######## block 1 ########
Fig. 1: block 1, wires at chosen ports, followed through buffers
(6 px per um)
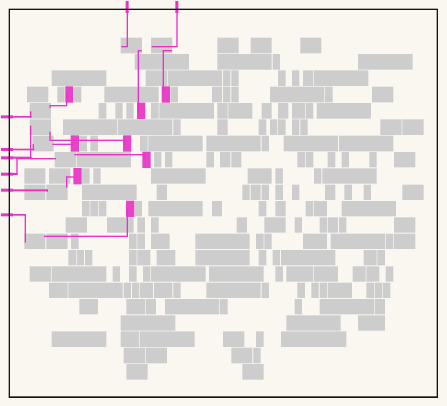
Fig. 2: block 1, cell density map
(4 px per um) The die is cut into 7 by 6 equal tiles; dark purple is low, yellow is high, 0 to 100% covered.
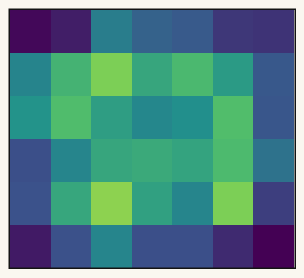
<file path="config.mk">
export PLATFORM = sky130hd
export DESIGN_NAME = dst_sequencer
export DESIGN_NICKNAME = d
export VERILOG_FILES = /design/src/rtl/dst_sequencer.sv
export SDC_FILE = /design/constraint.sdc
export NUM_CORES = 1
export LEC_CHECK = 0
export ABC_AREA = 1
export CAP_MARGIN = 30
export CORE_ASPECT_RATIO = 0.9
export CORE_MARGIN = 2
export CORE_UTILIZATION = 38
export CTS_BUF_LIST = sky130_fd_sc_hd__clkbuf_16
export CTS_CLUSTER_DIAMETER = 80
export CTS_CLUSTER_SIZE = 25
export DETAILED_ROUTE_END_ITERATION = 12
export GPL_ROUTABILITY_DRIVEN = 1
export MAX_ROUTING_LAYER = met4
export PLACE_DENSITY = 0.71
export RECOVER_POWER = 100
export SLEW_MARGIN = 5
export SYNTH_ARGS = -nofsm -noshare
export SYNTH_HDL_FRONTEND = slang
export SYNTH_SLANG_ARGS = --single-unit
</file>
<file path="constraint.sdc">
create_clock -name clk -period 4.25 [get_ports clk]
set_clock_uncertainty 0.2 [all_clocks]
set_input_delay 1.0625 -clock clk [delete_from_list [all_inputs] [get_ports clk]]
set_output_delay 1.0625 -clock clk [all_outputs]
set_load 0.005 [all_outputs]
</file>
<file path="src/rtl/dst_sequencer.sv">
// Control sequencer for the 4-entry register-file write path: fetch, decode,
// optional memory access, then a single write-back cycle per instruction.
module dst_sequencer #(
   parameter int PC_W    = 8,
   parameter int MEM_TMO = 15,
   parameter int TMO_W   = 4
) (
   input  logic            clk,
   input  logic            rst,
   input  logic            instr_valid,
   output logic            instr_ready,
   input  logic [7:0]      instr,
   output logic [PC_W-1:0] pc,
   output logic [1:0]      rf_raddr1,
   output logic [1:0]      rf_raddr2,
   output logic            mem_req,
   input  logic            mem_ack,
   output logic [1:0]      dst_type,
   output logic [1:0]      dst_d,
   output logic            rf_we,
   output logic            halted,
   output logic            fault
);

   localparam logic [2:0] S_FETCH  = 3'd0;
   localparam logic [2:0] S_DECODE = 3'd1;
   localparam logic [2:0] S_EXEC   = 3'd2;
   localparam logic [2:0] S_MEM    = 3'd3;
   localparam logic [2:0] S_WB     = 3'd4;
   localparam logic [2:0] S_HALT   = 3'd5;

   localparam logic [1:0] OP_ALU  = 2'b00;
   localparam logic [1:0] OP_LOAD = 2'b01;
   localparam logic [1:0] OP_LI   = 2'b10;

   logic [2:0]       state;
   logic [2:0]       nxt;
   logic [7:0]       ir;
   logic [TMO_W-1:0] tmo_cnt;
   logic [TMO_W-1:0] tmo_inc;
   logic             accept;
   logic             timeout;
   logic [1:0]       op;
   logic [1:0]       wb_type;

   assign op = ir[7:6];

   // Outputs are registered from the next state, so every decision is made here
   // and becomes visible in the cycle the FSM actually occupies that state.
   always_comb begin
      accept  = (state == S_FETCH) && instr_ready && instr_valid;
      tmo_inc = tmo_cnt + 1'b1;
      timeout = (tmo_inc == TMO_W'(MEM_TMO));
      nxt     = state;
      case (state)
         S_FETCH:  if (accept) nxt = S_DECODE;
         S_DECODE: begin
            case (op)
               OP_ALU:  nxt = S_EXEC;
               OP_LOAD: nxt = S_MEM;
               OP_LI:   nxt = S_WB;
               default: nxt = (ir[1:0] == 2'b00) ? S_HALT : S_WB;
            endcase
         end
         S_EXEC:   nxt = S_WB;
         S_MEM: begin
            if (mem_ack)      nxt = S_WB;
            else if (timeout) nxt = S_HALT;
         end
         S_WB:     nxt = S_FETCH;
         S_HALT:   nxt = S_HALT;
         default:  nxt = S_FETCH;
      endcase
   end

   // Destination mux encoding; the NOP form of op=11 selects the rs field.
   always_comb begin
      case (op)
         OP_ALU:  wb_type = 2'b01;
         OP_LOAD: wb_type = 2'b00;
         OP_LI:   wb_type = 2'b10;
         default: wb_type = 2'b00;
      endcase
   end

   // State, fetch bookkeeping and all registered outputs.
   always_ff @(posedge clk or posedge rst) begin
      if (rst) begin
         state       <= S_FETCH;
         pc          <= '0;
         ir          <= '0;
         tmo_cnt     <= '0;
         instr_ready <= 1'b0;
         rf_raddr1   <= 2'b00;
         rf_raddr2   <= 2'b00;
         mem_req     <= 1'b0;
         dst_type    <= 2'b00;
         dst_d       <= 2'b00;
         rf_we       <= 1'b0;
         halted      <= 1'b0;
         fault       <= 1'b0;
      end else begin
         state       <= nxt;
         instr_ready <= (nxt == S_FETCH);
         mem_req     <= (nxt == S_MEM);
         rf_we       <= (nxt == S_WB) && (op != 2'b11);
         if (accept) begin
            ir        <= instr;
            pc        <= pc + 1'b1;
            rf_raddr1 <= instr[5:4];
            rf_raddr2 <= instr[3:2];
         end
         if ((state == S_MEM) && (nxt == S_MEM)) tmo_cnt <= tmo_inc;
         else                                     tmo_cnt <= '0;
         if (nxt == S_WB) begin
            dst_type <= wb_type;
            dst_d    <= ir[1:0];
         end
         if (nxt == S_HALT) halted <= 1'b1;
         if ((state == S_MEM) && (nxt == S_HALT)) fault <= 1'b1;
      end
   end

endmodule

</file>
==> results.sh <==
# implementation run metrics
export IMPL_clk_latency_ns=0.27
export IMPL_drv_cap=1
export IMPL_clock_path_buffers=2
export IMPL_swShare=0.322
export IMPL_hpwl_um=2030
export IMPL_edf_count=0
export IMPL_lay_top_cells="56 x nand2_1, 32 x dfrtp_1, 24 x dlygate4sd3_1"
export IMPL_layout_top_cell="nand2_1"
export IMPL_irDropWorstVdd_mv=0.335
export IMPL_utilization=0.521
export IMPL_fp_dieH_um=64.4
export IMPL_first_global_vias=1141
export IMPL_taps=46
export IMPL_clock_sinks=32
export IMPL_fin_nets=219
export IMPL_worst_setup_path_start_kind="input pin"
export IMPL_drc=0
export IMPL_dpl_cell_area_um2=1890
export IMPL_endpoint_kind="register"
export IMPL_status="finished, violations left"
export IMPL_grt_usage=0.143
export IMPL_netlist_logic_family_top="simple AND/OR/NAND/NOR gates"
export IMPL_reg2reg_depth=7
export IMPL_ys_cells=170
export IMPL_drive_gt1_frac=0.0927
export IMPL_p_int_uw=844
export IMPL_wl_met1_um=1320
export IMPL_grt_overflow_total=0
export IMPL_place_congestion=0.830
export IMPL_rsz0062_at_grt="false"
export IMPL_synth_area_mux_share=0
export IMPL_grt_pass1_wl_um=4980
export IMPL_viasPerCell=4.61
export IMPL_top_area_frac=0.520
export IMPL_tightest_slew_ns=1.65
export IMPL_synthArstFlopShare=1.00
export IMPL_drt_initial_drc_count=32
export IMPL_final_area_um2=1980
export IMPL_hp_class="reg2reg"
export IMPL_violations="max-capacitance violations, max-slew violations"
export IMPL_maxSlewViolCount=33
export IMPL_grt_util_met3=0.0521
Notes on Fig. 1 above:
port	colour	direction	end cells	buffers	wire
`instr`	magenta	input	8	8	131 um

Notes on Fig. 2 above:
nearly empty tiles	2.4%
fullest tile	83%
tiles over 75% full	7.1%
mean over tiles	42%

-- worst reg2reg max path, stage by stage, from the launching register on --
cell and delay, ns:
dfrtp_1 0.40, inv_2 0.08, nand2_1 0.05, nor2_1 0.10, nand3_1 0.37, inv_1 0.46, nand4_1 0.18, xor2_1 0.18
-- flip-flops by register name, indices dropped and copies added, names as in the netlist, 2 cells and up --
| register | cells |
|---|---|
| pc | 8 |
| ir | 6 |
| tmo_cnt | 4 |
| state | 3 |
| dst_d | 2 |
| dst_type | 2 |

######## block 2 ########
Fig. 3: block 2, sequential cells grouped by signal name
(4 px per um) Other sequential cells in the stronger grey, the rest of the logic in the fainter grey.
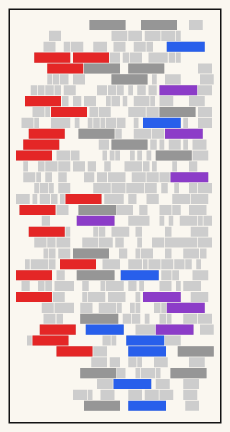
Fig. 4: block 2, wires at chosen ports, followed through buffers
(4 px per um)
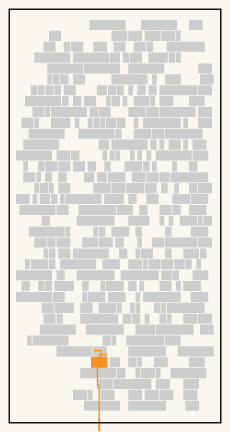
Fig. 5: block 2, clock nets
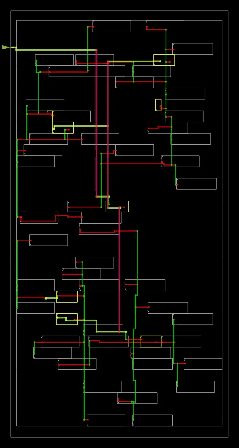
--- src/rtl/alu_disp_scan.sv ---
// Seven-segment scanner for the ALU wrapper outputs: 8-digit common-anode, active-low,
// one snapshot per scan frame, mode digit blinks for a few frames after a mode change.
module alu_disp_scan #(
  parameter int unsigned SCAN_DIV     = 100000,
  parameter int unsigned BLINK_FRAMES = 6
) (
  input  logic       clk,
  input  logic       rst,
  input  logic [2:0] mode,
  input  logic [3:0] result,
  input  logic       zf,
  input  logic       of,
  input  logic       cf,
  output logic [7:0] an,
  output logic [6:0] seg,
  output logic       dp
);

  localparam int unsigned      DIV_W      = (SCAN_DIV > 2) ? $clog2(SCAN_DIV) : 1;
  localparam logic [DIV_W-1:0] DIV_LAST   = DIV_W'(SCAN_DIV - 1);
  localparam logic [3:0]       BLINK_LOAD = 4'(BLINK_FRAMES);
  localparam logic [6:0]       SEG_BLANK  = 7'h7F;

  // Active-low {g,f,e,d,c,b,a} pattern for one hex digit
  function automatic logic [6:0] hex7(input logic [3:0] v);
    logic [6:0] s;
    case (v)
      4'h0: s = 7'h40;
      4'h1: s = 7'h79;
      4'h2: s = 7'h24;
      4'h3: s = 7'h30;
      4'h4: s = 7'h19;
      4'h5: s = 7'h12;
      4'h6: s = 7'h02;
      4'h7: s = 7'h78;
      4'h8: s = 7'h00;
      4'h9: s = 7'h10;
      4'hA: s = 7'h08;
      4'hB: s = 7'h03;
      4'hC: s = 7'h46;
      4'hD: s = 7'h21;
      4'hE: s = 7'h06;
      default: s = 7'h0E;
    endcase
    return s;
  endfunction

  logic [DIV_W-1:0] div;
  logic [2:0]       idx;
  logic [2:0]       snap_mode;
  logic [3:0]       snap_result;
  logic             snap_zf;
  logic             snap_of;
  logic             snap_cf;
  logic [3:0]       blink_cnt;

  logic             tick_c;
  logic             load_c;
  logic [2:0]       idx_next_c;
  logic [7:0]       an_next_c;
  logic [6:0]       seg_next_c;
  logic             dp_next_c;
  logic             blink_off_c;
  logic             frame_cf_c;

  assign tick_c      = (div == DIV_LAST);
  assign load_c      = tick_c && (idx == 3'd7);
  assign idx_next_c  = idx + 3'd1;
  assign an_next_c   = ~(8'd1 << idx_next_c);
  assign blink_off_c = (blink_cnt != 4'd0) && blink_cnt[0];
  // Digit 0 is entered on the load tick, so it must show the value being captured
  assign frame_cf_c  = load_c ? cf : snap_cf;

  // Decode the digit that becomes active on this tick
  always_comb begin
    seg_next_c = SEG_BLANK;
    dp_next_c  = 1'b1;
    case (idx_next_c)
      3'd0: seg_next_c = hex7({3'b000, frame_cf_c});
      3'd1: seg_next_c = hex7({3'b000, snap_of});
      3'd2: seg_next_c = hex7({3'b000, snap_zf});
      3'd4: seg_next_c = hex7(snap_result);
      3'd7: begin
        dp_next_c = 1'b0;
        if (!blink_off_c) seg_next_c = hex7({1'b0, snap_mode});
      end
      default: seg_next_c = SEG_BLANK;
    endcase
  end

  always_ff @(posedge clk or posedge rst) begin
    if (rst) begin
      div         <= '0;
      idx         <= 3'd7;
      snap_mode   <= 3'd0;
      snap_result <= 4'd0;
      snap_zf     <= 1'b0;
      snap_of     <= 1'b0;
      snap_cf     <= 1'b0;
      blink_cnt   <= 4'd0;
      an          <= 8'hFF;
      seg         <= SEG_BLANK;
      dp          <= 1'b1;
    end else begin
      div <= tick_c ? '0 : div + DIV_W'(1);
      if (tick_c) begin
        idx <= idx_next_c;
        an  <= an_next_c;
        seg <= seg_next_c;
        dp  <= dp_next_c;
      end
      if (load_c) begin
        snap_mode   <= mode;
        snap_result <= result;
        snap_zf     <= zf;
        snap_of     <= of;
        snap_cf     <= cf;
        // Compare against the outgoing snapshot; a change mid-blink restarts the count
        if (mode != snap_mode)
          blink_cnt <= BLINK_LOAD;
        else if (blink_cnt != 4'd0)
          blink_cnt <= blink_cnt - 4'd1;
      end
    end
  end

endmodule

--- config.mk ---
export PLATFORM = sky130hd
export DESIGN_NAME = alu_disp_scan
export DESIGN_NICKNAME = d
export VERILOG_FILES = /design/src/rtl/alu_disp_scan.sv
export SDC_FILE = /design/constraint.sdc
export NUM_CORES = 1
export LEC_CHECK = 0
export CAP_MARGIN = 5
export CORE_ASPECT_RATIO = 2
export CORE_UTILIZATION = 55
export CTS_CLUSTER_DIAMETER = 60
export DETAILED_ROUTE_END_ITERATION = 8
export PLACE_DENSITY_LB_ADDON = 0.25
export SLEW_MARGIN = 5
export SYNTH_ARGS = -nofsm -noshare
export SYNTH_HDL_FRONTEND = slang
export SYNTH_SLANG_ARGS = --single-unit
--- constraint.sdc ---
create_clock -name clk -period 4.91 [get_ports clk]
set_input_delay 0.982 -clock clk [delete_from_list [all_inputs] [get_ports clk]]
set_output_delay 0.982 -clock clk [all_outputs]
set_load 0.02 [all_outputs]
==> results.sh <==
# implementation run metrics
export IMPL_diodes=0
export IMPL_power_clock_uw=248
export IMPL_grt_max_degree=50
export IMPL_cp_depth=1
export IMPL_combPwrFrac=0.068
export IMPL_final_area_um2=3190
export IMPL_core_um2=4860
export IMPL_ys_types=52
export IMPL_top_layer="met4"
export IMPL_worstReg2RegStart="blink_cnt[0]$_DFFE_PP0P_"
export IMPL_setup_slack_ns=2.46
export IMPL_placedCellCount=347
export IMPL_use_met1=0.244
export IMPL_irDropWorstVdd_mv=0.214
export IMPL_first_pass_iters=4
export IMPL_syn_nets=306
export IMPL_ys_chip_area_um2=2810
export IMPL_power_total_uw=713
export IMPL_clock_path_buffers=2
export IMPL_slowest_stage="clkdlybuf4s50_1"
export IMPL_fp_dieH_um=103
export IMPL_swShare=0.232
export IMPL_startpoint="an[7]$_DFFE_PP1N_"
export IMPL_power_leader="sequential cells"
export IMPL_drv_cap=0
export IMPL_seq_power_share=0.585
export IMPL_root_buffer="clkbuf_8"
export IMPL_relSlewSlack=0.340
export IMPL_crit_end="an[7]"
export IMPL_ys_cells=274
export IMPL_status="finished clean"
export IMPL_adder_share=0.0892
export IMPL_ys_sh_aoi=0.126
export IMPL_grt_busiest_layer="met2"
export IMPL_cts_made_buffers=5
## Picture notes: Fig. 3
netlist name	colour	sequential cells
`an`	blue	8
`div`	red	17
`seg`	purple	7
not coloured	17

## Picture notes: Fig. 4
port	colour	direction	end cells	buffers	wire
`zf`	orange	input	1	1	24.6 um

## Picture notes: Fig. 5
Worst Clk Skew: 0.0133 ns
clock sinks: 49
clk latency of the worst-skew pair: 0.31 ns
flop count: 49

==> sequential cells by signal, indices dropped and copies added (netlist names) <==
signal	flops
snap_cf	1
snap_of	1
snap_mode	3
seg	7
div	17
snap_result	4
idx	3
an	8
snap_zf	1
blink_cnt	4
==> layout make-up <==
cell class	count	area (um^2)
Fill cell	434	1680
Sequential cell	49	1250
Inverter	21	78.8
Multi-Input combinational cell	192	1420
Tap cell	57	71.3
Clock buffer	8	90.1
Timing Repair Buffer	28	278

######## block 3 ########
$ cat config.mk
export PLATFORM = sky130hd
export DESIGN_NAME = prn_tx_gen
export DESIGN_NICKNAME = d
export VERILOG_FILES = /design/src/rtl/prn_pkg.sv /design/src/rtl/prn_lfsr.sv /design/src/rtl/prn_tx_gen.sv
export SDC_FILE = /design/constraint.sdc
export NUM_CORES = 1
export LEC_CHECK = 0
export CAP_MARGIN = 20
export CORE_MARGIN = 2
export CORE_UTILIZATION = 53
export CTS_CLUSTER_SIZE = 10
export DETAILED_ROUTE_END_ITERATION = 7
export MAX_ROUTING_LAYER = met4
export PLACE_DENSITY = 0.75
export SETUP_SLACK_MARGIN = 0.4
export SLEW_MARGIN = 20
export SYNTH_ARGS = -nofsm -noshare
export SYNTH_HDL_FRONTEND = slang
export SYNTH_SLANG_ARGS = --single-unit
export TNS_END_PERCENT = 5
$ cat constraint.sdc
create_clock -name clk -period 1.7 [get_ports clk]
set_input_delay 0.51 -clock clk [delete_from_list [all_inputs] [get_ports clk]]
set_output_delay 0.51 -clock clk [all_outputs]
set_load 0.005 [all_outputs]
$ cat src/rtl/prn_pkg.sv
// Shared definitions for the PRN transmit generator and the CDR-side checker.
// The PRBS is x^10 + x^7 + 1 in Fibonacci form: output is lfsr[9] and the
// feedback taps are bits 9 and 6.
package prn_pkg;

  localparam int PRN_W      = 10;
  localparam int PRN_PERIOD = 1023;
  localparam int PRN_TAP_HI = 9;
  localparam int PRN_TAP_LO = 6;

  localparam logic [PRN_W-1:0] PRN_ZERO_SUB = 10'h001;
  localparam logic [PRN_W-1:0] PRN_RESET    = 10'h3FF;

  typedef enum logic [1:0] {
    IDLE = 2'd0,
    LOAD = 2'd1,
    RUN  = 2'd2
  } prn_state_t;

  // One Fibonacci shift: feedback enters at bit 0, the MSB leaves as the output bit.
  function automatic logic [PRN_W-1:0] prn_next(input logic [PRN_W-1:0] s);
    logic fb;
    fb = s[PRN_TAP_HI] ^ s[PRN_TAP_LO];
    return {s[PRN_W-2:0], fb};
  endfunction

endpackage

$ cat src/rtl/prn_lfsr.sv
// 10-bit maximal-length LFSR register. A zero seed is swapped for
// PRN_ZERO_SUB so the all-zero lock-up state can never be entered.
module prn_lfsr
  import prn_pkg::*;
(
  input  logic             clk,
  input  logic             rst,
  input  logic             load,
  input  logic [PRN_W-1:0] seed,
  input  logic             step,
  output logic [PRN_W-1:0] state
);

  // Load has priority over step; reset restores the all-ones state.
  always_ff @(posedge clk) begin
    if (!rst) begin
      state <= PRN_RESET;
    end else if (load) begin
      state <= (seed == '0) ? PRN_ZERO_SUB : seed;
    end else if (step) begin
      state <= prn_next(state);
    end
  end

endmodule

$ cat src/rtl/prn_tx_gen.sv
// PRBS transmit source: serialises the prn_lfsr sequence at one bit per OSR
// clocks with a bit strobe and a start-of-period marker.
// Optional feature macro: PRN_TX_ERR_INJ_EN adds err_inj / err_cnt and
// inverts the next transmitted bit on request.
//
// state | meaning
// IDLE  | stopped, lfsr/idx/ph held, dout shows the held bit
// LOAD  | seed captured this cycle, counters cleared
// RUN   | transmitting, ph counts, lfsr shifts at ph == OSR-1
module prn_tx_gen
  import prn_pkg::*;
#(
  parameter int OSR = 4
)
(
  input  logic             clk,
  input  logic             rst,
  input  logic             en,
  input  logic [PRN_W-1:0] seed,
  input  logic             seed_load,
`ifdef PRN_TX_ERR_INJ_EN
  input  logic             err_inj,
  output logic [7:0]       err_cnt,
`endif
  output logic             dout,
  output logic             bit_stb,
  output logic             seq_start,
  output logic             busy
);

  localparam int PH_W = (OSR > 1) ? $clog2(OSR) : 1;
  localparam logic [PH_W-1:0]  PH_LAST  = PH_W'(OSR - 1);
  localparam logic [PRN_W-1:0] IDX_LAST = PRN_W'(PRN_PERIOD - 1);

  prn_state_t       state_q;
  logic [PH_W-1:0]  ph_q;
  logic [PRN_W-1:0] idx_q;
  logic [PRN_W-1:0] lfsr_state;
  logic             bit_end;
  logic             lfsr_step;

  assign bit_end   = (state_q == RUN) && (ph_q == PH_LAST);
  // A seed_load on the last phase truncates the bit; the load wins.
  assign lfsr_step = bit_end && !seed_load;

  prn_lfsr u_lfsr (
    .clk   (clk),
    .rst   (rst),
    .load  (seed_load),
    .seed  (seed),
    .step  (lfsr_step),
    .state (lfsr_state)
  );

  // Sequencing FSM with phase and bit-index counters; seed_load beats everything.
  always_ff @(posedge clk) begin
    if (!rst) begin
      state_q <= IDLE;
      ph_q    <= '0;
      idx_q   <= '0;
    end else if (seed_load) begin
      state_q <= LOAD;
      ph_q    <= '0;
      idx_q   <= '0;
    end else begin
      case (state_q)
        IDLE: begin
          if (en) state_q <= RUN;
        end
        LOAD: begin
          state_q <= en ? RUN : IDLE;
        end
        RUN: begin
          if (ph_q == PH_LAST) begin
            ph_q  <= '0;
            idx_q <= (idx_q == IDX_LAST) ? '0 : idx_q + PRN_W'(1);
            if (!en) state_q <= IDLE;
          end else begin
            ph_q <= ph_q + PH_W'(1);
          end
        end
        default: begin
          state_q <= IDLE;
        end
      endcase
    end
  end

  assign bit_stb   = (state_q == RUN) && (ph_q == '0);
  assign seq_start = bit_stb && (idx_q == '0);
  assign busy      = (state_q == LOAD) || (state_q == RUN);

`ifdef PRN_TX_ERR_INJ_EN
  logic       err_pend_q;
  logic       err_inv_q;
  logic [7:0] err_cnt_q;
  logic       err_take;

  // A request arriving on the last phase still targets the very next bit.
  assign err_take = err_pend_q || err_inj;

  // Latch requests during a bit, then invert the whole following bit and count it once.
  always_ff @(posedge clk) begin
    if (!rst) begin
      err_pend_q <= 1'b0;
      err_inv_q  <= 1'b0;
      err_cnt_q  <= 8'd0;
    end else if (seed_load) begin
      err_pend_q <= 1'b0;
      err_inv_q  <= 1'b0;
    end else if (bit_end) begin
      err_inv_q  <= err_take;
      err_pend_q <= 1'b0;
      if (err_take && (err_cnt_q != 8'hFF)) err_cnt_q <= err_cnt_q + 8'd1;
    end else if ((state_q == RUN) && err_inj) begin
      err_pend_q <= 1'b1;
    end
  end

  assign dout    = lfsr_state[PRN_W-1] ^ err_inv_q;
  assign err_cnt = err_cnt_q;
`else
  assign dout = lfsr_state[PRN_W-1];
`endif

endmodule
==> results.sh <==
# implementation run metrics
export IMPL_ctsResizeCount=58
export IMPL_yosysTopAreaCell="dfxtp_1"
export IMPL_synthSimpleGateAreaFrac=0.224
export IMPL_ys_cells=140
export IMPL_topCellsByArea="dfxtp_1 37%, ha_1 7.8%, mux2i_1 7.8%"
export IMPL_syn_area_um2=1280
export IMPL_fp_dieW_um=53.2
export IMPL_first_pass_iters=4
export IMPL_setup_slack_ns=-0.249
export IMPL_pre_cts_slack_ns=-0.324
export IMPL_tightest_slew_ns=0.378
export IMPL_final_area_um2=1910
export IMPL_violations="negative setup slack"
export IMPL_areaGrowthSynthToFinish_pct=48.6
export IMPL_root_buffer="clkbuf_4"
export IMPL_adder_share=0.0780
export IMPL_drv_cap=0
export IMPL_critPathRequiredTime_ns=1.19
export IMPL_synth_avg_cell_area_um2=9.16
export IMPL_synthXorXnorAreaFrac=0.0478
export IMPL_drive_gt1_frac=0.410
export IMPL_via_count=1194
export IMPL_lay_top_cells="20 x buf_4, 19 x dfxtp_1, 14 x nand2_1"
export IMPL_finalSetupViolations=3
export IMPL_drt_initial_drc_count=22
export IMPL_cts_made_buffers=3
export IMPL_yosys_stat_seqShare=0.375
export IMPL_top_area_frac=0.375
export IMPL_maxSlewViolCount=0
export IMPL_ys_types=36
export IMPL_status="finished, violations left"
export IMPL_critPathMaxFanout=2
export IMPL_core_um2=2250
export IMPL_rsz0062_at_grt="true"
export IMPL_synth_most_common_cell="dfxtp_1"
export IMPL_yosysWarnings=0
export IMPL_synth_area_mux_share=0.148
export IMPL_synth_flops=24
==> report_power, final <==
group / switching [mW] / internal [mW]
Clock: 0.173 / 0.0834
Sequential: 0.0122 / 0.582
Combinational: 0.0794 / 0.115
==> registers in the layout, summed over array words and instances, names as in the netlist <==
register      cells
u_lfsr.state     10
state_q           2
idx_q            10
ph_q              2
==> per-stage QoR <==
stage                     instances  power, mW
after detailed placement        205      0.754
after global placement          205      0.749
final                           211       1.05
after global routing            211       1.08
after CTS                       209       1.01
after floorplan                 140      0.675
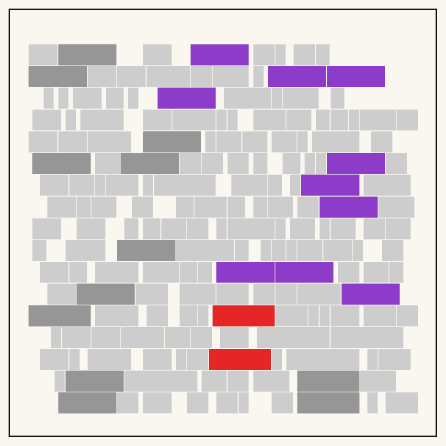
Fig. 6. Sequential cells grouped by signal name (block 3).
(8 px per um) Other sequential cells in the stronger grey, the rest of the logic in the fainter grey.
netlist name	colour	sequential cells
`state_q`	red	2
`idx_q`	purple	10
not coloured	12


######## block 4 ########
Fig. 7: block 4, gate-type map
(2 px per um)
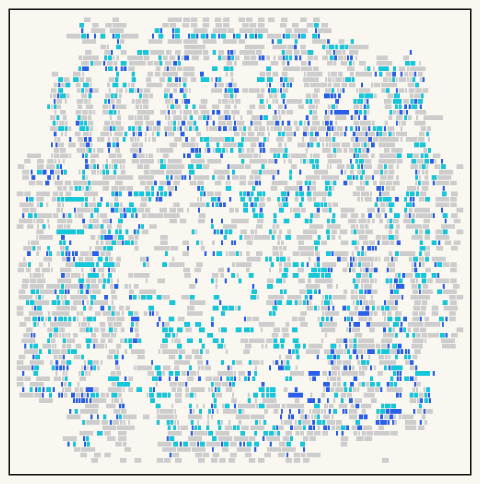
Fig. 8: block 4, clock nets
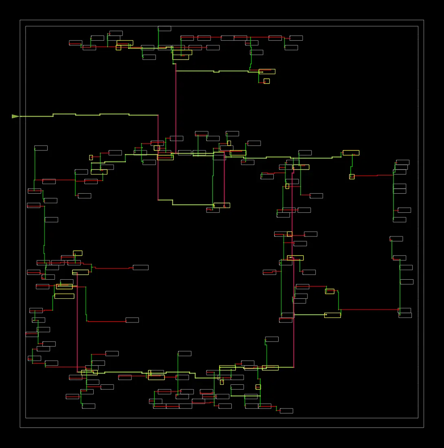
### src/rtl/fpu_normalizer_seq.sv
// Multi-cycle FPU normalizer: iterative left-normalize, round-to-nearest-even, overflow/underflow flags.
// Define FPU_NORM_ROUND_EN to enable rounding; otherwise the ROUND state truncates.
module fpu_normalizer_seq #(
    parameter int MANT_W     = 52,
    parameter int EXP_W      = 11,
    parameter int SHIFT_STEP = 8
) (
    input  logic              clk,
    input  logic              rst,
    input  logic              in_valid,
    output logic              in_ready,
    input  logic [MANT_W+3:0] in_mantissa,
    input  logic              in_sticky,
    input  logic [EXP_W-1:0]  in_exponent,
    output logic              out_valid,
    input  logic              out_ready,
    output logic [MANT_W-1:0] out_mantissa,
    output logic [EXP_W-1:0]  out_exponent,
    output logic              overflow,
    output logic              underflow
);
    typedef enum logic [1:0] {IDLE, SHIFT, ROUND, DONE} state_t;

    localparam logic [EXP_W:0] STEP_E = SHIFT_STEP[EXP_W:0];
    localparam logic [EXP_W:0] ONE_E  = {{EXP_W{1'b0}}, 1'b1};

    state_t              state_q, state_d;
    logic [MANT_W+3:0]   mant_q, mant_d;
    logic                sticky_q, sticky_d;
    logic [EXP_W-1:0]    exp_q, exp_d;
    logic                uf_q, uf_d;
    logic [MANT_W-1:0]   out_mant_q, out_mant_d;
    logic [EXP_W-1:0]    out_exp_q, out_exp_d;
    logic                ovf_q, ovf_d, unf_q, unf_d;

    logic [EXP_W:0]      lz, shamt, exp_plus;
    logic [EXP_W-1:0]    exp_inc, rnd_exp;
    logic                found, inc, ovf_now;
    logic [MANT_W+1:0]   rnd_sum;
    logic [MANT_W-1:0]   rnd_frac;

    // Leading zeros counted from the hidden position down through guard/round.
    always_comb begin
        lz    = '0;
        found = 1'b0;
        for (int unsigned i = 0; i < MANT_W + 3; i++) begin
            if (!found) begin
                if (mant_q[MANT_W+2-i]) found = 1'b1;
                else                    lz    = lz + ONE_E;
            end
        end
        shamt = lz;
        if (STEP_E < shamt)          shamt = STEP_E;
        if ({1'b0, exp_q} < shamt)   shamt = {1'b0, exp_q};
    end

    always_comb begin
        exp_plus = {1'b0, exp_q} + ONE_E;
        exp_inc  = exp_plus[EXP_W] ? '1 : exp_plus[EXP_W-1:0];
`ifdef FPU_NORM_ROUND_EN
        inc = mant_q[1] & (mant_q[0] | sticky_q | mant_q[2]);
`else
        inc = 1'b0;
`endif
        rnd_sum  = mant_q[MANT_W+3:2] + {{(MANT_W+1){1'b0}}, inc};
        rnd_frac = rnd_sum[MANT_W+1] ? rnd_sum[MANT_W:1] : rnd_sum[MANT_W-1:0];
        rnd_exp  = rnd_sum[MANT_W+1] ? exp_inc : exp_q;
        ovf_now  = (rnd_exp == '1);
    end

    always_comb begin
        state_d    = state_q;
        mant_d     = mant_q;
        sticky_d   = sticky_q;
        exp_d      = exp_q;
        uf_d       = uf_q;
        out_mant_d = out_mant_q;
        out_exp_d  = out_exp_q;
        ovf_d      = ovf_q;
        unf_d      = unf_q;
        in_ready   = (state_q == IDLE);
        out_valid  = (state_q == DONE);
        case (state_q)
            IDLE: begin
                if (in_valid) begin
                    mant_d   = in_mantissa;
                    sticky_d = in_sticky;
                    exp_d    = in_exponent;
                    uf_d     = 1'b0;
                    ovf_d    = 1'b0;
                    unf_d    = 1'b0;
                    state_d  = SHIFT;
                end
            end
            SHIFT: begin
                if (mant_q[MANT_W+3]) begin
                    mant_d   = mant_q >> 1;
                    sticky_d = sticky_q | mant_q[0];
                    exp_d    = exp_inc;
                    state_d  = ROUND;
                end else if (mant_q == '0) begin
                    exp_d      = '0;
                    out_mant_d = '0;
                    out_exp_d  = '0;
                    state_d    = DONE;
                end else if (mant_q[MANT_W+2]) begin
                    state_d = ROUND;
                end else if (exp_q == '0) begin
                    uf_d    = 1'b1;
                    state_d = ROUND;
                end else begin
                    mant_d = mant_q << shamt;
                    exp_d  = exp_q - shamt[EXP_W-1:0];
                end
            end
            ROUND: begin
                out_mant_d = ovf_now ? '0 : rnd_frac;
                out_exp_d  = rnd_exp;
                ovf_d      = ovf_now;
                unf_d      = uf_q && (rnd_exp == '0);
                state_d    = DONE;
            end
            DONE: begin
                if (out_ready) state_d = IDLE;
            end
            default: state_d = IDLE;
        endcase
    end

    always_ff @(posedge clk) begin
        if (rst) begin
            state_q    <= IDLE;
            mant_q     <= '0;
            sticky_q   <= 1'b0;
            exp_q      <= '0;
            uf_q       <= 1'b0;
            out_mant_q <= '0;
            out_exp_q  <= '0;
            ovf_q      <= 1'b0;
            unf_q      <= 1'b0;
        end else begin
            state_q    <= state_d;
            mant_q     <= mant_d;
            sticky_q   <= sticky_d;
            exp_q      <= exp_d;
            uf_q       <= uf_d;
            out_mant_q <= out_mant_d;
            out_exp_q  <= out_exp_d;
            ovf_q      <= ovf_d;
            unf_q      <= unf_d;
        end
    end

    assign out_mantissa = out_mant_q;
    assign out_exponent = out_exp_q;
    assign overflow     = ovf_q;
    assign underflow    = unf_q;
endmodule

### config.mk
export PLATFORM = sky130hd
export DESIGN_NAME = fpu_normalizer_seq
export DESIGN_NICKNAME = d
export VERILOG_FILES = /design/src/rtl/fpu_normalizer_seq.sv
export SDC_FILE = /design/constraint.sdc
export NUM_CORES = 1
export LEC_CHECK = 0
export CAP_MARGIN = 20
export CORE_AREA = 3 3 227 229
export DETAILED_ROUTE_END_ITERATION = 10
export DIE_AREA = 0 0 230 232
export PLACE_DENSITY = 0.7
export SLEW_MARGIN = 30
export SYNTH_ARGS = -nofsm -noshare
export SYNTH_HDL_FRONTEND = slang
export SYNTH_SLANG_ARGS = --single-unit
### constraint.sdc
create_clock -name clk -period 94.9 [get_ports clk]
set_clock_uncertainty 0.05 [all_clocks]
set_input_delay 9.49 -clock clk [delete_from_list [all_inputs] [get_ports clk]]
set_output_delay 9.49 -clock clk [all_outputs]
set_load 0.1 [all_outputs]
==> results.sh <==
# implementation run metrics
export IMPL_antenna_found_initial=0
export IMPL_ff_type="dfxtp_1"
export IMPL_clock_sinks=135
export IMPL_grt_overflow_total=0
export IMPL_drc=0
export IMPL_diodes=0
export IMPL_status="finished clean"
export IMPL_cp_depth=206
export IMPL_fin_nets=3205
export IMPL_synth_area_mux_share=0.126
export IMPL_ios=139
export IMPL_ctsResizeCount=0
export IMPL_finalNonFillerCells=3739
export IMPL_crit_type="reg2reg"
export IMPL_reg2reg_to="exp_q[10]$_SDFFE_PP0P_"
export IMPL_whs_path_depth=2
export IMPL_maxSlewViolCount=0
export IMPL_hpwl_um=64200
export IMPL_grt_busiest_layer="met2"
export IMPL_io_buffer_count=137
export IMPL_rrSetupSlack_ns=53.32
export IMPL_ant_nets=0
export IMPL_via_count=24400
export IMPL_slowest_stage="nand2_4"
export IMPL_areaGrowthSynthToFinish_pct=9.94
export IMPL_initCoreUtil=0.449
export IMPL_finalCritPeriodShare=0.438
export IMPL_routed_wl_um=85500
export IMPL_dr_wl_met2_um=38900
export IMPL_critPathTopFamily="adder cells"
export IMPL_grt_max_degree=86
export IMPL_hp_class="reg2reg"
export IMPL_edf_count=0
export IMPL_drv_cap=0
export IMPL_fp_dieH_um=232
export IMPL_final_hold_viol_count=0
export IMPL_ys_sh_aoi=0.273
export IMPL_reg2reg_depth=206
export IMPL_topCellsByArea="dfxtp_1 12%, nor2_1 6.0%, mux2i_1 5.9%"
export IMPL_dpl_cell_area_um2=24000
About Fig. 7:
family	colour	cells	most used	where
nor cells	blue	559	nor2_1	spread over the die
aoi and oai cells	cyan	766	o21ai_0	spread over the die

About Fig. 8:
flop count: 135
TritonCTS Buffers: 17

cell type report:
cell class | instances | area, um^2
clock inverters | 12 | 128
fillers | 4934 | 25300
inverters | 89 | 334
repair buffers | 165 | 1580
well taps | 672 | 841
multi-input cells | 2646 | 18500
clock buffers | 20 | 457
flip-flops and latches | 135 | 2710
state kept, by name (all words and copies together) (netlist names):
signal        cells
overflow          1
state_q           2
exp_q            11
out_mantissa     52
out_exponent     11
mant_q           56
uf_q              1
underflow         1

######## block 5 ########
Fig. 9: block 5, sequential cells grouped by signal name
(4 px per um) Other sequential cells in the stronger grey, the rest of the logic in the fainter grey.
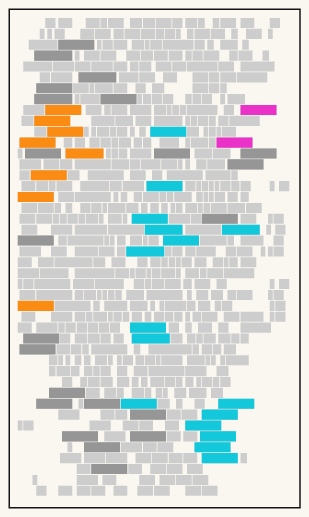
===== src/rtl/trig_pkg.sv =====
// Shared types and constants for the memory-mapped trigger unit.
package trig_pkg;

  // FSM states; the encoding is visible to software through STAT[3:2].
  typedef enum logic [1:0] {
    ST_IDLE  = 2'd0,
    ST_ARMED = 2'd1,
    ST_DELAY = 2'd2,
    ST_FIRE  = 2'd3
  } state_t;

  // Word index (byte offset >> 2) of each register in the 32-byte window.
  localparam logic [2:0] REG_CTRL  = 3'd0;
  localparam logic [2:0] REG_STAT  = 3'd1;
  localparam logic [2:0] REG_DELAY = 3'd2;
  localparam logic [2:0] REG_COUNT = 3'd3;
  localparam logic [2:0] REG_RAND  = 3'd4;

  // CTRL write bit positions.
  localparam int CTRL_ARM        = 0;
  localparam int CTRL_AUTO_REARM = 1;
  localparam int CTRL_CLEAR      = 2;
  localparam int CTRL_RAND_EN    = 3;

  // Right-shift Galois mask for x^8 + x^6 + x^5 + x^4 + 1.
  localparam logic [7:0] LFSR_TAPS = 8'hB8;

endpackage


===== src/rtl/mmio_trigger_unit_if.sv =====
// Data-memory port of the core as seen by a memory-mapped responder.
interface mmio_trigger_unit_if #(
  parameter int ADDRESS_WIDTH = 32,
  parameter int DATA_WIDTH    = 32
) ();
  logic                     WE;
  logic [ADDRESS_WIDTH-1:0] A;
  logic [DATA_WIDTH-1:0]    WD;
  logic [DATA_WIDTH-1:0]    RD;
  logic                     sel;

  // Core side issues loads/stores.
  modport master (output WE, A, WD, input RD, sel);
  // Responder side decodes and answers.
  modport slave (input WE, A, WD, output RD, sel);
endinterface


===== src/rtl/trig_sync.sv =====
// Two-flop synchroniser for an asynchronous input plus rising-edge detect.
module trig_sync (
  input  logic clk,
  input  logic rst,
  input  logic async_in,
  output logic rise
);
  logic meta_q, meta_d;
  logic sync_q, sync_d;
  logic prev_q, prev_d;

  // Shift chain: metastability stage, synchronised stage, history stage.
  always_comb begin
    meta_d = async_in;
    sync_d = meta_q;
    prev_d = sync_q;
  end

  // Chain registers, cleared by the asynchronous reset.
  always_ff @(posedge clk or posedge rst) begin
    if (rst) begin
      meta_q <= 1'b0;
      sync_q <= 1'b0;
      prev_q <= 1'b0;
    end else begin
      meta_q <= meta_d;
      sync_q <= sync_d;
      prev_q <= prev_d;
    end
  end

  // Single-cycle strobe on a 0->1 transition of the synchronised input.
  assign rise = sync_q & ~prev_q;
endmodule


===== src/rtl/mmio_trigger_unit.sv =====
// Memory-mapped armed trigger: waits for an external edge, counts a
// programmable (optionally randomised) delay, then emits a one-cycle pulse.
module mmio_trigger_unit
  import trig_pkg::*;
#(
  parameter int                     ADDRESS_WIDTH = 32,
  parameter int                     DATA_WIDTH    = 32,
  parameter logic [ADDRESS_WIDTH-1:0] BASE_ADDR   = 32'h0000_1000,
  parameter int                     DELAY_WIDTH   = 16,
  parameter int                     LFSR_WIDTH    = 8
) (
  input  logic                clk,
  input  logic                rst,
  mmio_trigger_unit_if.slave  bus,
  input  logic                trigger_in,
  output logic                trigger_out,
  output logic                busy
);

  localparam logic [ADDRESS_WIDTH-1:0] LAST_ADDR = BASE_ADDR + ADDRESS_WIDTH'(31);

  state_t                 state_q, state_d;
  logic [DELAY_WIDTH-1:0] delay_q, delay_d;
  logic [DELAY_WIDTH-1:0] count_q, count_d;
  logic                   auto_rearm_q, auto_rearm_d;
  logic                   rand_en_q, rand_en_d;
  logic                   triggered_q, triggered_d;
  logic [LFSR_WIDTH-1:0]  lfsr_q, lfsr_d;

  logic                     trig_rise;
  logic [ADDRESS_WIDTH-1:0] offset;
  logic [2:0]               word_idx;
  logic                     wr_en, ctrl_wr, delay_wr, clear_cmd, arm_cmd;
  logic [DELAY_WIDTH:0]     load_sum;
  logic [DELAY_WIDTH-1:0]   load_val;
  logic                     fire;
  logic [DATA_WIDTH-1:0]    rd_word;
  logic                     unused_bits;

  trig_sync u_sync (
    .clk      (clk),
    .rst      (rst),
    .async_in (trigger_in),
    .rise     (trig_rise)
  );

  // Address decode: window select and word index within the window.
  assign bus.sel  = (bus.A >= BASE_ADDR) && (bus.A <= LAST_ADDR);
  assign offset   = bus.A - BASE_ADDR;
  assign word_idx = offset[4:2];
  assign wr_en    = bus.WE & bus.sel;
  assign ctrl_wr  = wr_en && (word_idx == REG_CTRL);
  assign delay_wr = wr_en && (word_idx == REG_DELAY);
  assign clear_cmd = ctrl_wr & bus.WD[CTRL_CLEAR];
  assign arm_cmd   = ctrl_wr & bus.WD[CTRL_ARM];

  assign unused_bits = ^{offset[ADDRESS_WIDTH-1:5], offset[1:0], bus.WD[DATA_WIDTH-1:DELAY_WIDTH]};

  // Countdown load value: plain DELAY, or DELAY+RAND clamped to all-ones.
  always_comb begin
    load_sum = {1'b0, delay_q} + (DELAY_WIDTH+1)'(lfsr_q);
    load_val = delay_q;
    if (rand_en_q) begin
      load_val = load_sum[DELAY_WIDTH] ? {DELAY_WIDTH{1'b1}} : load_sum[DELAY_WIDTH-1:0];
    end
  end

  // FSM next-state and countdown; a clear command overrides every other outcome.
  always_comb begin
    state_d     = state_q;
    count_d     = count_q;
    triggered_d = triggered_q;
    fire        = 1'b0;
    case (state_q)
      ST_IDLE: begin
        if (arm_cmd) state_d = ST_ARMED;
      end
      ST_ARMED: begin
        if (trig_rise) begin
          state_d = ST_DELAY;
          count_d = load_val;
        end
      end
      ST_DELAY: begin
        if (count_q == '0) state_d = ST_FIRE;
        else               count_d = count_q - DELAY_WIDTH'(1);
      end
      ST_FIRE: begin
        fire        = 1'b1;
        triggered_d = 1'b1;
        state_d     = auto_rearm_q ? ST_ARMED : ST_IDLE;
      end
      default: state_d = ST_IDLE;
    endcase
    if (clear_cmd) begin
      state_d     = ST_IDLE;
      count_d     = '0;
      triggered_d = 1'b0;
      fire        = 1'b0;
    end
  end

  // Software-visible configuration and the free-running random source.
  always_comb begin
    delay_d      = delay_wr ? bus.WD[DELAY_WIDTH-1:0] : delay_q;
    auto_rearm_d = ctrl_wr ? bus.WD[CTRL_AUTO_REARM] : auto_rearm_q;
    rand_en_d    = ctrl_wr ? bus.WD[CTRL_RAND_EN] : rand_en_q;
    lfsr_d       = {1'b0, lfsr_q[LFSR_WIDTH-1:1]} ^
                   (lfsr_q[0] ? LFSR_WIDTH'(LFSR_TAPS) : '0);
  end

  // All unit state, cleared asynchronously; LFSR seeds to 1 so it never locks at 0.
  always_ff @(posedge clk or posedge rst) begin
    if (rst) begin
      state_q      <= ST_IDLE;
      delay_q      <= '0;
      count_q      <= '0;
      auto_rearm_q <= 1'b0;
      rand_en_q    <= 1'b0;
      triggered_q  <= 1'b0;
      lfsr_q       <= LFSR_WIDTH'(1);
    end else begin
      state_q      <= state_d;
      delay_q      <= delay_d;
      count_q      <= count_d;
      auto_rearm_q <= auto_rearm_d;
      rand_en_q    <= rand_en_d;
      triggered_q  <= triggered_d;
      lfsr_q       <= lfsr_d;
    end
  end

  // Combinational load data; zero whenever the address is outside the window.
  always_comb begin
    rd_word = '0;
    if (bus.sel) begin
      case (word_idx)
        REG_CTRL:  rd_word = DATA_WIDTH'({rand_en_q, auto_rearm_q, 1'b0});
        REG_STAT:  rd_word = DATA_WIDTH'({2'(state_q), triggered_q, state_q == ST_ARMED});
        REG_DELAY: rd_word = DATA_WIDTH'(delay_q);
        REG_COUNT: rd_word = DATA_WIDTH'(count_q);
        REG_RAND:  rd_word = DATA_WIDTH'(lfsr_q);
        default:   rd_word = '0;
      endcase
    end
  end

  assign bus.RD      = rd_word;
  assign trigger_out = fire;
  assign busy        = (state_q != ST_IDLE);

endmodule

===== src/flat_wrapper.sv =====
// flat-port wrapper written by rule: the top's interface ports become plain ports
module mmio_trigger_unit_flat import trig_pkg::*;
#(
  parameter int                     ADDRESS_WIDTH = 32,
  parameter int                     DATA_WIDTH    = 32,
  parameter logic [ADDRESS_WIDTH-1:0] BASE_ADDR   = 32'h0000_1000,
  parameter int                     DELAY_WIDTH   = 16,
  parameter int                     LFSR_WIDTH    = 8
)
  (clk, rst, trigger_in, trigger_out, busy, bus_WE, bus_A, bus_WD, bus_RD, bus_sel);
  mmio_trigger_unit_if #(.ADDRESS_WIDTH(ADDRESS_WIDTH), .DATA_WIDTH(DATA_WIDTH)) bus_i ();
  input  logic clk;
  input  logic rst;
  input  logic trigger_in;
  output logic trigger_out;
  output logic busy;
  input wire logic [$bits(bus_i.WE)-1:0] bus_WE;
  input wire logic [$bits(bus_i.A)-1:0] bus_A;
  input wire logic [$bits(bus_i.WD)-1:0] bus_WD;
  output wire logic [$bits(bus_i.RD)-1:0] bus_RD;
  output wire logic [$bits(bus_i.sel)-1:0] bus_sel;
  assign bus_i.WE = bus_WE;
  assign bus_i.A = bus_A;
  assign bus_i.WD = bus_WD;
  assign bus_RD = bus_i.RD;
  assign bus_sel = bus_i.sel;
  mmio_trigger_unit #(.ADDRESS_WIDTH(ADDRESS_WIDTH), .DATA_WIDTH(DATA_WIDTH), .BASE_ADDR(BASE_ADDR), .DELAY_WIDTH(DELAY_WIDTH), .LFSR_WIDTH(LFSR_WIDTH)) u_core (.clk(clk), .rst(rst), .bus(bus_i), .trigger_in(trigger_in), .trigger_out(trigger_out), .busy(busy));
endmodule

===== config.mk =====
export PLATFORM = sky130hd
export DESIGN_NAME = mmio_trigger_unit_flat
export DESIGN_NICKNAME = d
export VERILOG_FILES = /design/src/rtl/trig_pkg.sv /design/src/rtl/mmio_trigger_unit_if.sv /design/src/rtl/trig_sync.sv /design/src/rtl/mmio_trigger_unit.sv /design/src/flat_wrapper.sv
export SDC_FILE = /design/constraint.sdc
export NUM_CORES = 1
export LEC_CHECK = 0
export CAP_MARGIN = 10
export CORE_ASPECT_RATIO = 1.75
export CORE_MARGIN = 1.5
export CORE_UTILIZATION = 45
export CTS_CLUSTER_SIZE = 24
export DETAILED_ROUTE_END_ITERATION = 8
export GPL_ROUTABILITY_DRIVEN = 0
export GPL_TIMING_DRIVEN = 0
export PLACE_DENSITY = 0.78
export SLEW_MARGIN = 5
export SYNTH_ARGS = -nofsm -noshare
export SYNTH_HDL_FRONTEND = slang
export SYNTH_SLANG_ARGS = --single-unit

===== constraint.sdc =====
create_clock -name clk -period 2.2 [get_ports clk]
set_input_delay 0.44 -clock clk [delete_from_list [all_inputs] [get_ports clk]]
set_output_delay 0.44 -clock clk [all_outputs]
set_load 0.02 [all_outputs]

==> results.sh <==
# implementation run metrics
export IMPL_setup_slack_ns=-0.217
export IMPL_reg2reg_to="u_core.count_q[4]$_DFFE_PP0P_"
export IMPL_critPathTopFamily="simple AND/OR/NAND/NOR gates"
export IMPL_viasPerCell=6.62
export IMPL_tightest_slew_ns=0.649
export IMPL_reg2reg_depth=8
export IMPL_grt_overflow_total=0
export IMPL_clkbuf_count=6
export IMPL_wl_met1_um=5050
export IMPL_postCtsHoldBufs=0
export IMPL_layout_top_cell="buf_4"
export IMPL_worstReg2RegStart="u_core.count_q[1]$_DFFE_PP0P_"
export IMPL_netlist_logic_family_top="AND-OR/OR-AND gates"
export IMPL_die_area_um2=8990
export IMPL_maxSlewViolCount=0
export IMPL_ant_nets=0
export IMPL_irDropWorstVdd_mv=0.424
export IMPL_finalSetupViolations=49
export IMPL_finalNonFillerCells=646
export IMPL_worst_hold_slack_ns=0.356
export IMPL_status="finished, violations left"
export IMPL_comb_share=0.507
export IMPL_violations="negative setup slack"
export IMPL_crit_type="reg2reg"
export IMPL_ys_cells=422
export IMPL_power_clock_uw=914
export IMPL_cp_depth=8
export IMPL_synth_avg_cell_area_um2=8.96
export IMPL_leakage_nw=2.46
export IMPL_endpoint_kind="register"
About Fig. 9:
netlist name	colour	sequential cells
`u_core.count_q`	cyan	16
`u_core.lfsr_q`	orange	8
`u_core.state_q`	magenta	2

flip-flops by register name, indices dropped and copies added, names as in the netlist:
name / cells
u_core.delay_q: 16
u_core.u_sync.prev_q: 1
u_core.count_q: 16
u_core.lfsr_q: 8
u_core.rand_en_q: 1
u_core.auto_rearm_q: 1
u_core.u_sync.prev_d: 1
u_core.state_q: 2
u_core.triggered_q: 1
u_core.u_sync.meta_q: 1

######## block 6 ########
### src/rtl/bias_weight_reader_pkg.sv
// Shared sizing and bundle-layout helpers for the bias/weight bundle stream.
package bias_weight_reader_pkg;

  typedef enum logic [0:0] {
    ST_IDLE = 1'b0,
    ST_SEND = 1'b1
  } bw_state_e;

  function automatic int unsigned bw_num_beats(input int unsigned nc, input int unsigned np);
    return nc * (np + 1);
  endfunction

  function automatic int unsigned bw_idx_width(input int unsigned nc, input int unsigned np);
    return (bw_num_beats(nc, np) > 1) ? $clog2(bw_num_beats(nc, np)) : 1;
  endfunction

  function automatic int unsigned bw_bundle_width(input int unsigned nc, input int unsigned np,
                                                  input int unsigned wd);
    return nc * np * wd + nc * wd;
  endfunction

  function automatic int unsigned bw_weight_off(input int unsigned c, input int unsigned p,
                                                input int unsigned np, input int unsigned wd);
    return (c * np + p) * wd;
  endfunction

  function automatic int unsigned bw_bias_off(input int unsigned c, input int unsigned nc,
                                              input int unsigned np, input int unsigned wd);
    return nc * np * wd + c * wd;
  endfunction

endpackage

### src/rtl/bias_weight_word_sel.sv
// Combinational mux picking beat `index` out of a bias/weight bundle.
module bias_weight_word_sel
  import bias_weight_reader_pkg::*;
#(
  parameter int unsigned NP = 4,
  parameter int unsigned NC = 4,
  parameter int unsigned WD = 4,
  localparam int unsigned N  = bw_num_beats(NC, NP),
  localparam int unsigned IW = bw_idx_width(NC, NP),
  localparam int unsigned BW = bw_bundle_width(NC, NP, WD)
) (
  input  logic [BW-1:0] bundle,
  input  logic [IW-1:0] index,
  output logic [WD-1:0] word_c
);

  logic [WD-1:0] words [N];

  // Beat k: neuron k/(NP+1); slot NP within each neuron is its bias.
  for (genvar k = 0; k < int'(N); k++) begin : g_word
    localparam int unsigned C   = k / (NP + 1);
    localparam int unsigned J   = k % (NP + 1);
    localparam int unsigned OFF = (J == NP) ? bw_bias_off(C, NC, NP, WD)
                                            : bw_weight_off(C, J, NP, WD);
    assign words[k] = bundle[OFF +: WD];
  end

  always_comb begin
    word_c = '0;
    for (int unsigned k = 0; k < N; k++) begin
      if (index == IW'(k)) word_c = words[k];
    end
  end

endmodule

### src/rtl/bias_weight_reader.sv
// Captures one parallel bias/weight bundle in inference mode and streams it out one word per beat.
module bias_weight_reader
  import bias_weight_reader_pkg::*;
#(
  parameter int unsigned NP = 4,
  parameter int unsigned NC = 4,
  parameter int unsigned WD = 4,
  localparam int unsigned N  = bw_num_beats(NC, NP),
  localparam int unsigned IW = bw_idx_width(NC, NP),
  localparam int unsigned BW = bw_bundle_width(NC, NP, WD)
) (
  input  logic          iCLK,
  input  logic          iRST,
  input  logic          iMode,
  input  logic          iValid_BS,
  output logic          oReady_BS,
  input  logic [BW-1:0] iData_BS,
  output logic          oValid_OS,
  input  logic          iReady_OS,
  output logic [WD-1:0] oData_OS,
  output logic [IW-1:0] oIndex_OS,
  output logic          oLast_OS
);

  localparam logic [IW-1:0] LAST_IDX = IW'(N - 1);

  bw_state_e     state_q, state_d;
  logic [IW-1:0] cnt_q, cnt_d;
  logic [BW-1:0] bundle_q, bundle_d;
  logic          ready_q, ready_d;
  logic          valid_q, valid_d;
  logic          last_q, last_d;
  logic [WD-1:0] data_q, data_d;
  logic [WD-1:0] word_c;

  // Word for the next cycle is selected ahead so oData_OS comes straight from a flop.
  bias_weight_word_sel #(
    .NP(NP),
    .NC(NC),
    .WD(WD)
  ) u_word_sel (
    .bundle(bundle_d),
    .index (cnt_d),
    .word_c(word_c)
  );

  always_comb begin
    state_d  = state_q;
    cnt_d    = cnt_q;
    bundle_d = bundle_q;
    ready_d  = ready_q;
    valid_d  = valid_q;
    last_d   = last_q;
    unique case (state_q)
      ST_IDLE: begin
        ready_d = ~iMode;
        valid_d = 1'b0;
        last_d  = 1'b0;
        if (iValid_BS && ready_q) begin
          bundle_d = iData_BS;
          cnt_d    = '0;
          state_d  = ST_SEND;
          ready_d  = 1'b0;
          valid_d  = 1'b1;
          last_d   = (LAST_IDX == '0);
        end
      end
      ST_SEND: begin
        ready_d = 1'b0;
        valid_d = 1'b1;
        if (iReady_OS) begin
          if (cnt_q == LAST_IDX) begin
            state_d = ST_IDLE;
            cnt_d   = '0;
            valid_d = 1'b0;
            last_d  = 1'b0;
            ready_d = ~iMode;
          end else begin
            cnt_d  = cnt_q + IW'(1);
            last_d = ((cnt_q + IW'(1)) == LAST_IDX);
          end
        end
      end
      default: state_d = ST_IDLE;
    endcase
    data_d = word_c;
  end

  always_ff @(posedge iCLK or negedge iRST) begin
    if (!iRST) begin
      state_q  <= ST_IDLE;
      cnt_q    <= '0;
      bundle_q <= '0;
      ready_q  <= 1'b0;
      valid_q  <= 1'b0;
      last_q   <= 1'b0;
      data_q   <= '0;
    end else begin
      state_q  <= state_d;
      cnt_q    <= cnt_d;
      bundle_q <= bundle_d;
      ready_q  <= ready_d;
      valid_q  <= valid_d;
      last_q   <= last_d;
      data_q   <= data_d;
    end
  end

  assign oReady_BS = ready_q;
  assign oValid_OS = valid_q;
  assign oData_OS  = data_q;
  assign oIndex_OS = cnt_q;
  assign oLast_OS  = last_q;

endmodule

### config.mk
export PLATFORM = sky130hd
export DESIGN_NAME = bias_weight_reader
export DESIGN_NICKNAME = d
export VERILOG_FILES = /design/src/rtl/bias_weight_reader_pkg.sv /design/src/rtl/bias_weight_word_sel.sv /design/src/rtl/bias_weight_reader.sv
export SDC_FILE = /design/constraint.sdc
export NUM_CORES = 1
export LEC_CHECK = 0
export CAP_MARGIN = 10
export CORE_MARGIN = 2
export CORE_UTILIZATION = 55
export DETAILED_ROUTE_END_ITERATION = 10
export PLACE_DENSITY = 0.84
export SYNTH_ARGS = -nofsm -noshare
export SYNTH_HDL_FRONTEND = slang
export SYNTH_SLANG_ARGS = --single-unit
### constraint.sdc
create_clock -name iCLK -period 5.9 [get_ports iCLK]
set_input_delay 0.59 -clock iCLK [delete_from_list [all_inputs] [get_ports iCLK]]
set_output_delay 0.59 -clock iCLK [all_outputs]
set_load 0.05 [all_outputs]
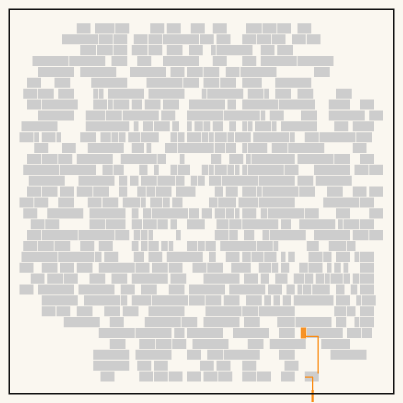
Fig. 10. Wires at chosen ports, followed through buffers (block 6).
(4 px per um)
port	colour	direction	end cells	buffers	wire
`iMode`	orange	input	1	1	18.5 um

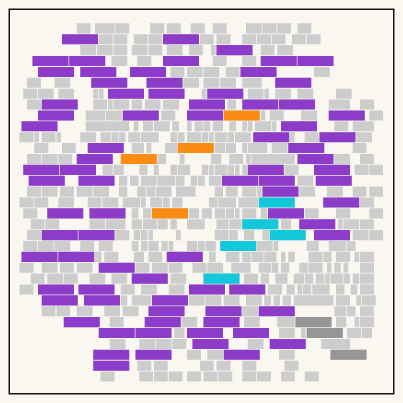
Fig. 11. Sequential cells grouped by signal name (block 6).
(4 px per um) Other sequential cells in the stronger grey, the rest of the logic in the fainter grey.
netlist name	colour	sequential cells
`bundle_q`	purple	80
`oIndex_OS`	cyan	5
`oData_OS`	orange	4

==> results.sh <==
# implementation run metrics
export IMPL_routed_wl_um=10500
export IMPL_tritoncts="done"
export IMPL_ys_chip_area_um2=4630
export IMPL_root_buffer="clkbuf_8"
export IMPL_yosys_stat_seqShare=0.498
export IMPL_combPwrFrac=0.498
export IMPL_drv_cap=0
export IMPL_power_clock_uw=448
export IMPL_rrSetupSlack_ns=2.62
export IMPL_worst_hold_slack_ns=0.203
export IMPL_antenna_found_initial=0
export IMPL_seq_area_um2=2300
export IMPL_cp_depth=9
export IMPL_grt_pass1_wl_um=16400
export IMPL_hp_class="in2async"
export IMPL_yosysWarnings=0
export IMPL_rsz0062_at_grt="false"
export IMPL_regMostFlops="bundle_q"
export IMPL_finalNonFillerCells=569
export IMPL_status="finished clean"
export IMPL_die_area_um2=9160
export IMPL_viasPerCell=5.84
export IMPL_top_layer="met4"
export IMPL_cts_made_buffers=9
export IMPL_final_area_um2=5760
export IMPL_comb_share=0.363
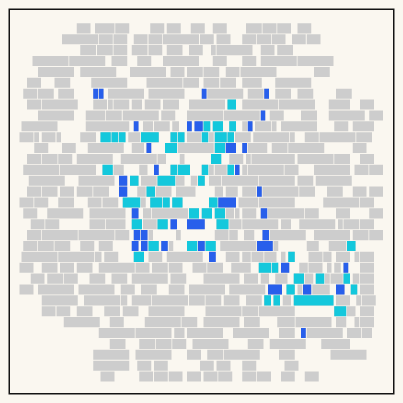
Fig. 12. Gate-type map (block 6).
(4 px per um)
family	colour	cells	most used
nor cells	blue	37	nor2_1
aoi and oai cells	cyan	53	a211oi_1

==> cells in the final DEF, fill, tap and decap left out, types with 3 or more instances in the layout <==
master,instances
nor2b_1,3
clkdlybuf4s50_1,95
mux2_1,12
nand2b_1,3
nand3_1,4
nor2_1,15
o22ai_1,3
dfrtp_1,92
nor4_1,3
mux2_2,60
nand2_1,15
o21ai_1,3
a31oi_1,4
a21oi_1,8
mux2i_1,23
o21ai_0,8
buf_4,3
o311a_1,3
and2_1,6
nor3_1,11
a211o_1,3
a211oi_1,12
inv_1,9
clkbuf_8,9
o211ai_2,3

######## block 7 ########
Fig. 13: block 7, cell density map
(4 px per um) The die is cut into 7 by 7 equal tiles; dark purple is low, yellow is high, 0 to 100% covered.
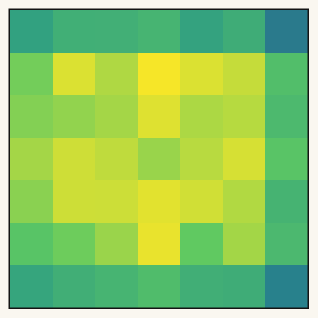
[config.mk]
export PLATFORM = sky130hd
export DESIGN_NAME = program_sequencer
export DESIGN_NICKNAME = d
export VERILOG_FILES = /design/src/rtl/program_sequencer.sv
export SDC_FILE = /design/constraint.sdc
export NUM_CORES = 1
export LEC_CHECK = 0
export CORE_UTILIZATION = 55
export CTS_CLUSTER_SIZE = 40
export DETAILED_ROUTE_END_ITERATION = 10
export DONT_BUFFER_PORTS = 1
export PLACE_DENSITY = 0.73
export SYNTH_ARGS = -nofsm -noshare
export SYNTH_HDL_FRONTEND = slang
export SYNTH_SLANG_ARGS = --single-unit
[constraint.sdc]
create_clock -name Clock -period 2 [get_ports Clock]
set_clock_uncertainty 0.1 [all_clocks]
set_input_delay 0.3 -clock Clock [delete_from_list [all_inputs] [get_ports Clock]]
set_output_delay 0.3 -clock Clock [all_outputs]
set_load 0.1 [all_outputs]
[src/rtl/program_sequencer.sv]
// program_sequencer
//
// Fetches instruction words from a synchronous 32-word ROM and issues them
// to a simple processor one at a time. Each instruction gets a one-cycle Run
// strobe with the instruction word on DIN. An mvi instruction also gets its
// immediate word, which is driven on the cycle after Run. The sequencer then
// waits for the processor's Done pulse before it fetches the next word.
//
// Ports
//   Clock     in   rising-edge clock shared with the processor
//   Resetn    in   asynchronous active-low reset
//   Start     in   start execution at address 0 (honoured in IDLE/HALT/ERROR)
//   Done_in   in   instruction-complete pulse from the processor
//   rom_data  in   ROM read data, one cycle after rom_addr
//   rom_addr  out  ROM word address
//   DIN       out  instruction / immediate word to the processor
//   Run       out  one-cycle instruction-issue strobe
//   Busy      out  high while a program is executing
//   Halted    out  high in HALT
//   Error     out  high in ERROR (only with SEQ_TIMEOUT_EN)
//
// Build option
//   SEQ_TIMEOUT_EN  adds the Error port, a watchdog and the ERROR state. After
//                   8 consecutive IMM/WAIT cycles without Done_in, the
//                   sequencer enters ERROR.
//
// state  | meaning
// -------+-----------------------------------------------------------
// IDLE   | out of reset, waiting for Start
// FETCH  | rom_addr = PC, instruction word arrives next cycle
// DECODE | latch instruction; halt -> HALT, mvi prefetches PC+1
// RUN    | Run strobe with instruction word; mvi latches immediate
// IMM    | immediate word on DIN (mvi only)
// WAIT   | wait for Done_in, then advance PC
// HALT   | halt instruction reached, waiting for Start
// ERROR  | watchdog expired, waiting for Start (SEQ_TIMEOUT_EN only)

module program_sequencer (
  input  logic        Clock,
  input  logic        Resetn,
  input  logic        Start,
  input  logic        Done_in,
  input  logic [15:0] rom_data,
  output logic [4:0]  rom_addr,
  output logic [15:0] DIN,
  output logic        Run,
  output logic        Busy,
  output logic        Halted
`ifdef SEQ_TIMEOUT_EN
  ,
  output logic        Error
`endif
);

  localparam logic [2:0] OP_MVI  = 3'b001;
  localparam logic [2:0] OP_HALT = 3'b111;

`ifdef SEQ_TIMEOUT_EN
  // The watchdog counts from 0. The eighth silent cycle is the one seen
  // with count 7.
  localparam logic [3:0] WDOG_LAST = 4'd7;
`endif

  typedef enum logic [2:0] {
    S_IDLE   = 3'd0,
    S_FETCH  = 3'd1,
    S_DECODE = 3'd2,
    S_RUN    = 3'd3,
    S_IMM    = 3'd4,
    S_WAIT   = 3'd5,
    S_HALT   = 3'd6
`ifdef SEQ_TIMEOUT_EN
    ,
    S_ERROR  = 3'd7
`endif
  } state_t;

  state_t      state_q, state_d;
  logic [4:0]  pc_q, pc_d;
  logic [15:0] din_q, din_d;
  logic [15:0] imm_q, imm_d;
  logic        mvi_q, mvi_d;
  // Last value driven on DIN, used wherever DIN must hold.
  logic [15:0] din_hold_q;

`ifdef SEQ_TIMEOUT_EN
  logic [3:0]  wdog_q, wdog_d;
`endif

  logic [2:0]  rom_op;
  assign rom_op = rom_data[8:6];

  always_ff @(posedge Clock or negedge Resetn) begin
    if (!Resetn) begin
      state_q    <= S_IDLE;
      pc_q       <= '0;
      din_q      <= '0;
      imm_q      <= '0;
      mvi_q      <= 1'b0;
      din_hold_q <= '0;
`ifdef SEQ_TIMEOUT_EN
      wdog_q     <= '0;
`endif
    end else begin
      state_q    <= state_d;
      pc_q       <= pc_d;
      din_q      <= din_d;
      imm_q      <= imm_d;
      mvi_q      <= mvi_d;
      din_hold_q <= DIN;
`ifdef SEQ_TIMEOUT_EN
      wdog_q     <= wdog_d;
`endif
    end
  end

  always_comb begin
    state_d  = state_q;
    pc_d     = pc_q;
    din_d    = din_q;
    imm_d    = imm_q;
    mvi_d    = mvi_q;
`ifdef SEQ_TIMEOUT_EN
    wdog_d   = wdog_q;
`endif
    rom_addr = pc_q;
    DIN      = din_hold_q;
    Run      = 1'b0;
    Busy     = 1'b1;
    Halted   = 1'b0;

    case (state_q)
      S_IDLE, S_HALT: begin
        Busy   = 1'b0;
        Halted = (state_q == S_HALT);
        DIN    = 16'h0000;
        if (Start) begin
          pc_d    = '0;
          state_d = S_FETCH;
        end
      end

      S_FETCH: begin
        state_d = S_DECODE;
      end

      S_DECODE: begin
        din_d = rom_data;
        mvi_d = (rom_op == OP_MVI);
        // Present the immediate's address now so the word arrives during RUN.
        if (rom_op == OP_MVI) begin
          rom_addr = pc_q + 5'd1;
        end
        if (rom_op == OP_HALT) begin
          state_d = S_HALT;
        end else begin
          state_d = S_RUN;
        end
      end

      S_RUN: begin
        Run = 1'b1;
        DIN = din_q;
`ifdef SEQ_TIMEOUT_EN
        wdog_d = '0;
`endif
        if (mvi_q) begin
          imm_d   = rom_data;
          state_d = S_IMM;
        end else begin
          state_d = S_WAIT;
        end
      end

      S_IMM: begin
        DIN = imm_q;
        if (Done_in) begin
          pc_d    = pc_q + 5'd2;
          state_d = S_FETCH;
        end else begin
          state_d = S_WAIT;
`ifdef SEQ_TIMEOUT_EN
          wdog_d = wdog_q + 4'd1;
          if (wdog_q == WDOG_LAST) begin
            state_d = S_ERROR;
          end
`endif
        end
      end

      S_WAIT: begin
        if (Done_in) begin
          pc_d    = pc_q + (mvi_q ? 5'd2 : 5'd1);
          state_d = S_FETCH;
        end else begin
`ifdef SEQ_TIMEOUT_EN
          wdog_d = wdog_q + 4'd1;
          if (wdog_q == WDOG_LAST) begin
            state_d = S_ERROR;
          end
`endif
        end
      end

`ifdef SEQ_TIMEOUT_EN
      S_ERROR: begin
        Busy = 1'b0;
        DIN  = 16'h0000;
        if (Start) begin
          pc_d    = '0;
          state_d = S_FETCH;
        end
      end
`endif

      default: begin
        state_d = S_IDLE;
      end
    endcase
  end

`ifdef SEQ_TIMEOUT_EN
  assign Error = (state_q == S_ERROR);
`endif

endmodule

==> results.sh <==
# implementation run metrics
export IMPL_endpoint_kind="output pin"
export IMPL_status="finished, violations left"
export IMPL_topCellsByArea="dfrtp_1 50%, mux2_2 12%, mux2i_1 5.9%"
export IMPL_final_hold_viol_count=0
export IMPL_areaGrowthSynthToFinish_pct=52.5
export IMPL_top_regs="din_hold_q: 16 flops, din_q: 16 flops, imm_q: 16 flops"
export IMPL_clock_sinks=57
export IMPL_drt_initial_drc_count=156
export IMPL_final_area_um2=4390
export IMPL_wl_met1_um=3050
export IMPL_top_area_frac=0.495
export IMPL_synth_most_common_cell="dfrtp_1"
export IMPL_violations="negative setup slack"
export IMPL_finalSetupViolations=22
export IMPL_pre_cts_slack_ns=-0.00428
export IMPL_clock_path_buffers=2
export IMPL_yosysTopAreaCell="dfrtp_1"
export IMPL_use_met2=0.549
export IMPL_cp_arrival_ns=1.87
export IMPL_yosysWarnings=0
export IMPL_rsz0062_at_grt="true"
export IMPL_die_area_um2=5530
export IMPL_via_count=2341
export IMPL_first_global_vias=2418
export IMPL_setup_slack_ns=-0.275
export IMPL_tightest_slew_ns=0.350
export IMPL_cp_depth=6
## Picture notes: Fig. 13
fullest tile	99%
mean over tiles	78%
tiles over 75% full	59%

==> cell usage in the layout, fill, tap and decap left out, types with 2 or more instances in the layout <==
cell           instances
ha_1                   3
clkinvlp_4             4
mux2i_1               17
o21ai_0                5
buf_12                28
a31oi_1                3
buf_4                  9
nor2_4                 2
buf_6                  7
clkbuf_8               9
inv_1                  6
nor2b_1                2
nand2_1               23
o221ai_4              16
dfrtp_2                2
dlygate4sd3_1         10
or2b_1                 2
o21ai_1                2
nand2_2                3
mux2_2                31
xnor2_4                4
a22oi_1                4
dfrtp_1               55
nor2_1                 3
a22oi_2               12
o22ai_1                3
a21oi_1                4

######## block 8 ########
File: src/rtl/reg_file_pkg.sv
// Shared constants and types for the MIPS architectural register file.
package reg_file_pkg;

  localparam int DATA_W_DEF = 32;
  localparam int ADDR_W_DEF = 5;
  localparam int NUM_REGS   = 32;

  localparam logic [4:0] ZERO_REG = 5'd0;

  typedef logic [4:0]  reg_addr_t;
  typedef logic [31:0] reg_data_t;

endpackage

File: src/rtl/reg_wr_decoder.sv
// Write-side one-hot decoder: the demux counterpart of the read-port muxes.
// Bit 0 is always low so register 0 can never be written.
module reg_wr_decoder
  import reg_file_pkg::*;
#(
  parameter int ADDR_W = ADDR_W_DEF
) (
  input  logic                     en,
  input  logic [ADDR_W-1:0]        addr,
  output logic [(1<<ADDR_W)-1:0]   onehot
);

  always_comb begin
    onehot = '0;
    if (en) begin
      onehot[addr] = 1'b1;
    end
    onehot[0] = 1'b0;
  end

endmodule

File: src/rtl/reg_file.sv
// 32 x 32 MIPS register file: one synchronous write port, two combinational
// read ports, r0 hardwired to zero. Define REG_FILE_BYPASS_EN for write-through.
module reg_file
  import reg_file_pkg::*;
#(
  parameter int DATA_W = DATA_W_DEF,
  parameter int ADDR_W = ADDR_W_DEF
) (
  input  logic              clk,
  input  logic              rst_n,
  input  logic              we,
  input  logic [ADDR_W-1:0] waddr,
  input  logic [DATA_W-1:0] wdata,
  input  logic [ADDR_W-1:0] raddr1,
  output logic [DATA_W-1:0] rdata1,
  input  logic [ADDR_W-1:0] raddr2,
  output logic [DATA_W-1:0] rdata2
);

  localparam int NUM = 1 << ADDR_W;

  logic [NUM-1:0]    wr_en;
  logic [DATA_W-1:0] regs [1:NUM-1];
  logic              unused_wr_en0;

  reg_wr_decoder #(.ADDR_W(ADDR_W)) u_dec (
    .en     (we),
    .addr   (waddr),
    .onehot (wr_en)
  );

  // r0 has no storage, so its decoder output has nowhere to go.
  assign unused_wr_en0 = wr_en[0];

  always_ff @(posedge clk or negedge rst_n) begin
    if (!rst_n) begin
      for (int i = 1; i < NUM; i++) begin
        regs[i] <= '0;
      end
    end else begin
      for (int i = 1; i < NUM; i++) begin
        if (wr_en[i]) begin
          regs[i] <= wdata;
        end
      end
    end
  end

  // Read muxes: address 0 matches no stored register and falls through to 0.
  always_comb begin
    rdata1 = '0;
    rdata2 = '0;
    for (int i = 1; i < NUM; i++) begin
      if (raddr1 == ADDR_W'(i)) rdata1 = regs[i];
      if (raddr2 == ADDR_W'(i)) rdata2 = regs[i];
    end
`ifdef REG_FILE_BYPASS_EN
    // Forwarding is held off during reset so every address reads 0 then.
    if (rst_n && we && (waddr != '0)) begin
      if (raddr1 == waddr) rdata1 = wdata;
      if (raddr2 == waddr) rdata2 = wdata;
    end
`endif
  end

endmodule
File: config.mk
export PLATFORM = sky130hd
export DESIGN_NAME = reg_file
export DESIGN_NICKNAME = d
export VERILOG_FILES = /design/src/rtl/reg_file_pkg.sv /design/src/rtl/reg_wr_decoder.sv /design/src/rtl/reg_file.sv
export SDC_FILE = /design/constraint.sdc
export NUM_CORES = 2
export LEC_CHECK = 0
export CELL_PAD_IN_SITES_DETAIL_PLACEMENT = 0
export CELL_PAD_IN_SITES_GLOBAL_PLACEMENT = 2
export CORE_MARGIN = 10
export CORE_UTILIZATION = 38
export DETAILED_ROUTE_END_ITERATION = 6
export MAX_ROUTING_LAYER = met4
export PLACE_DENSITY_LB_ADDON = 0.3
export SYNTH_ARGS = -nofsm -noshare
export SYNTH_HDL_FRONTEND = slang
export SYNTH_SLANG_ARGS = --single-unit
export TNS_END_PERCENT = 10
File: constraint.sdc
create_clock -name clk -period 5.8 [get_ports clk]
set_input_delay 0.58 -clock clk [delete_from_list [all_inputs] [get_ports clk]]
set_output_delay 0.58 -clock clk [all_outputs]
set_load 0.01 [all_outputs]
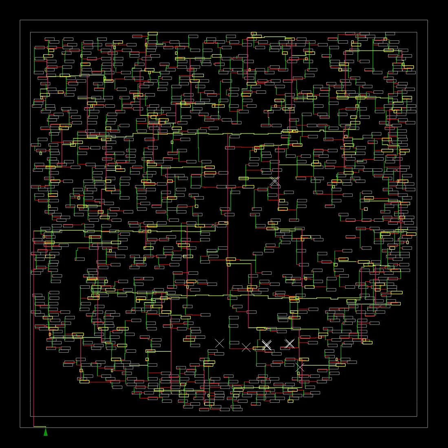
Fig. 14. Clock nets (block 8).
Worst Clk Skew: 0 ns
flop count: 992

==> results.sh <==
# implementation run metrics
export IMPL_synth_flops=992
export IMPL_ff_type="dfrtp_1"
export IMPL_top_area_frac=0.457
export IMPL_drc=16
export IMPL_layout_top_cell="mux2_2"
export IMPL_place_congestion=1.06
export IMPL_finalSetupViolations=1
export IMPL_pg_seq_mw=9.70
export IMPL_tightest_slew_ns=1.38
export IMPL_ys_chip_area_um2=54400
export IMPL_setup_slack_ns=-0.0118
export IMPL_status="finished, violations left"
export IMPL_violations="design-rule violations, negative setup slack"
export IMPL_worstReg2RegStart="regs[438]$_DFFE_PN0P_"
export IMPL_yosys_stat_seqShare=0.457
export IMPL_crit_type="in2out"
export IMPL_synthArstFlopShare=1.00
export IMPL_rrSetupSlack_ns=4.86
export IMPL_clkPwrFrac=0.374
==> routing by layer <==
layer,global-route usage,up-vias,part of all wire
met5,-,-,0
met3,0.106,993,0.12
li1,-,19800,-
met1,0.513,26700,0.39
met2,0.536,4168,0.41
met4,0.232,0,0.079
==> cell type report <==
cell class / instances / area share
multi-input cells: 3621 / 0.431
flip-flops and latches: 992 / 0.388
repair buffers: 578 / 0.0757
clock buffers: 148 / 0.0507
well taps: 1890 / 0.0370
clock inverters: 70 / 0.0151
inverters: 24 / 0.00141
diodes: 28 / 0.00110

######## block 9 ########
Fig. 15: block 9, gate-type map
(4 px per um)
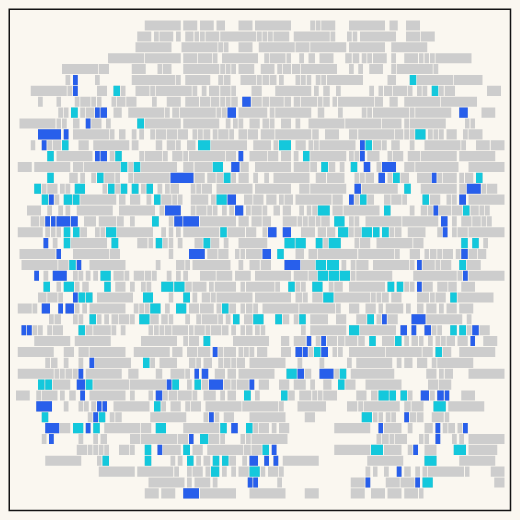
File: src/rtl/spike_argmax_readout.sv
// spike_argmax_readout
//   Output-layer classification readout. Counts spikes per class over a
//   programmable window, scans the counts one class per cycle to find the
//   argmax (lowest index wins on a tie) and presents class, winning count and
//   a tie flag alongside a one-cycle valid pulse.

module spike_argmax_readout #(
  parameter  int NUM_CLASSES = 10,
  parameter  int COUNT_W     = 8,
  parameter  int WINDOW_W    = 8,
  localparam int CLASS_W     = $clog2(NUM_CLASSES)
) (
  input  logic                   clk_i,
  input  logic                   rst_ni,
  input  logic                   start_i,
  input  logic [WINDOW_W-1:0]    window_len_i,
  input  logic [NUM_CLASSES-1:0] spike_i,
  output logic                   busy_o,
  output logic                   valid_o,
  output logic [CLASS_W-1:0]     class_o,
  output logic [COUNT_W-1:0]     max_count_o,
  output logic                   tie_o
);

  typedef enum logic [1:0] {
    IDLE  = 2'd0,
    ACCUM = 2'd1,
    SCAN  = 2'd2,
    DONE  = 2'd3
  } state_t;

  localparam logic [COUNT_W-1:0] COUNT_MAX = {COUNT_W{1'b1}};
  localparam logic [CLASS_W-1:0] LAST_IDX  = CLASS_W'(NUM_CLASSES - 1);

  state_t               state_r, state_nxt_s;
  logic                 accept_s;
  logic                 scan_last_s;
  logic [COUNT_W-1:0]   count_r [NUM_CLASSES];
  logic [WINDOW_W-1:0]  win_r;
  logic [CLASS_W-1:0]   scan_idx_r;
  logic [COUNT_W-1:0]   cand_s;
  logic [COUNT_W-1:0]   best_r, best_nxt_s;
  logic [CLASS_W-1:0]   best_idx_r, best_idx_nxt_s;
  logic                 tie_r, tie_nxt_s;
  logic                 busy_r, valid_r, tie_out_r;
  logic [CLASS_W-1:0]   class_r;
  logic [COUNT_W-1:0]   max_r;

  // State register.
  always_ff @(posedge clk_i or negedge rst_ni) begin
    if (!rst_ni) begin
      state_r <= IDLE;
    end else begin
      state_r <= state_nxt_s;
    end
  end

  // Next-state logic; a start is only honoured while idle.
  always_comb begin
    state_nxt_s = state_r;
    accept_s    = 1'b0;
    scan_last_s = (scan_idx_r == LAST_IDX);
    case (state_r)
      IDLE: begin
        if (start_i) begin
          accept_s = 1'b1;
          if (window_len_i != WINDOW_W'(0)) begin
            state_nxt_s = ACCUM;
          end else begin
            state_nxt_s = SCAN;
          end
        end else begin
          state_nxt_s = IDLE;
        end
      end
      ACCUM: begin
        if (win_r == WINDOW_W'(1)) begin
          state_nxt_s = SCAN;
        end else begin
          state_nxt_s = ACCUM;
        end
      end
      SCAN: begin
        if (scan_last_s) begin
          state_nxt_s = DONE;
        end else begin
          state_nxt_s = SCAN;
        end
      end
      DONE:    state_nxt_s = IDLE;
      default: state_nxt_s = IDLE;
    endcase
  end

  // Per-class saturating spike counters, cleared when a window is accepted.
  always_ff @(posedge clk_i or negedge rst_ni) begin
    if (!rst_ni) begin
      for (int i = 0; i < NUM_CLASSES; i++) count_r[i] <= COUNT_W'(0);
    end else begin
      for (int i = 0; i < NUM_CLASSES; i++) begin
        if (accept_s) begin
          count_r[i] <= COUNT_W'(0);
        end else if (state_r == ACCUM && spike_i[i] && count_r[i] != COUNT_MAX) begin
          count_r[i] <= count_r[i] + COUNT_W'(1);
        end
      end
    end
  end

  // Window down-counter; leaves ACCUM at 1 so it never wraps.
  always_ff @(posedge clk_i or negedge rst_ni) begin
    if (!rst_ni) begin
      win_r <= WINDOW_W'(0);
    end else if (accept_s) begin
      win_r <= window_len_i;
    end else if (state_r == ACCUM) begin
      win_r <= win_r - WINDOW_W'(1);
    end
  end

  // One argmax step for the class currently addressed by the scan index.
  always_comb begin
    cand_s         = count_r[scan_idx_r];
    best_nxt_s     = best_r;
    best_idx_nxt_s = best_idx_r;
    tie_nxt_s      = tie_r;
    if (scan_idx_r == CLASS_W'(0)) begin
      best_nxt_s     = cand_s;
      best_idx_nxt_s = CLASS_W'(0);
      tie_nxt_s      = 1'b0;
    end else if (cand_s > best_r) begin
      best_nxt_s     = cand_s;
      best_idx_nxt_s = scan_idx_r;
      tie_nxt_s      = 1'b0;
    end else if (cand_s == best_r) begin
      tie_nxt_s      = 1'b1;
    end else begin
      tie_nxt_s      = tie_r;
    end
  end

  // Scan index and running best, advanced once per SCAN cycle.
  always_ff @(posedge clk_i or negedge rst_ni) begin
    if (!rst_ni) begin
      scan_idx_r <= CLASS_W'(0);
      best_r     <= COUNT_W'(0);
      best_idx_r <= CLASS_W'(0);
      tie_r      <= 1'b0;
    end else if (accept_s) begin
      scan_idx_r <= CLASS_W'(0);
    end else if (state_r == SCAN) begin
      scan_idx_r <= scan_last_s ? CLASS_W'(0) : scan_idx_r + CLASS_W'(1);
      best_r     <= best_nxt_s;
      best_idx_r <= best_idx_nxt_s;
      tie_r      <= tie_nxt_s;
    end
  end

  // Registered outputs; results load on entry to DONE so they appear with valid.
  always_ff @(posedge clk_i or negedge rst_ni) begin
    if (!rst_ni) begin
      busy_r    <= 1'b0;
      valid_r   <= 1'b0;
      class_r   <= CLASS_W'(0);
      max_r     <= COUNT_W'(0);
      tie_out_r <= 1'b0;
    end else begin
      busy_r  <= (state_nxt_s != IDLE);
      valid_r <= (state_r == SCAN) && scan_last_s;
      if ((state_r == SCAN) && scan_last_s) begin
        class_r   <= best_idx_nxt_s;
        max_r     <= best_nxt_s;
        tie_out_r <= tie_nxt_s;
      end
    end
  end

  assign busy_o      = busy_r;
  assign valid_o     = valid_r;
  assign class_o     = class_r;
  assign max_count_o = max_r;
  assign tie_o       = tie_out_r;

endmodule
File: config.mk
export PLATFORM = sky130hd
export DESIGN_NAME = spike_argmax_readout
export DESIGN_NICKNAME = d
export VERILOG_FILES = /design/src/rtl/spike_argmax_readout.sv
export SDC_FILE = /design/constraint.sdc
export NUM_CORES = 1
export LEC_CHECK = 0
export ABC_AREA = 1
export CAP_MARGIN = 30
export CORE_UTILIZATION = 50
export DETAILED_ROUTE_END_ITERATION = 10
export PLACE_DENSITY = 0.71
export SETUP_SLACK_MARGIN = 0.3
export SYNTH_ARGS = -nofsm -noshare
export SYNTH_HDL_FRONTEND = slang
export SYNTH_SLANG_ARGS = --single-unit
File: constraint.sdc
create_clock -name clk_i -period 2.2 [get_ports clk_i]
set_input_delay 0.44 -clock clk_i [delete_from_list [all_inputs] [get_ports clk_i]]
set_output_delay 0.44 -clock clk_i [all_outputs]
set_load 0.01 [all_outputs]
==> results.sh <==
# implementation run metrics
export IMPL_tritoncts="done"
export IMPL_cts_clk_slew_worst_paths_ns=0.06
export IMPL_topCellsByArea="dfrtp_1 40%, nand2_1 15%, inv_1 6.5%"
export IMPL_postCtsSetupBuffers=8
export IMPL_finalSetupViolations=26
export IMPL_critPathTopFamily="simple AND/OR/NAND/NOR gates"
export IMPL_worst_setup_path_start_kind="register"
export IMPL_use_met1=0.360
export IMPL_htree_levels=4
export IMPL_violations="design-rule violations, negative setup slack"
export IMPL_clock_skew_ns=0.00971
export IMPL_status="finished, violations left"
export IMPL_synthSimpleGateAreaFrac=0.333
export IMPL_fp_dieH_um=125
export IMPL_slowest_stage="dfrtp_2"
export IMPL_crit_end="best_r[5]$_DFFE_PN0P_"
export IMPL_place_congestion=0.861
export IMPL_drc=3
export IMPL_grt_pass1_wl_um=34200
export IMPL_via_count=7451
export IMPL_cp_arrival_ns=2.97
export IMPL_areaGrowthSynthToFinish_pct=34.0
export IMPL_taps=184
export IMPL_top_area_frac=0.404
export IMPL_seq_area_um2=3050
export IMPL_postCtsHoldBufs=1
export IMPL_min_delay_start="max_count_o[5]$_DFFE_PN0P_"
export IMPL_fp_dieW_um=125
export IMPL_worstReg2RegStart="scan_idx_r[0]$_DFFE_PN0P_"
export IMPL_setup_slack_ns=-0.458
export IMPL_clock_path_buffers=2
export IMPL_power_total_mw=8.24
export IMPL_ys_chip_area_um2=7560
export IMPL_yosys_stat_seqShare=0.404
export IMPL_worst_hold_slack_ns=0.477
## Picture notes: Fig. 15
family	colour	cells	most used
nor cells	blue	114	nor2_1
aoi and oai cells	cyan	142	o21ai_0

-- cell usage in the layout, fill, tap and decap left out, types with 8 or more instances in the layout --
master           synthesis  routed
buf_4                    5     122
nand4_1                 22      22
nand3_2                  7      28
nor3_2                   8       8
clkbuf_16                0      18
ha_1                    23      17
inv_1                  130     124
nand2_2                  7      36
xor2_1                  16      16
a21oi_1                 32      26
o21ai_0                 46      44
o21ai_1                 25      27
o211ai_1                19      19
clkdlybuf4s50_1          0      34
inv_2                    9      14
nor2_2                   6      13
nand3_1                 93      71
nand2_1                306     273
dfrtp_1                122     121
nor3_1                  19      19
nor2_1                  74      64
o31ai_1                  9       9

######## block 10 ########
Fig. 16: block 10, sequential cells grouped by signal name
(3 px per um) Other sequential cells in the stronger grey, the rest of the logic in the fainter grey.
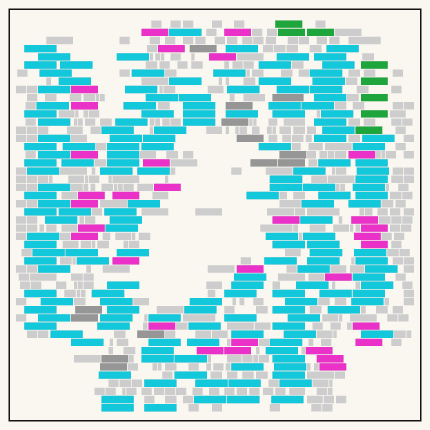
Fig. 17: block 10, gate-type map
(3 px per um)
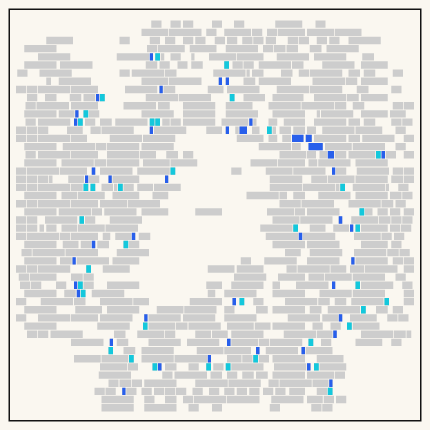
Fig. 18: block 10, clock nets
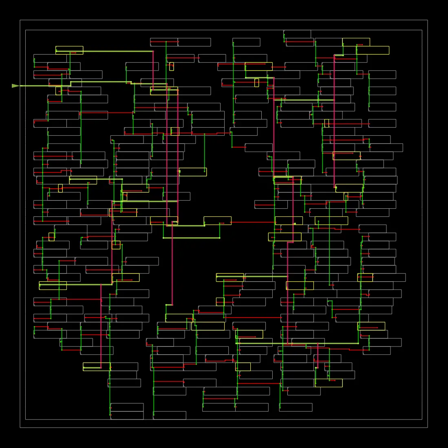
### src/rtl/alu_pkg.sv
// rtl/alu_pkg.sv - shared ALU op codes, writeback state enum and result-entry type
package alu_pkg;

  localparam int WB_DATA_W = 32;
  localparam int WB_ADDR_W = 5;
  localparam int WB_CMP_W  = 8;

  localparam logic [3:0] OP_ADD = 4'h0;
  localparam logic [3:0] OP_SUB = 4'h1;
  localparam logic [3:0] OP_AND = 4'h2;
  localparam logic [3:0] OP_OR  = 4'h3;
  localparam logic [3:0] OP_XOR = 4'h4;
  localparam logic [3:0] OP_SHL = 4'h5;
  localparam logic [3:0] OP_SHR = 4'h6;
  localparam logic [3:0] OP_CMP = 4'h7;
  localparam logic [3:0] OP_MUL = 4'h8;

  typedef enum logic [1:0] {
    IDLE = 2'd0,
    WR1  = 2'd1,
    WR2  = 2'd2
  } wb_state_t;

  typedef struct packed {
    logic [WB_DATA_W-1:0] y1;
    logic [WB_DATA_W-1:0] y2;
    logic [WB_ADDR_W-1:0] dst1;
    logic [WB_ADDR_W-1:0] dst2;
    logic                 wr2;
    logic [WB_CMP_W-1:0]  cmp;
    logic                 cmp_en;
  } result_entry_t;

endpackage

### src/rtl/alu_writeback_if.sv
// rtl/alu_writeback_if.sv - ALU result handshake into the writeback stage
interface alu_writeback_if #(
  parameter int DATA_W = 32,
  parameter int ADDR_W = 5,
  parameter int CMP_W  = 8
);
  logic              in_valid;
  logic              in_ready;
  logic [DATA_W-1:0] in_y1;
  logic [DATA_W-1:0] in_y2;
  logic [ADDR_W-1:0] in_dst1;
  logic [ADDR_W-1:0] in_dst2;
  logic              in_wr2;
  logic [CMP_W-1:0]  in_cmp;
  logic              in_cmp_en;

  modport master (
    output in_valid, in_y1, in_y2, in_dst1, in_dst2, in_wr2, in_cmp, in_cmp_en,
    input  in_ready
  );

  modport slave (
    input  in_valid, in_y1, in_y2, in_dst1, in_dst2, in_wr2, in_cmp, in_cmp_en,
    output in_ready
  );
endinterface

### src/rtl/alu_result_fifo.sv
// rtl/alu_result_fifo.sv - small synchronous FIFO of ALU result entries
module alu_result_fifo
  import alu_pkg::*;
#(
  parameter int DEPTH = 2
) (
  input  logic          clk,
  input  logic          rst_n,
  input  logic          push,
  input  logic          pop,
  input  result_entry_t wdata,
  output result_entry_t head,
  output logic          full,
  output logic          empty
);

  localparam int AW = $clog2(DEPTH);

  // One extra pointer bit separates full from empty when the indices match.
  logic [AW:0]   wr_ptr;
  logic [AW:0]   rd_ptr;
  result_entry_t mem [DEPTH];

  assign empty = (wr_ptr == rd_ptr);
  assign full  = (wr_ptr[AW] != rd_ptr[AW]) && (wr_ptr[AW-1:0] == rd_ptr[AW-1:0]);
  assign head  = mem[rd_ptr[AW-1:0]];

  always_ff @(posedge clk or negedge rst_n) begin
    if (!rst_n) begin
      wr_ptr <= '0;
      rd_ptr <= '0;
    end else begin
      if (push) wr_ptr <= wr_ptr + (AW+1)'(1);
      if (pop)  rd_ptr <= rd_ptr + (AW+1)'(1);
    end
  end

  always_ff @(posedge clk) begin
    if (push) mem[wr_ptr[AW-1:0]] <= wdata;
  end

endmodule

### src/rtl/alu_writeback.sv
// rtl/alu_writeback.sv - buffers ALU results and serialises them onto the register-file write port
module alu_writeback
  import alu_pkg::*;
#(
  parameter int DATA_W = WB_DATA_W,
  parameter int ADDR_W = WB_ADDR_W,
  parameter int DEPTH  = 2,
  parameter int CMP_W  = WB_CMP_W
) (
  input  logic              clk,
  input  logic              rst_n,
  alu_writeback_if.slave    in_bus,
  output logic              wb_en,
  output logic [ADDR_W-1:0] wb_addr,
  output logic [DATA_W-1:0] wb_data,
  output logic [CMP_W-1:0]  flags,
  output logic              busy
);

  result_entry_t in_entry;
  result_entry_t head;
  logic          full;
  logic          empty;
  logic          push;
  logic          pop;

  wb_state_t         state, state_nxt;
  logic              y2_pend, y2_pend_nxt;
  logic              wb_en_nxt;
  logic [ADDR_W-1:0] wb_addr_nxt;
  logic [DATA_W-1:0] wb_data_nxt;
  logic [CMP_W-1:0]  flags_nxt;

  assign in_entry = '{
    y1:     in_bus.in_y1,
    y2:     in_bus.in_y2,
    dst1:   in_bus.in_dst1,
    dst2:   in_bus.in_dst2,
    wr2:    in_bus.in_wr2,
    cmp:    in_bus.in_cmp,
    cmp_en: in_bus.in_cmp_en
  };

  assign in_bus.in_ready = !full;
  assign push            = in_bus.in_valid && !full;
  assign busy            = !empty || (state != IDLE);

  alu_result_fifo #(.DEPTH(DEPTH)) u_fifo (
    .clk   (clk),
    .rst_n (rst_n),
    .push  (push),
    .pop   (pop),
    .wdata (in_entry),
    .head  (head),
    .full  (full),
    .empty (empty)
  );

  // Single-write entries leave the FIFO as their Y1 registers, so a full
  // FIFO drains without bubbles; two-write entries leave with their Y2.
  always_comb begin
    state_nxt   = IDLE;
    y2_pend_nxt = 1'b0;
    pop         = 1'b0;
    wb_en_nxt   = 1'b0;
    wb_addr_nxt = wb_addr;
    wb_data_nxt = wb_data;
    flags_nxt   = flags;
    if (state == WR1 && y2_pend) begin
      state_nxt   = WR2;
      pop         = 1'b1;
      wb_en_nxt   = 1'b1;
      wb_addr_nxt = head.dst2;
      wb_data_nxt = head.y2;
    end else if (!empty) begin
      state_nxt   = WR1;
      y2_pend_nxt = head.wr2;
      pop         = !head.wr2;
      wb_en_nxt   = 1'b1;
      wb_addr_nxt = head.dst1;
      wb_data_nxt = head.y1;
      if (head.cmp_en) flags_nxt = head.cmp;
    end
  end

  always_ff @(posedge clk or negedge rst_n) begin
    if (!rst_n) begin
      state   <= IDLE;
      y2_pend <= 1'b0;
      wb_en   <= 1'b0;
      wb_addr <= '0;
      wb_data <= '0;
      flags   <= '0;
    end else begin
      state   <= state_nxt;
      y2_pend <= y2_pend_nxt;
      wb_en   <= wb_en_nxt;
      wb_addr <= wb_addr_nxt;
      wb_data <= wb_data_nxt;
      flags   <= flags_nxt;
    end
  end

endmodule
### src/flat_wrapper.sv
// flat-port wrapper written by rule: the top's interface ports become plain ports
module alu_writeback_flat import alu_pkg::*;
#(
  parameter int DATA_W = WB_DATA_W,
  parameter int ADDR_W = WB_ADDR_W,
  parameter int DEPTH  = 2,
  parameter int CMP_W  = WB_CMP_W
)
  (clk, rst_n, wb_en, wb_addr, wb_data, flags, busy, in_bus_in_valid, in_bus_in_y1, in_bus_in_y2, in_bus_in_dst1, in_bus_in_dst2, in_bus_in_wr2, in_bus_in_cmp, in_bus_in_cmp_en, in_bus_in_ready);
  alu_writeback_if #(.DATA_W(DATA_W), .ADDR_W(ADDR_W), .CMP_W(CMP_W)) in_bus_i ();
  input  logic clk;
  input  logic rst_n;
  output logic wb_en;
  output logic [ADDR_W-1:0] wb_addr;
  output logic [DATA_W-1:0] wb_data;
  output logic [CMP_W-1:0] flags;
  output logic busy;
  input wire logic [$bits(in_bus_i.in_valid)-1:0] in_bus_in_valid;
  input wire logic [$bits(in_bus_i.in_y1)-1:0] in_bus_in_y1;
  input wire logic [$bits(in_bus_i.in_y2)-1:0] in_bus_in_y2;
  input wire logic [$bits(in_bus_i.in_dst1)-1:0] in_bus_in_dst1;
  input wire logic [$bits(in_bus_i.in_dst2)-1:0] in_bus_in_dst2;
  input wire logic [$bits(in_bus_i.in_wr2)-1:0] in_bus_in_wr2;
  input wire logic [$bits(in_bus_i.in_cmp)-1:0] in_bus_in_cmp;
  input wire logic [$bits(in_bus_i.in_cmp_en)-1:0] in_bus_in_cmp_en;
  output wire logic [$bits(in_bus_i.in_ready)-1:0] in_bus_in_ready;
  assign in_bus_i.in_valid = in_bus_in_valid;
  assign in_bus_i.in_y1 = in_bus_in_y1;
  assign in_bus_i.in_y2 = in_bus_in_y2;
  assign in_bus_i.in_dst1 = in_bus_in_dst1;
  assign in_bus_i.in_dst2 = in_bus_in_dst2;
  assign in_bus_i.in_wr2 = in_bus_in_wr2;
  assign in_bus_i.in_cmp = in_bus_in_cmp;
  assign in_bus_i.in_cmp_en = in_bus_in_cmp_en;
  assign in_bus_in_ready = in_bus_i.in_ready;
  alu_writeback #(.DATA_W(DATA_W), .ADDR_W(ADDR_W), .DEPTH(DEPTH), .CMP_W(CMP_W)) u_core (.clk(clk), .rst_n(rst_n), .in_bus(in_bus_i), .wb_en(wb_en), .wb_addr(wb_addr), .wb_data(wb_data), .flags(flags), .busy(busy));
endmodule
### config.mk
export PLATFORM = sky130hd
export DESIGN_NAME = alu_writeback_flat
export DESIGN_NICKNAME = d
export VERILOG_FILES = /design/src/rtl/alu_pkg.sv /design/src/rtl/alu_writeback_if.sv /design/src/rtl/alu_result_fifo.sv /design/src/rtl/alu_writeback.sv /design/src/flat_wrapper.sv
export SDC_FILE = /design/constraint.sdc
export NUM_CORES = 1
export LEC_CHECK = 0
export ABC_CLOCK_PERIOD_IN_PS = 5600
export CORE_MARGIN = 1.5
export CORE_UTILIZATION = 48
export CTS_CLUSTER_SIZE = 20
export DETAILED_ROUTE_END_ITERATION = 7
export PLACE_DENSITY = 0.86
export SYNTH_ARGS = -nofsm -noshare
export SYNTH_HDL_FRONTEND = slang
export SYNTH_HIERARCHICAL = 1
export SYNTH_SLANG_ARGS = --single-unit
### constraint.sdc
create_clock -name clk -period 5.6 [get_ports clk]
set_input_delay 1.4 -clock clk [delete_from_list [all_inputs] [get_ports clk]]
set_output_delay 1.4 -clock clk [all_outputs]
set_load 0.01 [all_outputs]
==> results.sh <==
# implementation run metrics
export IMPL_power_leader="sequential cells"
export IMPL_io_buffer_count=134
export IMPL_first_global_vias=4620
export IMPL_critPathMaxFanout=19
export IMPL_synthArstFlopShare=0.240
export IMPL_syn_area_um2=8570
export IMPL_min_period_ns=3.55
export IMPL_powerDensity_nw_per_um2=606
export IMPL_root_buffer="clkbuf_16"
export IMPL_ff_type="edfxtp_1"
export IMPL_synthTopCellsByCount="168 x edfxtp_1, 62 x mux2_2, 53 x dfrtp_1"
export IMPL_finalSetupViolations=0
export IMPL_min_to="u_core/u_fifo/wr_ptr[1]$_DFFE_PN0P_"
export IMPL_switchingPower_mw=1.96
export IMPL_first_pass_iters=4
export IMPL_placedCellCount=811
export IMPL_cts_clk_slew_worst_paths_ns=0.06
export IMPL_top_area_frac=0.588
export IMPL_netlist_logic_family_top="multiplexers"
export IMPL_tightest_slew_ns=1.11
export IMPL_max_freq_mhz=282
export IMPL_ctsResizeCount=0
export IMPL_min_delay_start="u_core/u_fifo/wr_ptr[1]$_DFFE_PN0P_"
export IMPL_synth_most_common_cell="edfxtp_1"
export IMPL_status="finished clean"
export IMPL_seq_power_share=0.407
export IMPL_final_hold_viol_count=0
export IMPL_startpoint="u_core/u_fifo/rd_ptr[0]$_DFFE_PN0P_"
export IMPL_dpl_cell_area_um2=10100
export IMPL_ys_types=19
export IMPL_wl_per_cell_um=18.1
export IMPL_rrSetupSlack_ns=2.74
export IMPL_grt_max_degree=79
export IMPL_use_met1=0.204
Notes on Fig. 16 above:
netlist name	colour	sequential cells	where
`u_core/u_fifo/mem`	cyan	168	spread over the die
`u_core/flags`	green	8	top right
`u_core/wb_data`	magenta	32	spread over the die

Notes on Fig. 17 above:
family	colour	cells	most used	where
nor cells	blue	44	nor2_1	spread over the die
aoi and oai cells	cyan	38	a21oi_1	spread over the die

Notes on Fig. 18 above:
clock sinks: 221
clkbuf count: 31

layout make-up:
class                   count  share of cell area
clock buffers              31              0.0577
clock inverters             9              0.0141
well taps                 225              0.0259
flip-flops and latches    221               0.588
inverters                   2            0.000692
multi-input cells         223               0.186
repair buffers            140               0.128
critical path, cell delays in order (launching register included):
cell	delay [ns]
dfrtp_4	0.60
xor2_1	0.33
nor2b_1	0.13
inv_1	0.07
clkdlybuf4s50_1	0.52

######## block 11 ########
[config.mk]
export PLATFORM = sky130hd
export DESIGN_NAME = pipe_stage_reg
export DESIGN_NICKNAME = d
export VERILOG_FILES = /design/src/rtl/pipe_stage_reg.sv
export SDC_FILE = /design/constraint.sdc
export NUM_CORES = 1
export LEC_CHECK = 0
export ABC_CLOCK_PERIOD_IN_PS = 2400
export CORE_AREA = 4 4 111 113
export CTS_BUF_LIST = sky130_fd_sc_hd__clkbuf_2
export DETAILED_ROUTE_END_ITERATION = 8
export DIE_AREA = 0 0 115 117
export GPL_TIMING_DRIVEN = 0
export PLACE_DENSITY = 0.88
export SETUP_SLACK_MARGIN = 0.5
export SYNTH_ARGS = -nofsm -noshare
export SYNTH_HDL_FRONTEND = slang
export SYNTH_SLANG_ARGS = --single-unit
[constraint.sdc]
create_clock -name clk -period 2.4 [get_ports clk]
set_input_delay 0.36 -clock clk [delete_from_list [all_inputs] [get_ports clk]]
set_output_delay 0.36 -clock clk [all_outputs]
set_load 0.1 [all_outputs]
[src/rtl/pipe_stage_reg.sv]
// Handshaked pipeline stage register: valid/ready flow control, flush-to-bubble,
// saturating back-pressure counter. Define PIPE_SKID_EN for the two-entry skid build.
module pipe_stage_reg #(
   parameter int WIDTH  = 32,
   parameter int NDATA  = 3,
   parameter int CTRL_W = 4,
   parameter int RD_W   = 5,
   parameter int CNT_W  = 16
) (
   input  logic                    clk,
   input  logic                    rst,
   input  logic                    in_valid,
   output logic                    in_ready,
   input  logic [CTRL_W-1:0]       in_ctrl,
   input  logic [RD_W-1:0]         in_rd,
   input  logic [NDATA*WIDTH-1:0]  in_data,
   input  logic                    flush,
   output logic                    out_valid,
   input  logic                    out_ready,
   output logic [CTRL_W-1:0]       out_ctrl,
   output logic [RD_W-1:0]         out_rd,
   output logic [NDATA*WIDTH-1:0]  out_data,
   output logic [CNT_W-1:0]        stall_cnt
);

   localparam int DW = NDATA * WIDTH;

   typedef enum logic [1:0] {
      S_EMPTY = 2'd0,
      S_FULL  = 2'd1,
      S_SKID  = 2'd2
   } state_e;

   state_e            state_q, state_d;
   logic [CTRL_W-1:0] main_ctrl_q, main_ctrl_d;
   logic [RD_W-1:0]   main_rd_q, main_rd_d;
   logic [DW-1:0]     main_data_q, main_data_d;
   logic [CNT_W-1:0]  cnt_q, cnt_d;
   logic              in_fire, out_fire;

   function automatic logic [CNT_W-1:0] sat_inc(input logic [CNT_W-1:0] v);
      if (&v) return v;
      return v + {{(CNT_W-1){1'b0}}, 1'b1};
   endfunction

`ifdef PIPE_SKID_EN
   logic [CTRL_W-1:0] skid_ctrl_q, skid_ctrl_d;
   logic [RD_W-1:0]   skid_rd_q, skid_rd_d;
   logic [DW-1:0]     skid_data_q, skid_data_d;
   logic              in_ready_q;
`endif

   // State register: control and main-entry contents; rst wins over everything
   always_ff @(posedge clk) begin
      if (rst) begin
         state_q     <= S_EMPTY;
         main_ctrl_q <= '0;
         main_rd_q   <= '0;
         main_data_q <= '0;
         cnt_q       <= '0;
`ifdef PIPE_SKID_EN
         skid_ctrl_q <= '0;
         in_ready_q  <= 1'b1;
`endif
      end else begin
         state_q     <= state_d;
         main_ctrl_q <= main_ctrl_d;
         main_rd_q   <= main_rd_d;
         main_data_q <= main_data_d;
         cnt_q       <= cnt_d;
`ifdef PIPE_SKID_EN
         skid_ctrl_q <= skid_ctrl_d;
         in_ready_q  <= (state_d != S_SKID);
`endif
      end
   end

`ifdef PIPE_SKID_EN
   // Skid payload needs no reset: it is only read while its state says it is valid
   always_ff @(posedge clk) begin
      skid_rd_q   <= skid_rd_d;
      skid_data_q <= skid_data_d;
   end
`endif

   // Next-state logic
   always_comb begin
      state_d     = state_q;
      main_ctrl_d = main_ctrl_q;
      main_rd_d   = main_rd_q;
      main_data_d = main_data_q;
`ifdef PIPE_SKID_EN
      skid_ctrl_d = skid_ctrl_q;
      skid_rd_d   = skid_rd_q;
      skid_data_d = skid_data_q;
`endif
      if (flush) begin
         state_d     = S_EMPTY;
         main_ctrl_d = '0;
`ifdef PIPE_SKID_EN
         skid_ctrl_d = '0;
`endif
      end else begin
         unique case (state_q)
            S_EMPTY: begin
               if (in_fire) begin
                  state_d     = S_FULL;
                  main_ctrl_d = in_ctrl;
                  main_rd_d   = in_rd;
                  main_data_d = in_data;
               end
            end
            S_FULL: begin
               if (in_fire && out_fire) begin
                  main_ctrl_d = in_ctrl;
                  main_rd_d   = in_rd;
                  main_data_d = in_data;
`ifdef PIPE_SKID_EN
               end else if (in_fire) begin
                  // Downstream stalled: the younger instruction parks in the skid entry
                  state_d     = S_SKID;
                  skid_ctrl_d = in_ctrl;
                  skid_rd_d   = in_rd;
                  skid_data_d = in_data;
`endif
               end else if (out_fire) begin
                  state_d     = S_EMPTY;
                  main_ctrl_d = '0;
               end
            end
            S_SKID: begin
`ifdef PIPE_SKID_EN
               if (out_fire) begin
                  state_d     = S_FULL;
                  main_ctrl_d = skid_ctrl_q;
                  main_rd_d   = skid_rd_q;
                  main_data_d = skid_data_q;
                  skid_ctrl_d = '0;
               end
`else
               state_d     = S_EMPTY;
               main_ctrl_d = '0;
`endif
            end
            default: begin
               state_d     = S_EMPTY;
               main_ctrl_d = '0;
            end
         endcase
      end
   end

   // Output logic: out_* come straight from main-entry flops
   always_comb begin
      out_valid = (state_q != S_EMPTY);
      out_ctrl  = main_ctrl_q;
      out_rd    = main_rd_q;
      out_data  = main_data_q;
      stall_cnt = cnt_q;
`ifdef PIPE_SKID_EN
      in_ready  = in_ready_q;
`else
      in_ready  = (state_q == S_EMPTY) | out_ready;
`endif
   end

   assign in_fire  = in_valid & in_ready;
   assign out_fire = out_valid & out_ready;

   // Back-pressure counter keeps counting through flush; only rst clears it
   always_comb begin
      cnt_d = cnt_q;
      if (out_valid && !out_ready) cnt_d = sat_inc(cnt_q);
   end

endmodule

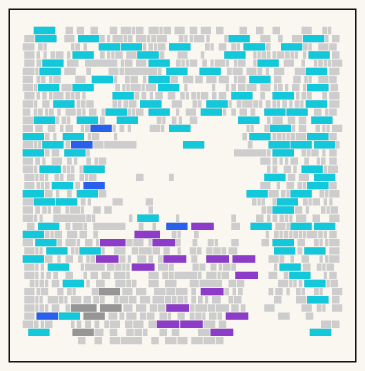
Fig. 19. Sequential cells grouped by signal name (block 11).
(3 px per um) Other sequential cells in the stronger grey, the rest of the logic in the fainter grey.
netlist name	colour	sequential cells
`stall_cnt`	purple	16
`out_rd`	blue	5
`out_data`	cyan	96
not coloured	5

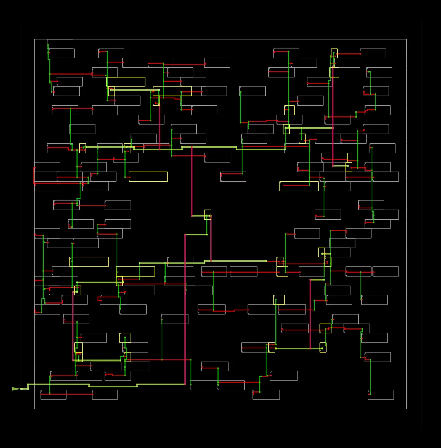
Fig. 20. Clock nets (block 11).
clock sinks: 122
TritonCTS Buffers: 17

==> results.sh <==
# implementation run metrics
export IMPL_hpwl_um=10900
export IMPL_p_int_mw=3.35
export IMPL_synth_flops=122
export IMPL_endpoint_kind="output pin"
export IMPL_first_pass_iters=5
export IMPL_htree_levels=4
export IMPL_setup_tns_ns=0
export IMPL_min_to="out_data[83]$_SDFFE_PP0P_"
export IMPL_grt_usage=0.212
export IMPL_tightest_slew_ns=0.583
export IMPL_lay_top_cells="206 x nand2_1, 115 x buf_4, 110 x a21oi_1"
export IMPL_clock_path_buffers=2
export IMPL_power_clock_mw=1.72
export IMPL_viasPerCell=4.96
export IMPL_netlist_instances=563
export IMPL_dr_wl_met2_um=7300
export IMPL_dpl_cell_area_um2=7080
export IMPL_grt_max_degree=17
export IMPL_status="finished clean"
export IMPL_crit_end="in_ready"
export IMPL_drv_cap=0
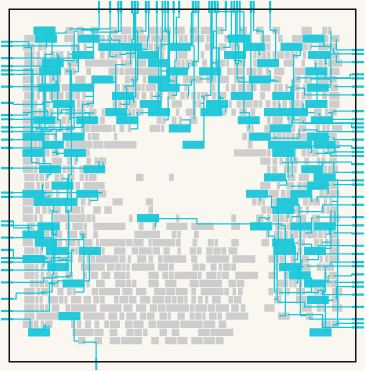
Fig. 21. Wires at chosen ports, followed through buffers (block 11).
(3 px per um)
port	colour	direction	end cells	buffers	wire
`out_data`	cyan	output	96	96	3130 um

[area by class of cell]
cell class                      instances  area, um^2
Sequential cell                       122        2470
Clock inverter                         15         245
Tap cell                              143         179
Clock buffer                           17        85.1
Fill cell                             955        4070
Multi-Input combinational cell        398        1930
Inverter                                4        20.0
Buffer                                 39         196
Timing Repair Buffer                  238        2120
[what timing repair did]
action / CTS / global route
gates cloned: 0 / 1
buffers inserted: 2 / 3
pin swaps: 0 / 1
gates resized: 745 / 24
setup endpoints to repair: 123 / 112

######## block 12 ########
==> src/rtl/correlator_pkg.sv <==
// rtl/correlator_pkg.sv - shared correlator readout defaults and FSM state type
package correlator_pkg;
    localparam int DEF_DST_WIDTH = 6;
    localparam int DEF_RATE_BITS = 3;
    localparam int DEF_TRATE     = 1 << DEF_RATE_BITS;

    typedef enum logic [1:0] {
        ST_IDLE,
        ST_FETCH,
        ST_DRAIN
    } readout_state_e;
endpackage

==> src/rtl/accum_readout_if.sv <==
// rtl/accum_readout_if.sv - accumulator storage read/clear port plus sum output stream
interface accum_readout_if
    import correlator_pkg::*;
#(
    parameter int DST_WIDTH = DEF_DST_WIDTH,
    parameter int RATE_BITS = DEF_RATE_BITS
);
    logic                 mem_rd;
    logic                 mem_clr;
    logic [RATE_BITS-1:0] mem_addr;
    logic [DST_WIDTH-1:0] mem_re;
    logic [DST_WIDTH-1:0] mem_im;

    logic                 valid;
    logic                 ready;
    logic [DST_WIDTH-1:0] sum_re;
    logic [DST_WIDTH-1:0] sum_im;
    logic [RATE_BITS-1:0] index;
    logic                 last;

    modport master (
        output mem_rd, mem_clr, mem_addr,
        input  mem_re, mem_im,
        output valid, sum_re, sum_im, index, last,
        input  ready
    );

    modport slave (
        input  mem_rd, mem_clr, mem_addr,
        output mem_re, mem_im,
        input  valid, sum_re, sum_im, index, last,
        output ready
    );
endinterface

==> src/rtl/readout_fifo2.sv <==
// rtl/readout_fifo2.sv - 2-entry registered FIFO; an empty FIFO presents the word being pushed
module readout_fifo2 #(
    parameter int W = 16
) (
    input  logic         clock_i,
    input  logic         reset_i,
    input  logic         push_i,
    input  logic [W-1:0] push_data_i,
    input  logic         pop_i,
    output logic         valid_o,
    output logic [W-1:0] head_o,
    output logic [1:0]   count_o
);
    logic [W-1:0] ent0_q, ent1_q;
    logic [1:0]   count_q;

    assign count_o = count_q;
    assign valid_o = (count_q != 2'd0) || push_i;
    assign head_o  = (count_q == 2'd0 && push_i) ? push_data_i : ent0_q;

    always_ff @(posedge clock_i or posedge reset_i) begin
        if (reset_i) begin
            ent0_q  <= '0;
            ent1_q  <= '0;
            count_q <= 2'd0;
        end else begin
            case (count_q)
                2'd0: begin
                    if (push_i && !pop_i) begin
                        ent0_q  <= push_data_i;
                        count_q <= 2'd1;
                    end
                end
                2'd1: begin
                    if (push_i && pop_i) begin
                        ent0_q <= push_data_i;
                    end else if (push_i) begin
                        ent1_q  <= push_data_i;
                        count_q <= 2'd2;
                    end else if (pop_i) begin
                        count_q <= 2'd0;
                    end
                end
                default: begin
                    // Full: the issue throttle upstream never pushes here without a pop.
                    if (pop_i) begin
                        ent0_q <= ent1_q;
                        if (push_i) ent1_q <= push_data_i;
                        else        count_q <= 2'd1;
                    end
                end
            endcase
        end
    end
endmodule

==> src/rtl/accum_readout.sv <==
// rtl/accum_readout.sv - read-and-clear drain of one accumulator bank onto a valid/ready stream
module accum_readout
    import correlator_pkg::*;
#(
    parameter int DST_WIDTH = DEF_DST_WIDTH,
    parameter int RATE_BITS = DEF_RATE_BITS,
    parameter int TRATE     = 1 << RATE_BITS
) (
    input  logic            clock_i,
    input  logic            reset_i,
    input  logic            enable_i,
    input  logic            dump_i,
    output logic            busy_o,
    output logic            overrun_o,
    accum_readout_if.master bus
);
    localparam int EW = 2 * DST_WIDTH + RATE_BITS + 1;
    localparam logic [RATE_BITS-1:0] LAST_ADDR = RATE_BITS'(TRATE - 1);

    readout_state_e       state_q;
    logic                 busy_q, overrun_q;
    logic                 rd_q, rd_dly_q;
    logic [RATE_BITS-1:0] addr_q, idx_dly_q;

    logic          push, pop, fifo_valid, issue_d;
    logic [1:0]    count, count_d;
    logic [EW-1:0] push_data, head_data;

    assign push      = rd_dly_q;
    assign push_data = {bus.mem_re, bus.mem_im, idx_dly_q, idx_dly_q == LAST_ADDR};
    assign pop       = fifo_valid && bus.ready;
    assign count_d   = count + {1'b0, push} - {1'b0, pop};

    // Occupancy after this edge plus the read whose data lands next cycle must stay below 2.
    assign issue_d = (state_q == ST_FETCH) && !(rd_q && addr_q == LAST_ADDR)
                     && ((count_d + {1'b0, rd_q}) < 2'd2);

    always_ff @(posedge clock_i or posedge reset_i) begin
        if (reset_i) begin
            state_q   <= ST_IDLE;
            busy_q    <= 1'b0;
            overrun_q <= 1'b0;
            rd_q      <= 1'b0;
            rd_dly_q  <= 1'b0;
            addr_q    <= '0;
            idx_dly_q <= '0;
        end else begin
            overrun_q <= dump_i && busy_q;
            rd_dly_q  <= rd_q;
            idx_dly_q <= addr_q;
            case (state_q)
                ST_IDLE: begin
                    if (dump_i && enable_i) begin
                        state_q <= ST_FETCH;
                        busy_q  <= 1'b1;
                        rd_q    <= 1'b1;
                        addr_q  <= '0;
                    end
                end
                ST_FETCH: begin
                    rd_q <= issue_d;
                    if (rd_q && addr_q != LAST_ADDR) addr_q <= addr_q + RATE_BITS'(1);
                    if (rd_q && addr_q == LAST_ADDR) state_q <= ST_DRAIN;
                end
                ST_DRAIN: begin
                    if (pop && head_data[0]) begin
                        state_q <= ST_IDLE;
                        busy_q  <= 1'b0;
                    end
                end
                default: state_q <= ST_IDLE;
            endcase
        end
    end

    readout_fifo2 #(.W(EW)) u_fifo (
        .clock_i     (clock_i),
        .reset_i     (reset_i),
        .push_i      (push),
        .push_data_i (push_data),
        .pop_i       (pop),
        .valid_o     (fifo_valid),
        .head_o      (head_data),
        .count_o     (count)
    );

    assign busy_o       = busy_q;
    assign overrun_o    = overrun_q;
    assign bus.mem_rd   = rd_q;
    assign bus.mem_clr  = rd_q;
    assign bus.mem_addr = addr_q;
    assign bus.valid    = fifo_valid;
    assign {bus.sum_re, bus.sum_im, bus.index, bus.last} = head_data;
endmodule
==> src/flat_wrapper.sv <==
// flat-port wrapper written by rule: the top's interface ports become plain ports
module accum_readout_flat import correlator_pkg::*;
#(
    parameter int DST_WIDTH = DEF_DST_WIDTH,
    parameter int RATE_BITS = DEF_RATE_BITS,
    parameter int TRATE     = 1 << RATE_BITS
)
  (clock_i, reset_i, enable_i, dump_i, busy_o, overrun_o, bus_mem_rd, bus_mem_clr, bus_mem_addr, bus_mem_re, bus_mem_im, bus_valid, bus_sum_re, bus_sum_im, bus_index, bus_last, bus_ready);
  accum_readout_if #(.DST_WIDTH(DST_WIDTH), .RATE_BITS(RATE_BITS)) bus_i ();
  input  logic clock_i;
  input  logic reset_i;
  input  logic enable_i;
  input  logic dump_i;
  output logic busy_o;
  output logic overrun_o;
  output wire logic [$bits(bus_i.mem_rd)-1:0] bus_mem_rd;
  output wire logic [$bits(bus_i.mem_clr)-1:0] bus_mem_clr;
  output wire logic [$bits(bus_i.mem_addr)-1:0] bus_mem_addr;
  input wire logic [$bits(bus_i.mem_re)-1:0] bus_mem_re;
  input wire logic [$bits(bus_i.mem_im)-1:0] bus_mem_im;
  output wire logic [$bits(bus_i.valid)-1:0] bus_valid;
  output wire logic [$bits(bus_i.sum_re)-1:0] bus_sum_re;
  output wire logic [$bits(bus_i.sum_im)-1:0] bus_sum_im;
  output wire logic [$bits(bus_i.index)-1:0] bus_index;
  output wire logic [$bits(bus_i.last)-1:0] bus_last;
  input wire logic [$bits(bus_i.ready)-1:0] bus_ready;
  assign bus_mem_rd = bus_i.mem_rd;
  assign bus_mem_clr = bus_i.mem_clr;
  assign bus_mem_addr = bus_i.mem_addr;
  assign bus_i.mem_re = bus_mem_re;
  assign bus_i.mem_im = bus_mem_im;
  assign bus_valid = bus_i.valid;
  assign bus_sum_re = bus_i.sum_re;
  assign bus_sum_im = bus_i.sum_im;
  assign bus_index = bus_i.index;
  assign bus_last = bus_i.last;
  assign bus_i.ready = bus_ready;
  accum_readout #(.DST_WIDTH(DST_WIDTH), .RATE_BITS(RATE_BITS), .TRATE(TRATE)) u_core (.clock_i(clock_i), .reset_i(reset_i), .enable_i(enable_i), .dump_i(dump_i), .busy_o(busy_o), .overrun_o(overrun_o), .bus(bus_i));
endmodule
==> config.mk <==
export PLATFORM = sky130hd
export DESIGN_NAME = accum_readout_flat
export DESIGN_NICKNAME = d
export VERILOG_FILES = /design/src/rtl/correlator_pkg.sv /design/src/rtl/accum_readout_if.sv /design/src/rtl/readout_fifo2.sv /design/src/rtl/accum_readout.sv /design/src/flat_wrapper.sv
export SDC_FILE = /design/constraint.sdc
export NUM_CORES = 1
export LEC_CHECK = 0
export CAP_MARGIN = 20
export CORE_ASPECT_RATIO = 0.5
export CORE_MARGIN = 4
export CORE_UTILIZATION = 35
export CTS_BUF_LIST = sky130_fd_sc_hd__clkbuf_4
export CTS_CLUSTER_SIZE = 14
export DETAILED_ROUTE_END_ITERATION = 8
export GPL_TIMING_DRIVEN = 0
export HOLD_SLACK_MARGIN = 0.08
export SETUP_SLACK_MARGIN = 0.4
export SLEW_MARGIN = 20
export SYNTH_ARGS = -nofsm -noshare
export SYNTH_HDL_FRONTEND = slang
export SYNTH_SLANG_ARGS = --single-unit
export TNS_END_PERCENT = 1
==> constraint.sdc <==
create_clock -name clock_i -period 6 [get_ports clock_i]
set_clock_uncertainty 0.15 [all_clocks]
set_input_delay 1.2 -clock clock_i [delete_from_list [all_inputs] [get_ports clock_i]]
set_output_delay 1.2 -clock clock_i [all_outputs]
set_load 0.02 [all_outputs]
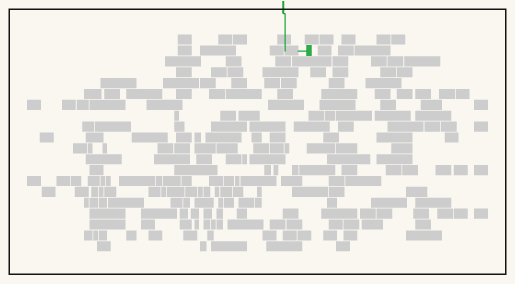
Fig. 22. Wires at chosen ports, followed through buffers (block 12).
(4 px per um)
port	colour	direction	end cells	buffers	wire
`reset_i`	green	input	1	1	12.8 um

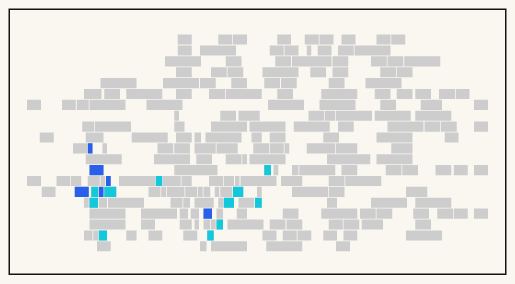
Fig. 23. Gate-type map (block 12).
(4 px per um)
family	colour	cells	most used
aoi and oai cells	cyan	11	o21ai_0
nor cells	blue	6	nor2_1

==> results.sh <==
# implementation run metrics
export IMPL_tightest_slew_ns=0.634
export IMPL_hpwl_um=3210
export IMPL_top_area_frac=0.491
export IMPL_die_area_um2=8150
export IMPL_viasPerCell=4.77
export IMPL_crit_top_cell="buf_2"
export IMPL_finalCritPeriodShare=0.647
export IMPL_ios=41
export IMPL_swShare=0.343
export IMPL_synth_most_common_cell="mux2_2"
export IMPL_synthTopCellsByCount="53 x mux2_2, 46 x dfrtp_1, 9 x mux2_4"
export IMPL_critPathTopFamily="buffers and inverters"
export IMPL_first_pass_iters=5
export IMPL_critPathRequiredTime_ns=4.65
export IMPL_root_buffer="clkbuf_4"
export IMPL_top_layer="met4"
export IMPL_placedCellCount=303
export IMPL_top_regs="u_core.u_fifo.ent0_q: 16 flops, u_core.u_fifo.ent1_q: 16 flops"
export IMPL_yosysTopAreaCell="dfrtp_1"
export IMPL_grt_pass1_wl_um=7800
export IMPL_netlist_instances=175
export IMPL_fin_nets=243
export IMPL_syn_nets=196
export IMPL_cp_slowest_stage_delay_ns=0.59
export IMPL_synthSimpleGateAreaFrac=0.0624
export IMPL_rsz0062_at_grt="false"
export IMPL_synthXorXnorAreaFrac=0.0112
export IMPL_rrSetupSlack_ns=3.27
export IMPL_initCoreUtil=0.373
export IMPL_power_clock_uw=227
export IMPL_clock_path_buffers=2
export IMPL_status="finished clean"
export IMPL_finalSetupViolations=0
export IMPL_whs_path_depth=0
export IMPL_pg_seq_uw=551
export IMPL_comb_power_uw=955
export IMPL_clock_sinks=46
export IMPL_synth_avg_cell_area_um2=13.4
export IMPL_adder_share=0.0213
export IMPL_grt_busiest_layer="met2"
export IMPL_ys_chip_area_um2=2340
==> area by class of cell <==
class | count | area [um^2]
fillers | 554 | 3310
inverters | 8 | 30.0
repair buffers | 40 | 418
flip-flops and latches | 46 | 1150
clock buffers | 5 | 37.5
plain buffers | 11 | 91.3
well taps | 88 | 110
clock inverters | 3 | 63.8
multi-input cells | 110 | 1070
==> metrics by stage <==
step | util | setup slack [ns]
finish | 0.474 | 2.12
global route | 0.474 | 2.00
CTS | 0.474 | 2.06
detailed placement | 0.457 | 2.17
global placement | 0.453 | 2.18
floorplan | - | 2.97


==> screenshots <==
Wires at chosen ports, followed through buffers.
image #1
(1.5 px per um)
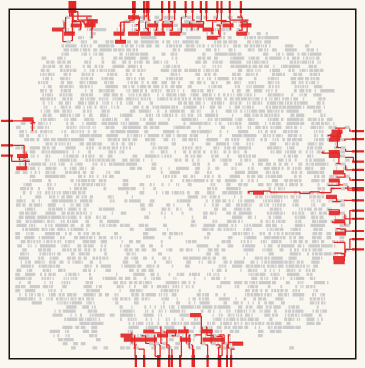
image #2
(8 px per um)
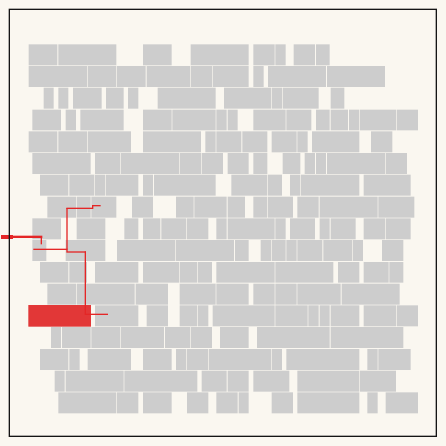
image #3
(4 px per um)
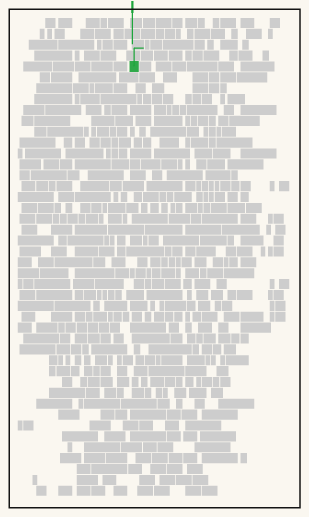
image #4
(3 px per um)
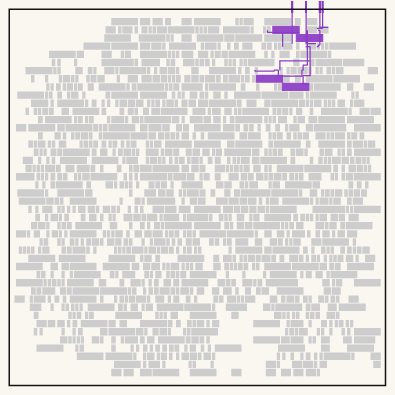
image #5
(4 px per um)
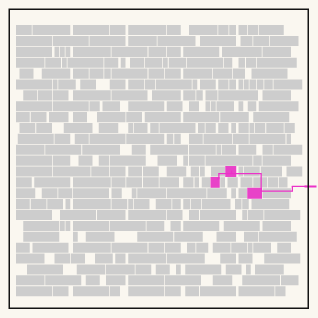
image #6
(3 px per um)
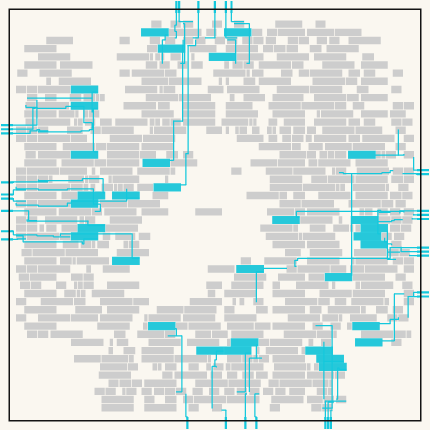
- most cells: image #1
- largest die: image #1
| picture | from |
|---|---|
| image #3 | block 5 |
| image #5 | block 7 |
| image #2 | block 3 |
| image #4 | block 9 |
| image #1 | block 4 |
| image #6 | block 10 |

Key to image #1:
port	colour	direction	end cells	buffers	wire
`out_mantissa`	red	output	52	52	1190 um


## Gallery

Cell density map.
(a)
(1 px per um) The die is cut into 23 by 23 equal tiles; dark purple is low, yellow is high, 0 to 100% covered.
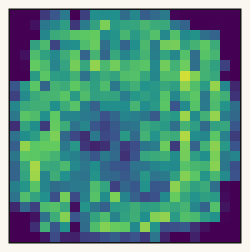
(b)
(3 px per um) The die is cut into 10 by 10 equal tiles; dark purple is low, yellow is high, 0 to 100% covered.
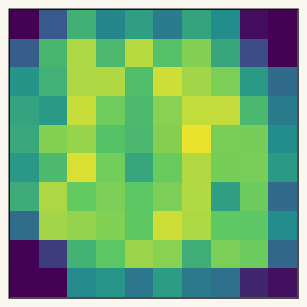
(c)
(3 px per um) The die is cut into 7 by 12 equal tiles; dark purple is low, yellow is high, 0 to 100% covered.
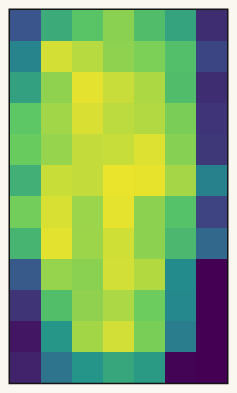
(d)
(4 px per um) The die is cut into 5 by 10 equal tiles; dark purple is low, yellow is high, 0 to 100% covered.
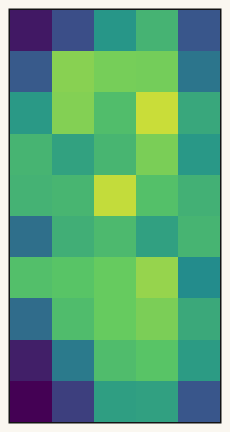
(e)
The die is cut into 40 by 40 equal tiles; dark purple is low, yellow is high, 0 to 100% covered.
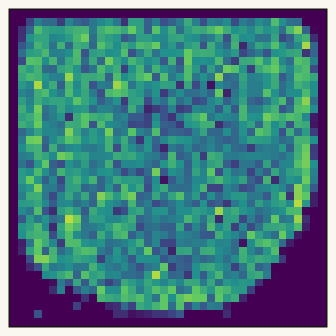
(f)
(2 px per um) The die is cut into 12 by 12 equal tiles; dark purple is low, yellow is high, 0 to 100% covered.
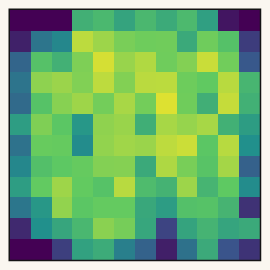
Of these, smallest die: (d)
Of these, largest die: (e)
- (e) = block 8
- (f) = block 9
- (d) = block 2
- (a) = block 4
- (c) = block 5
- (b) = block 6

Power and IR drop assume default switching activity.
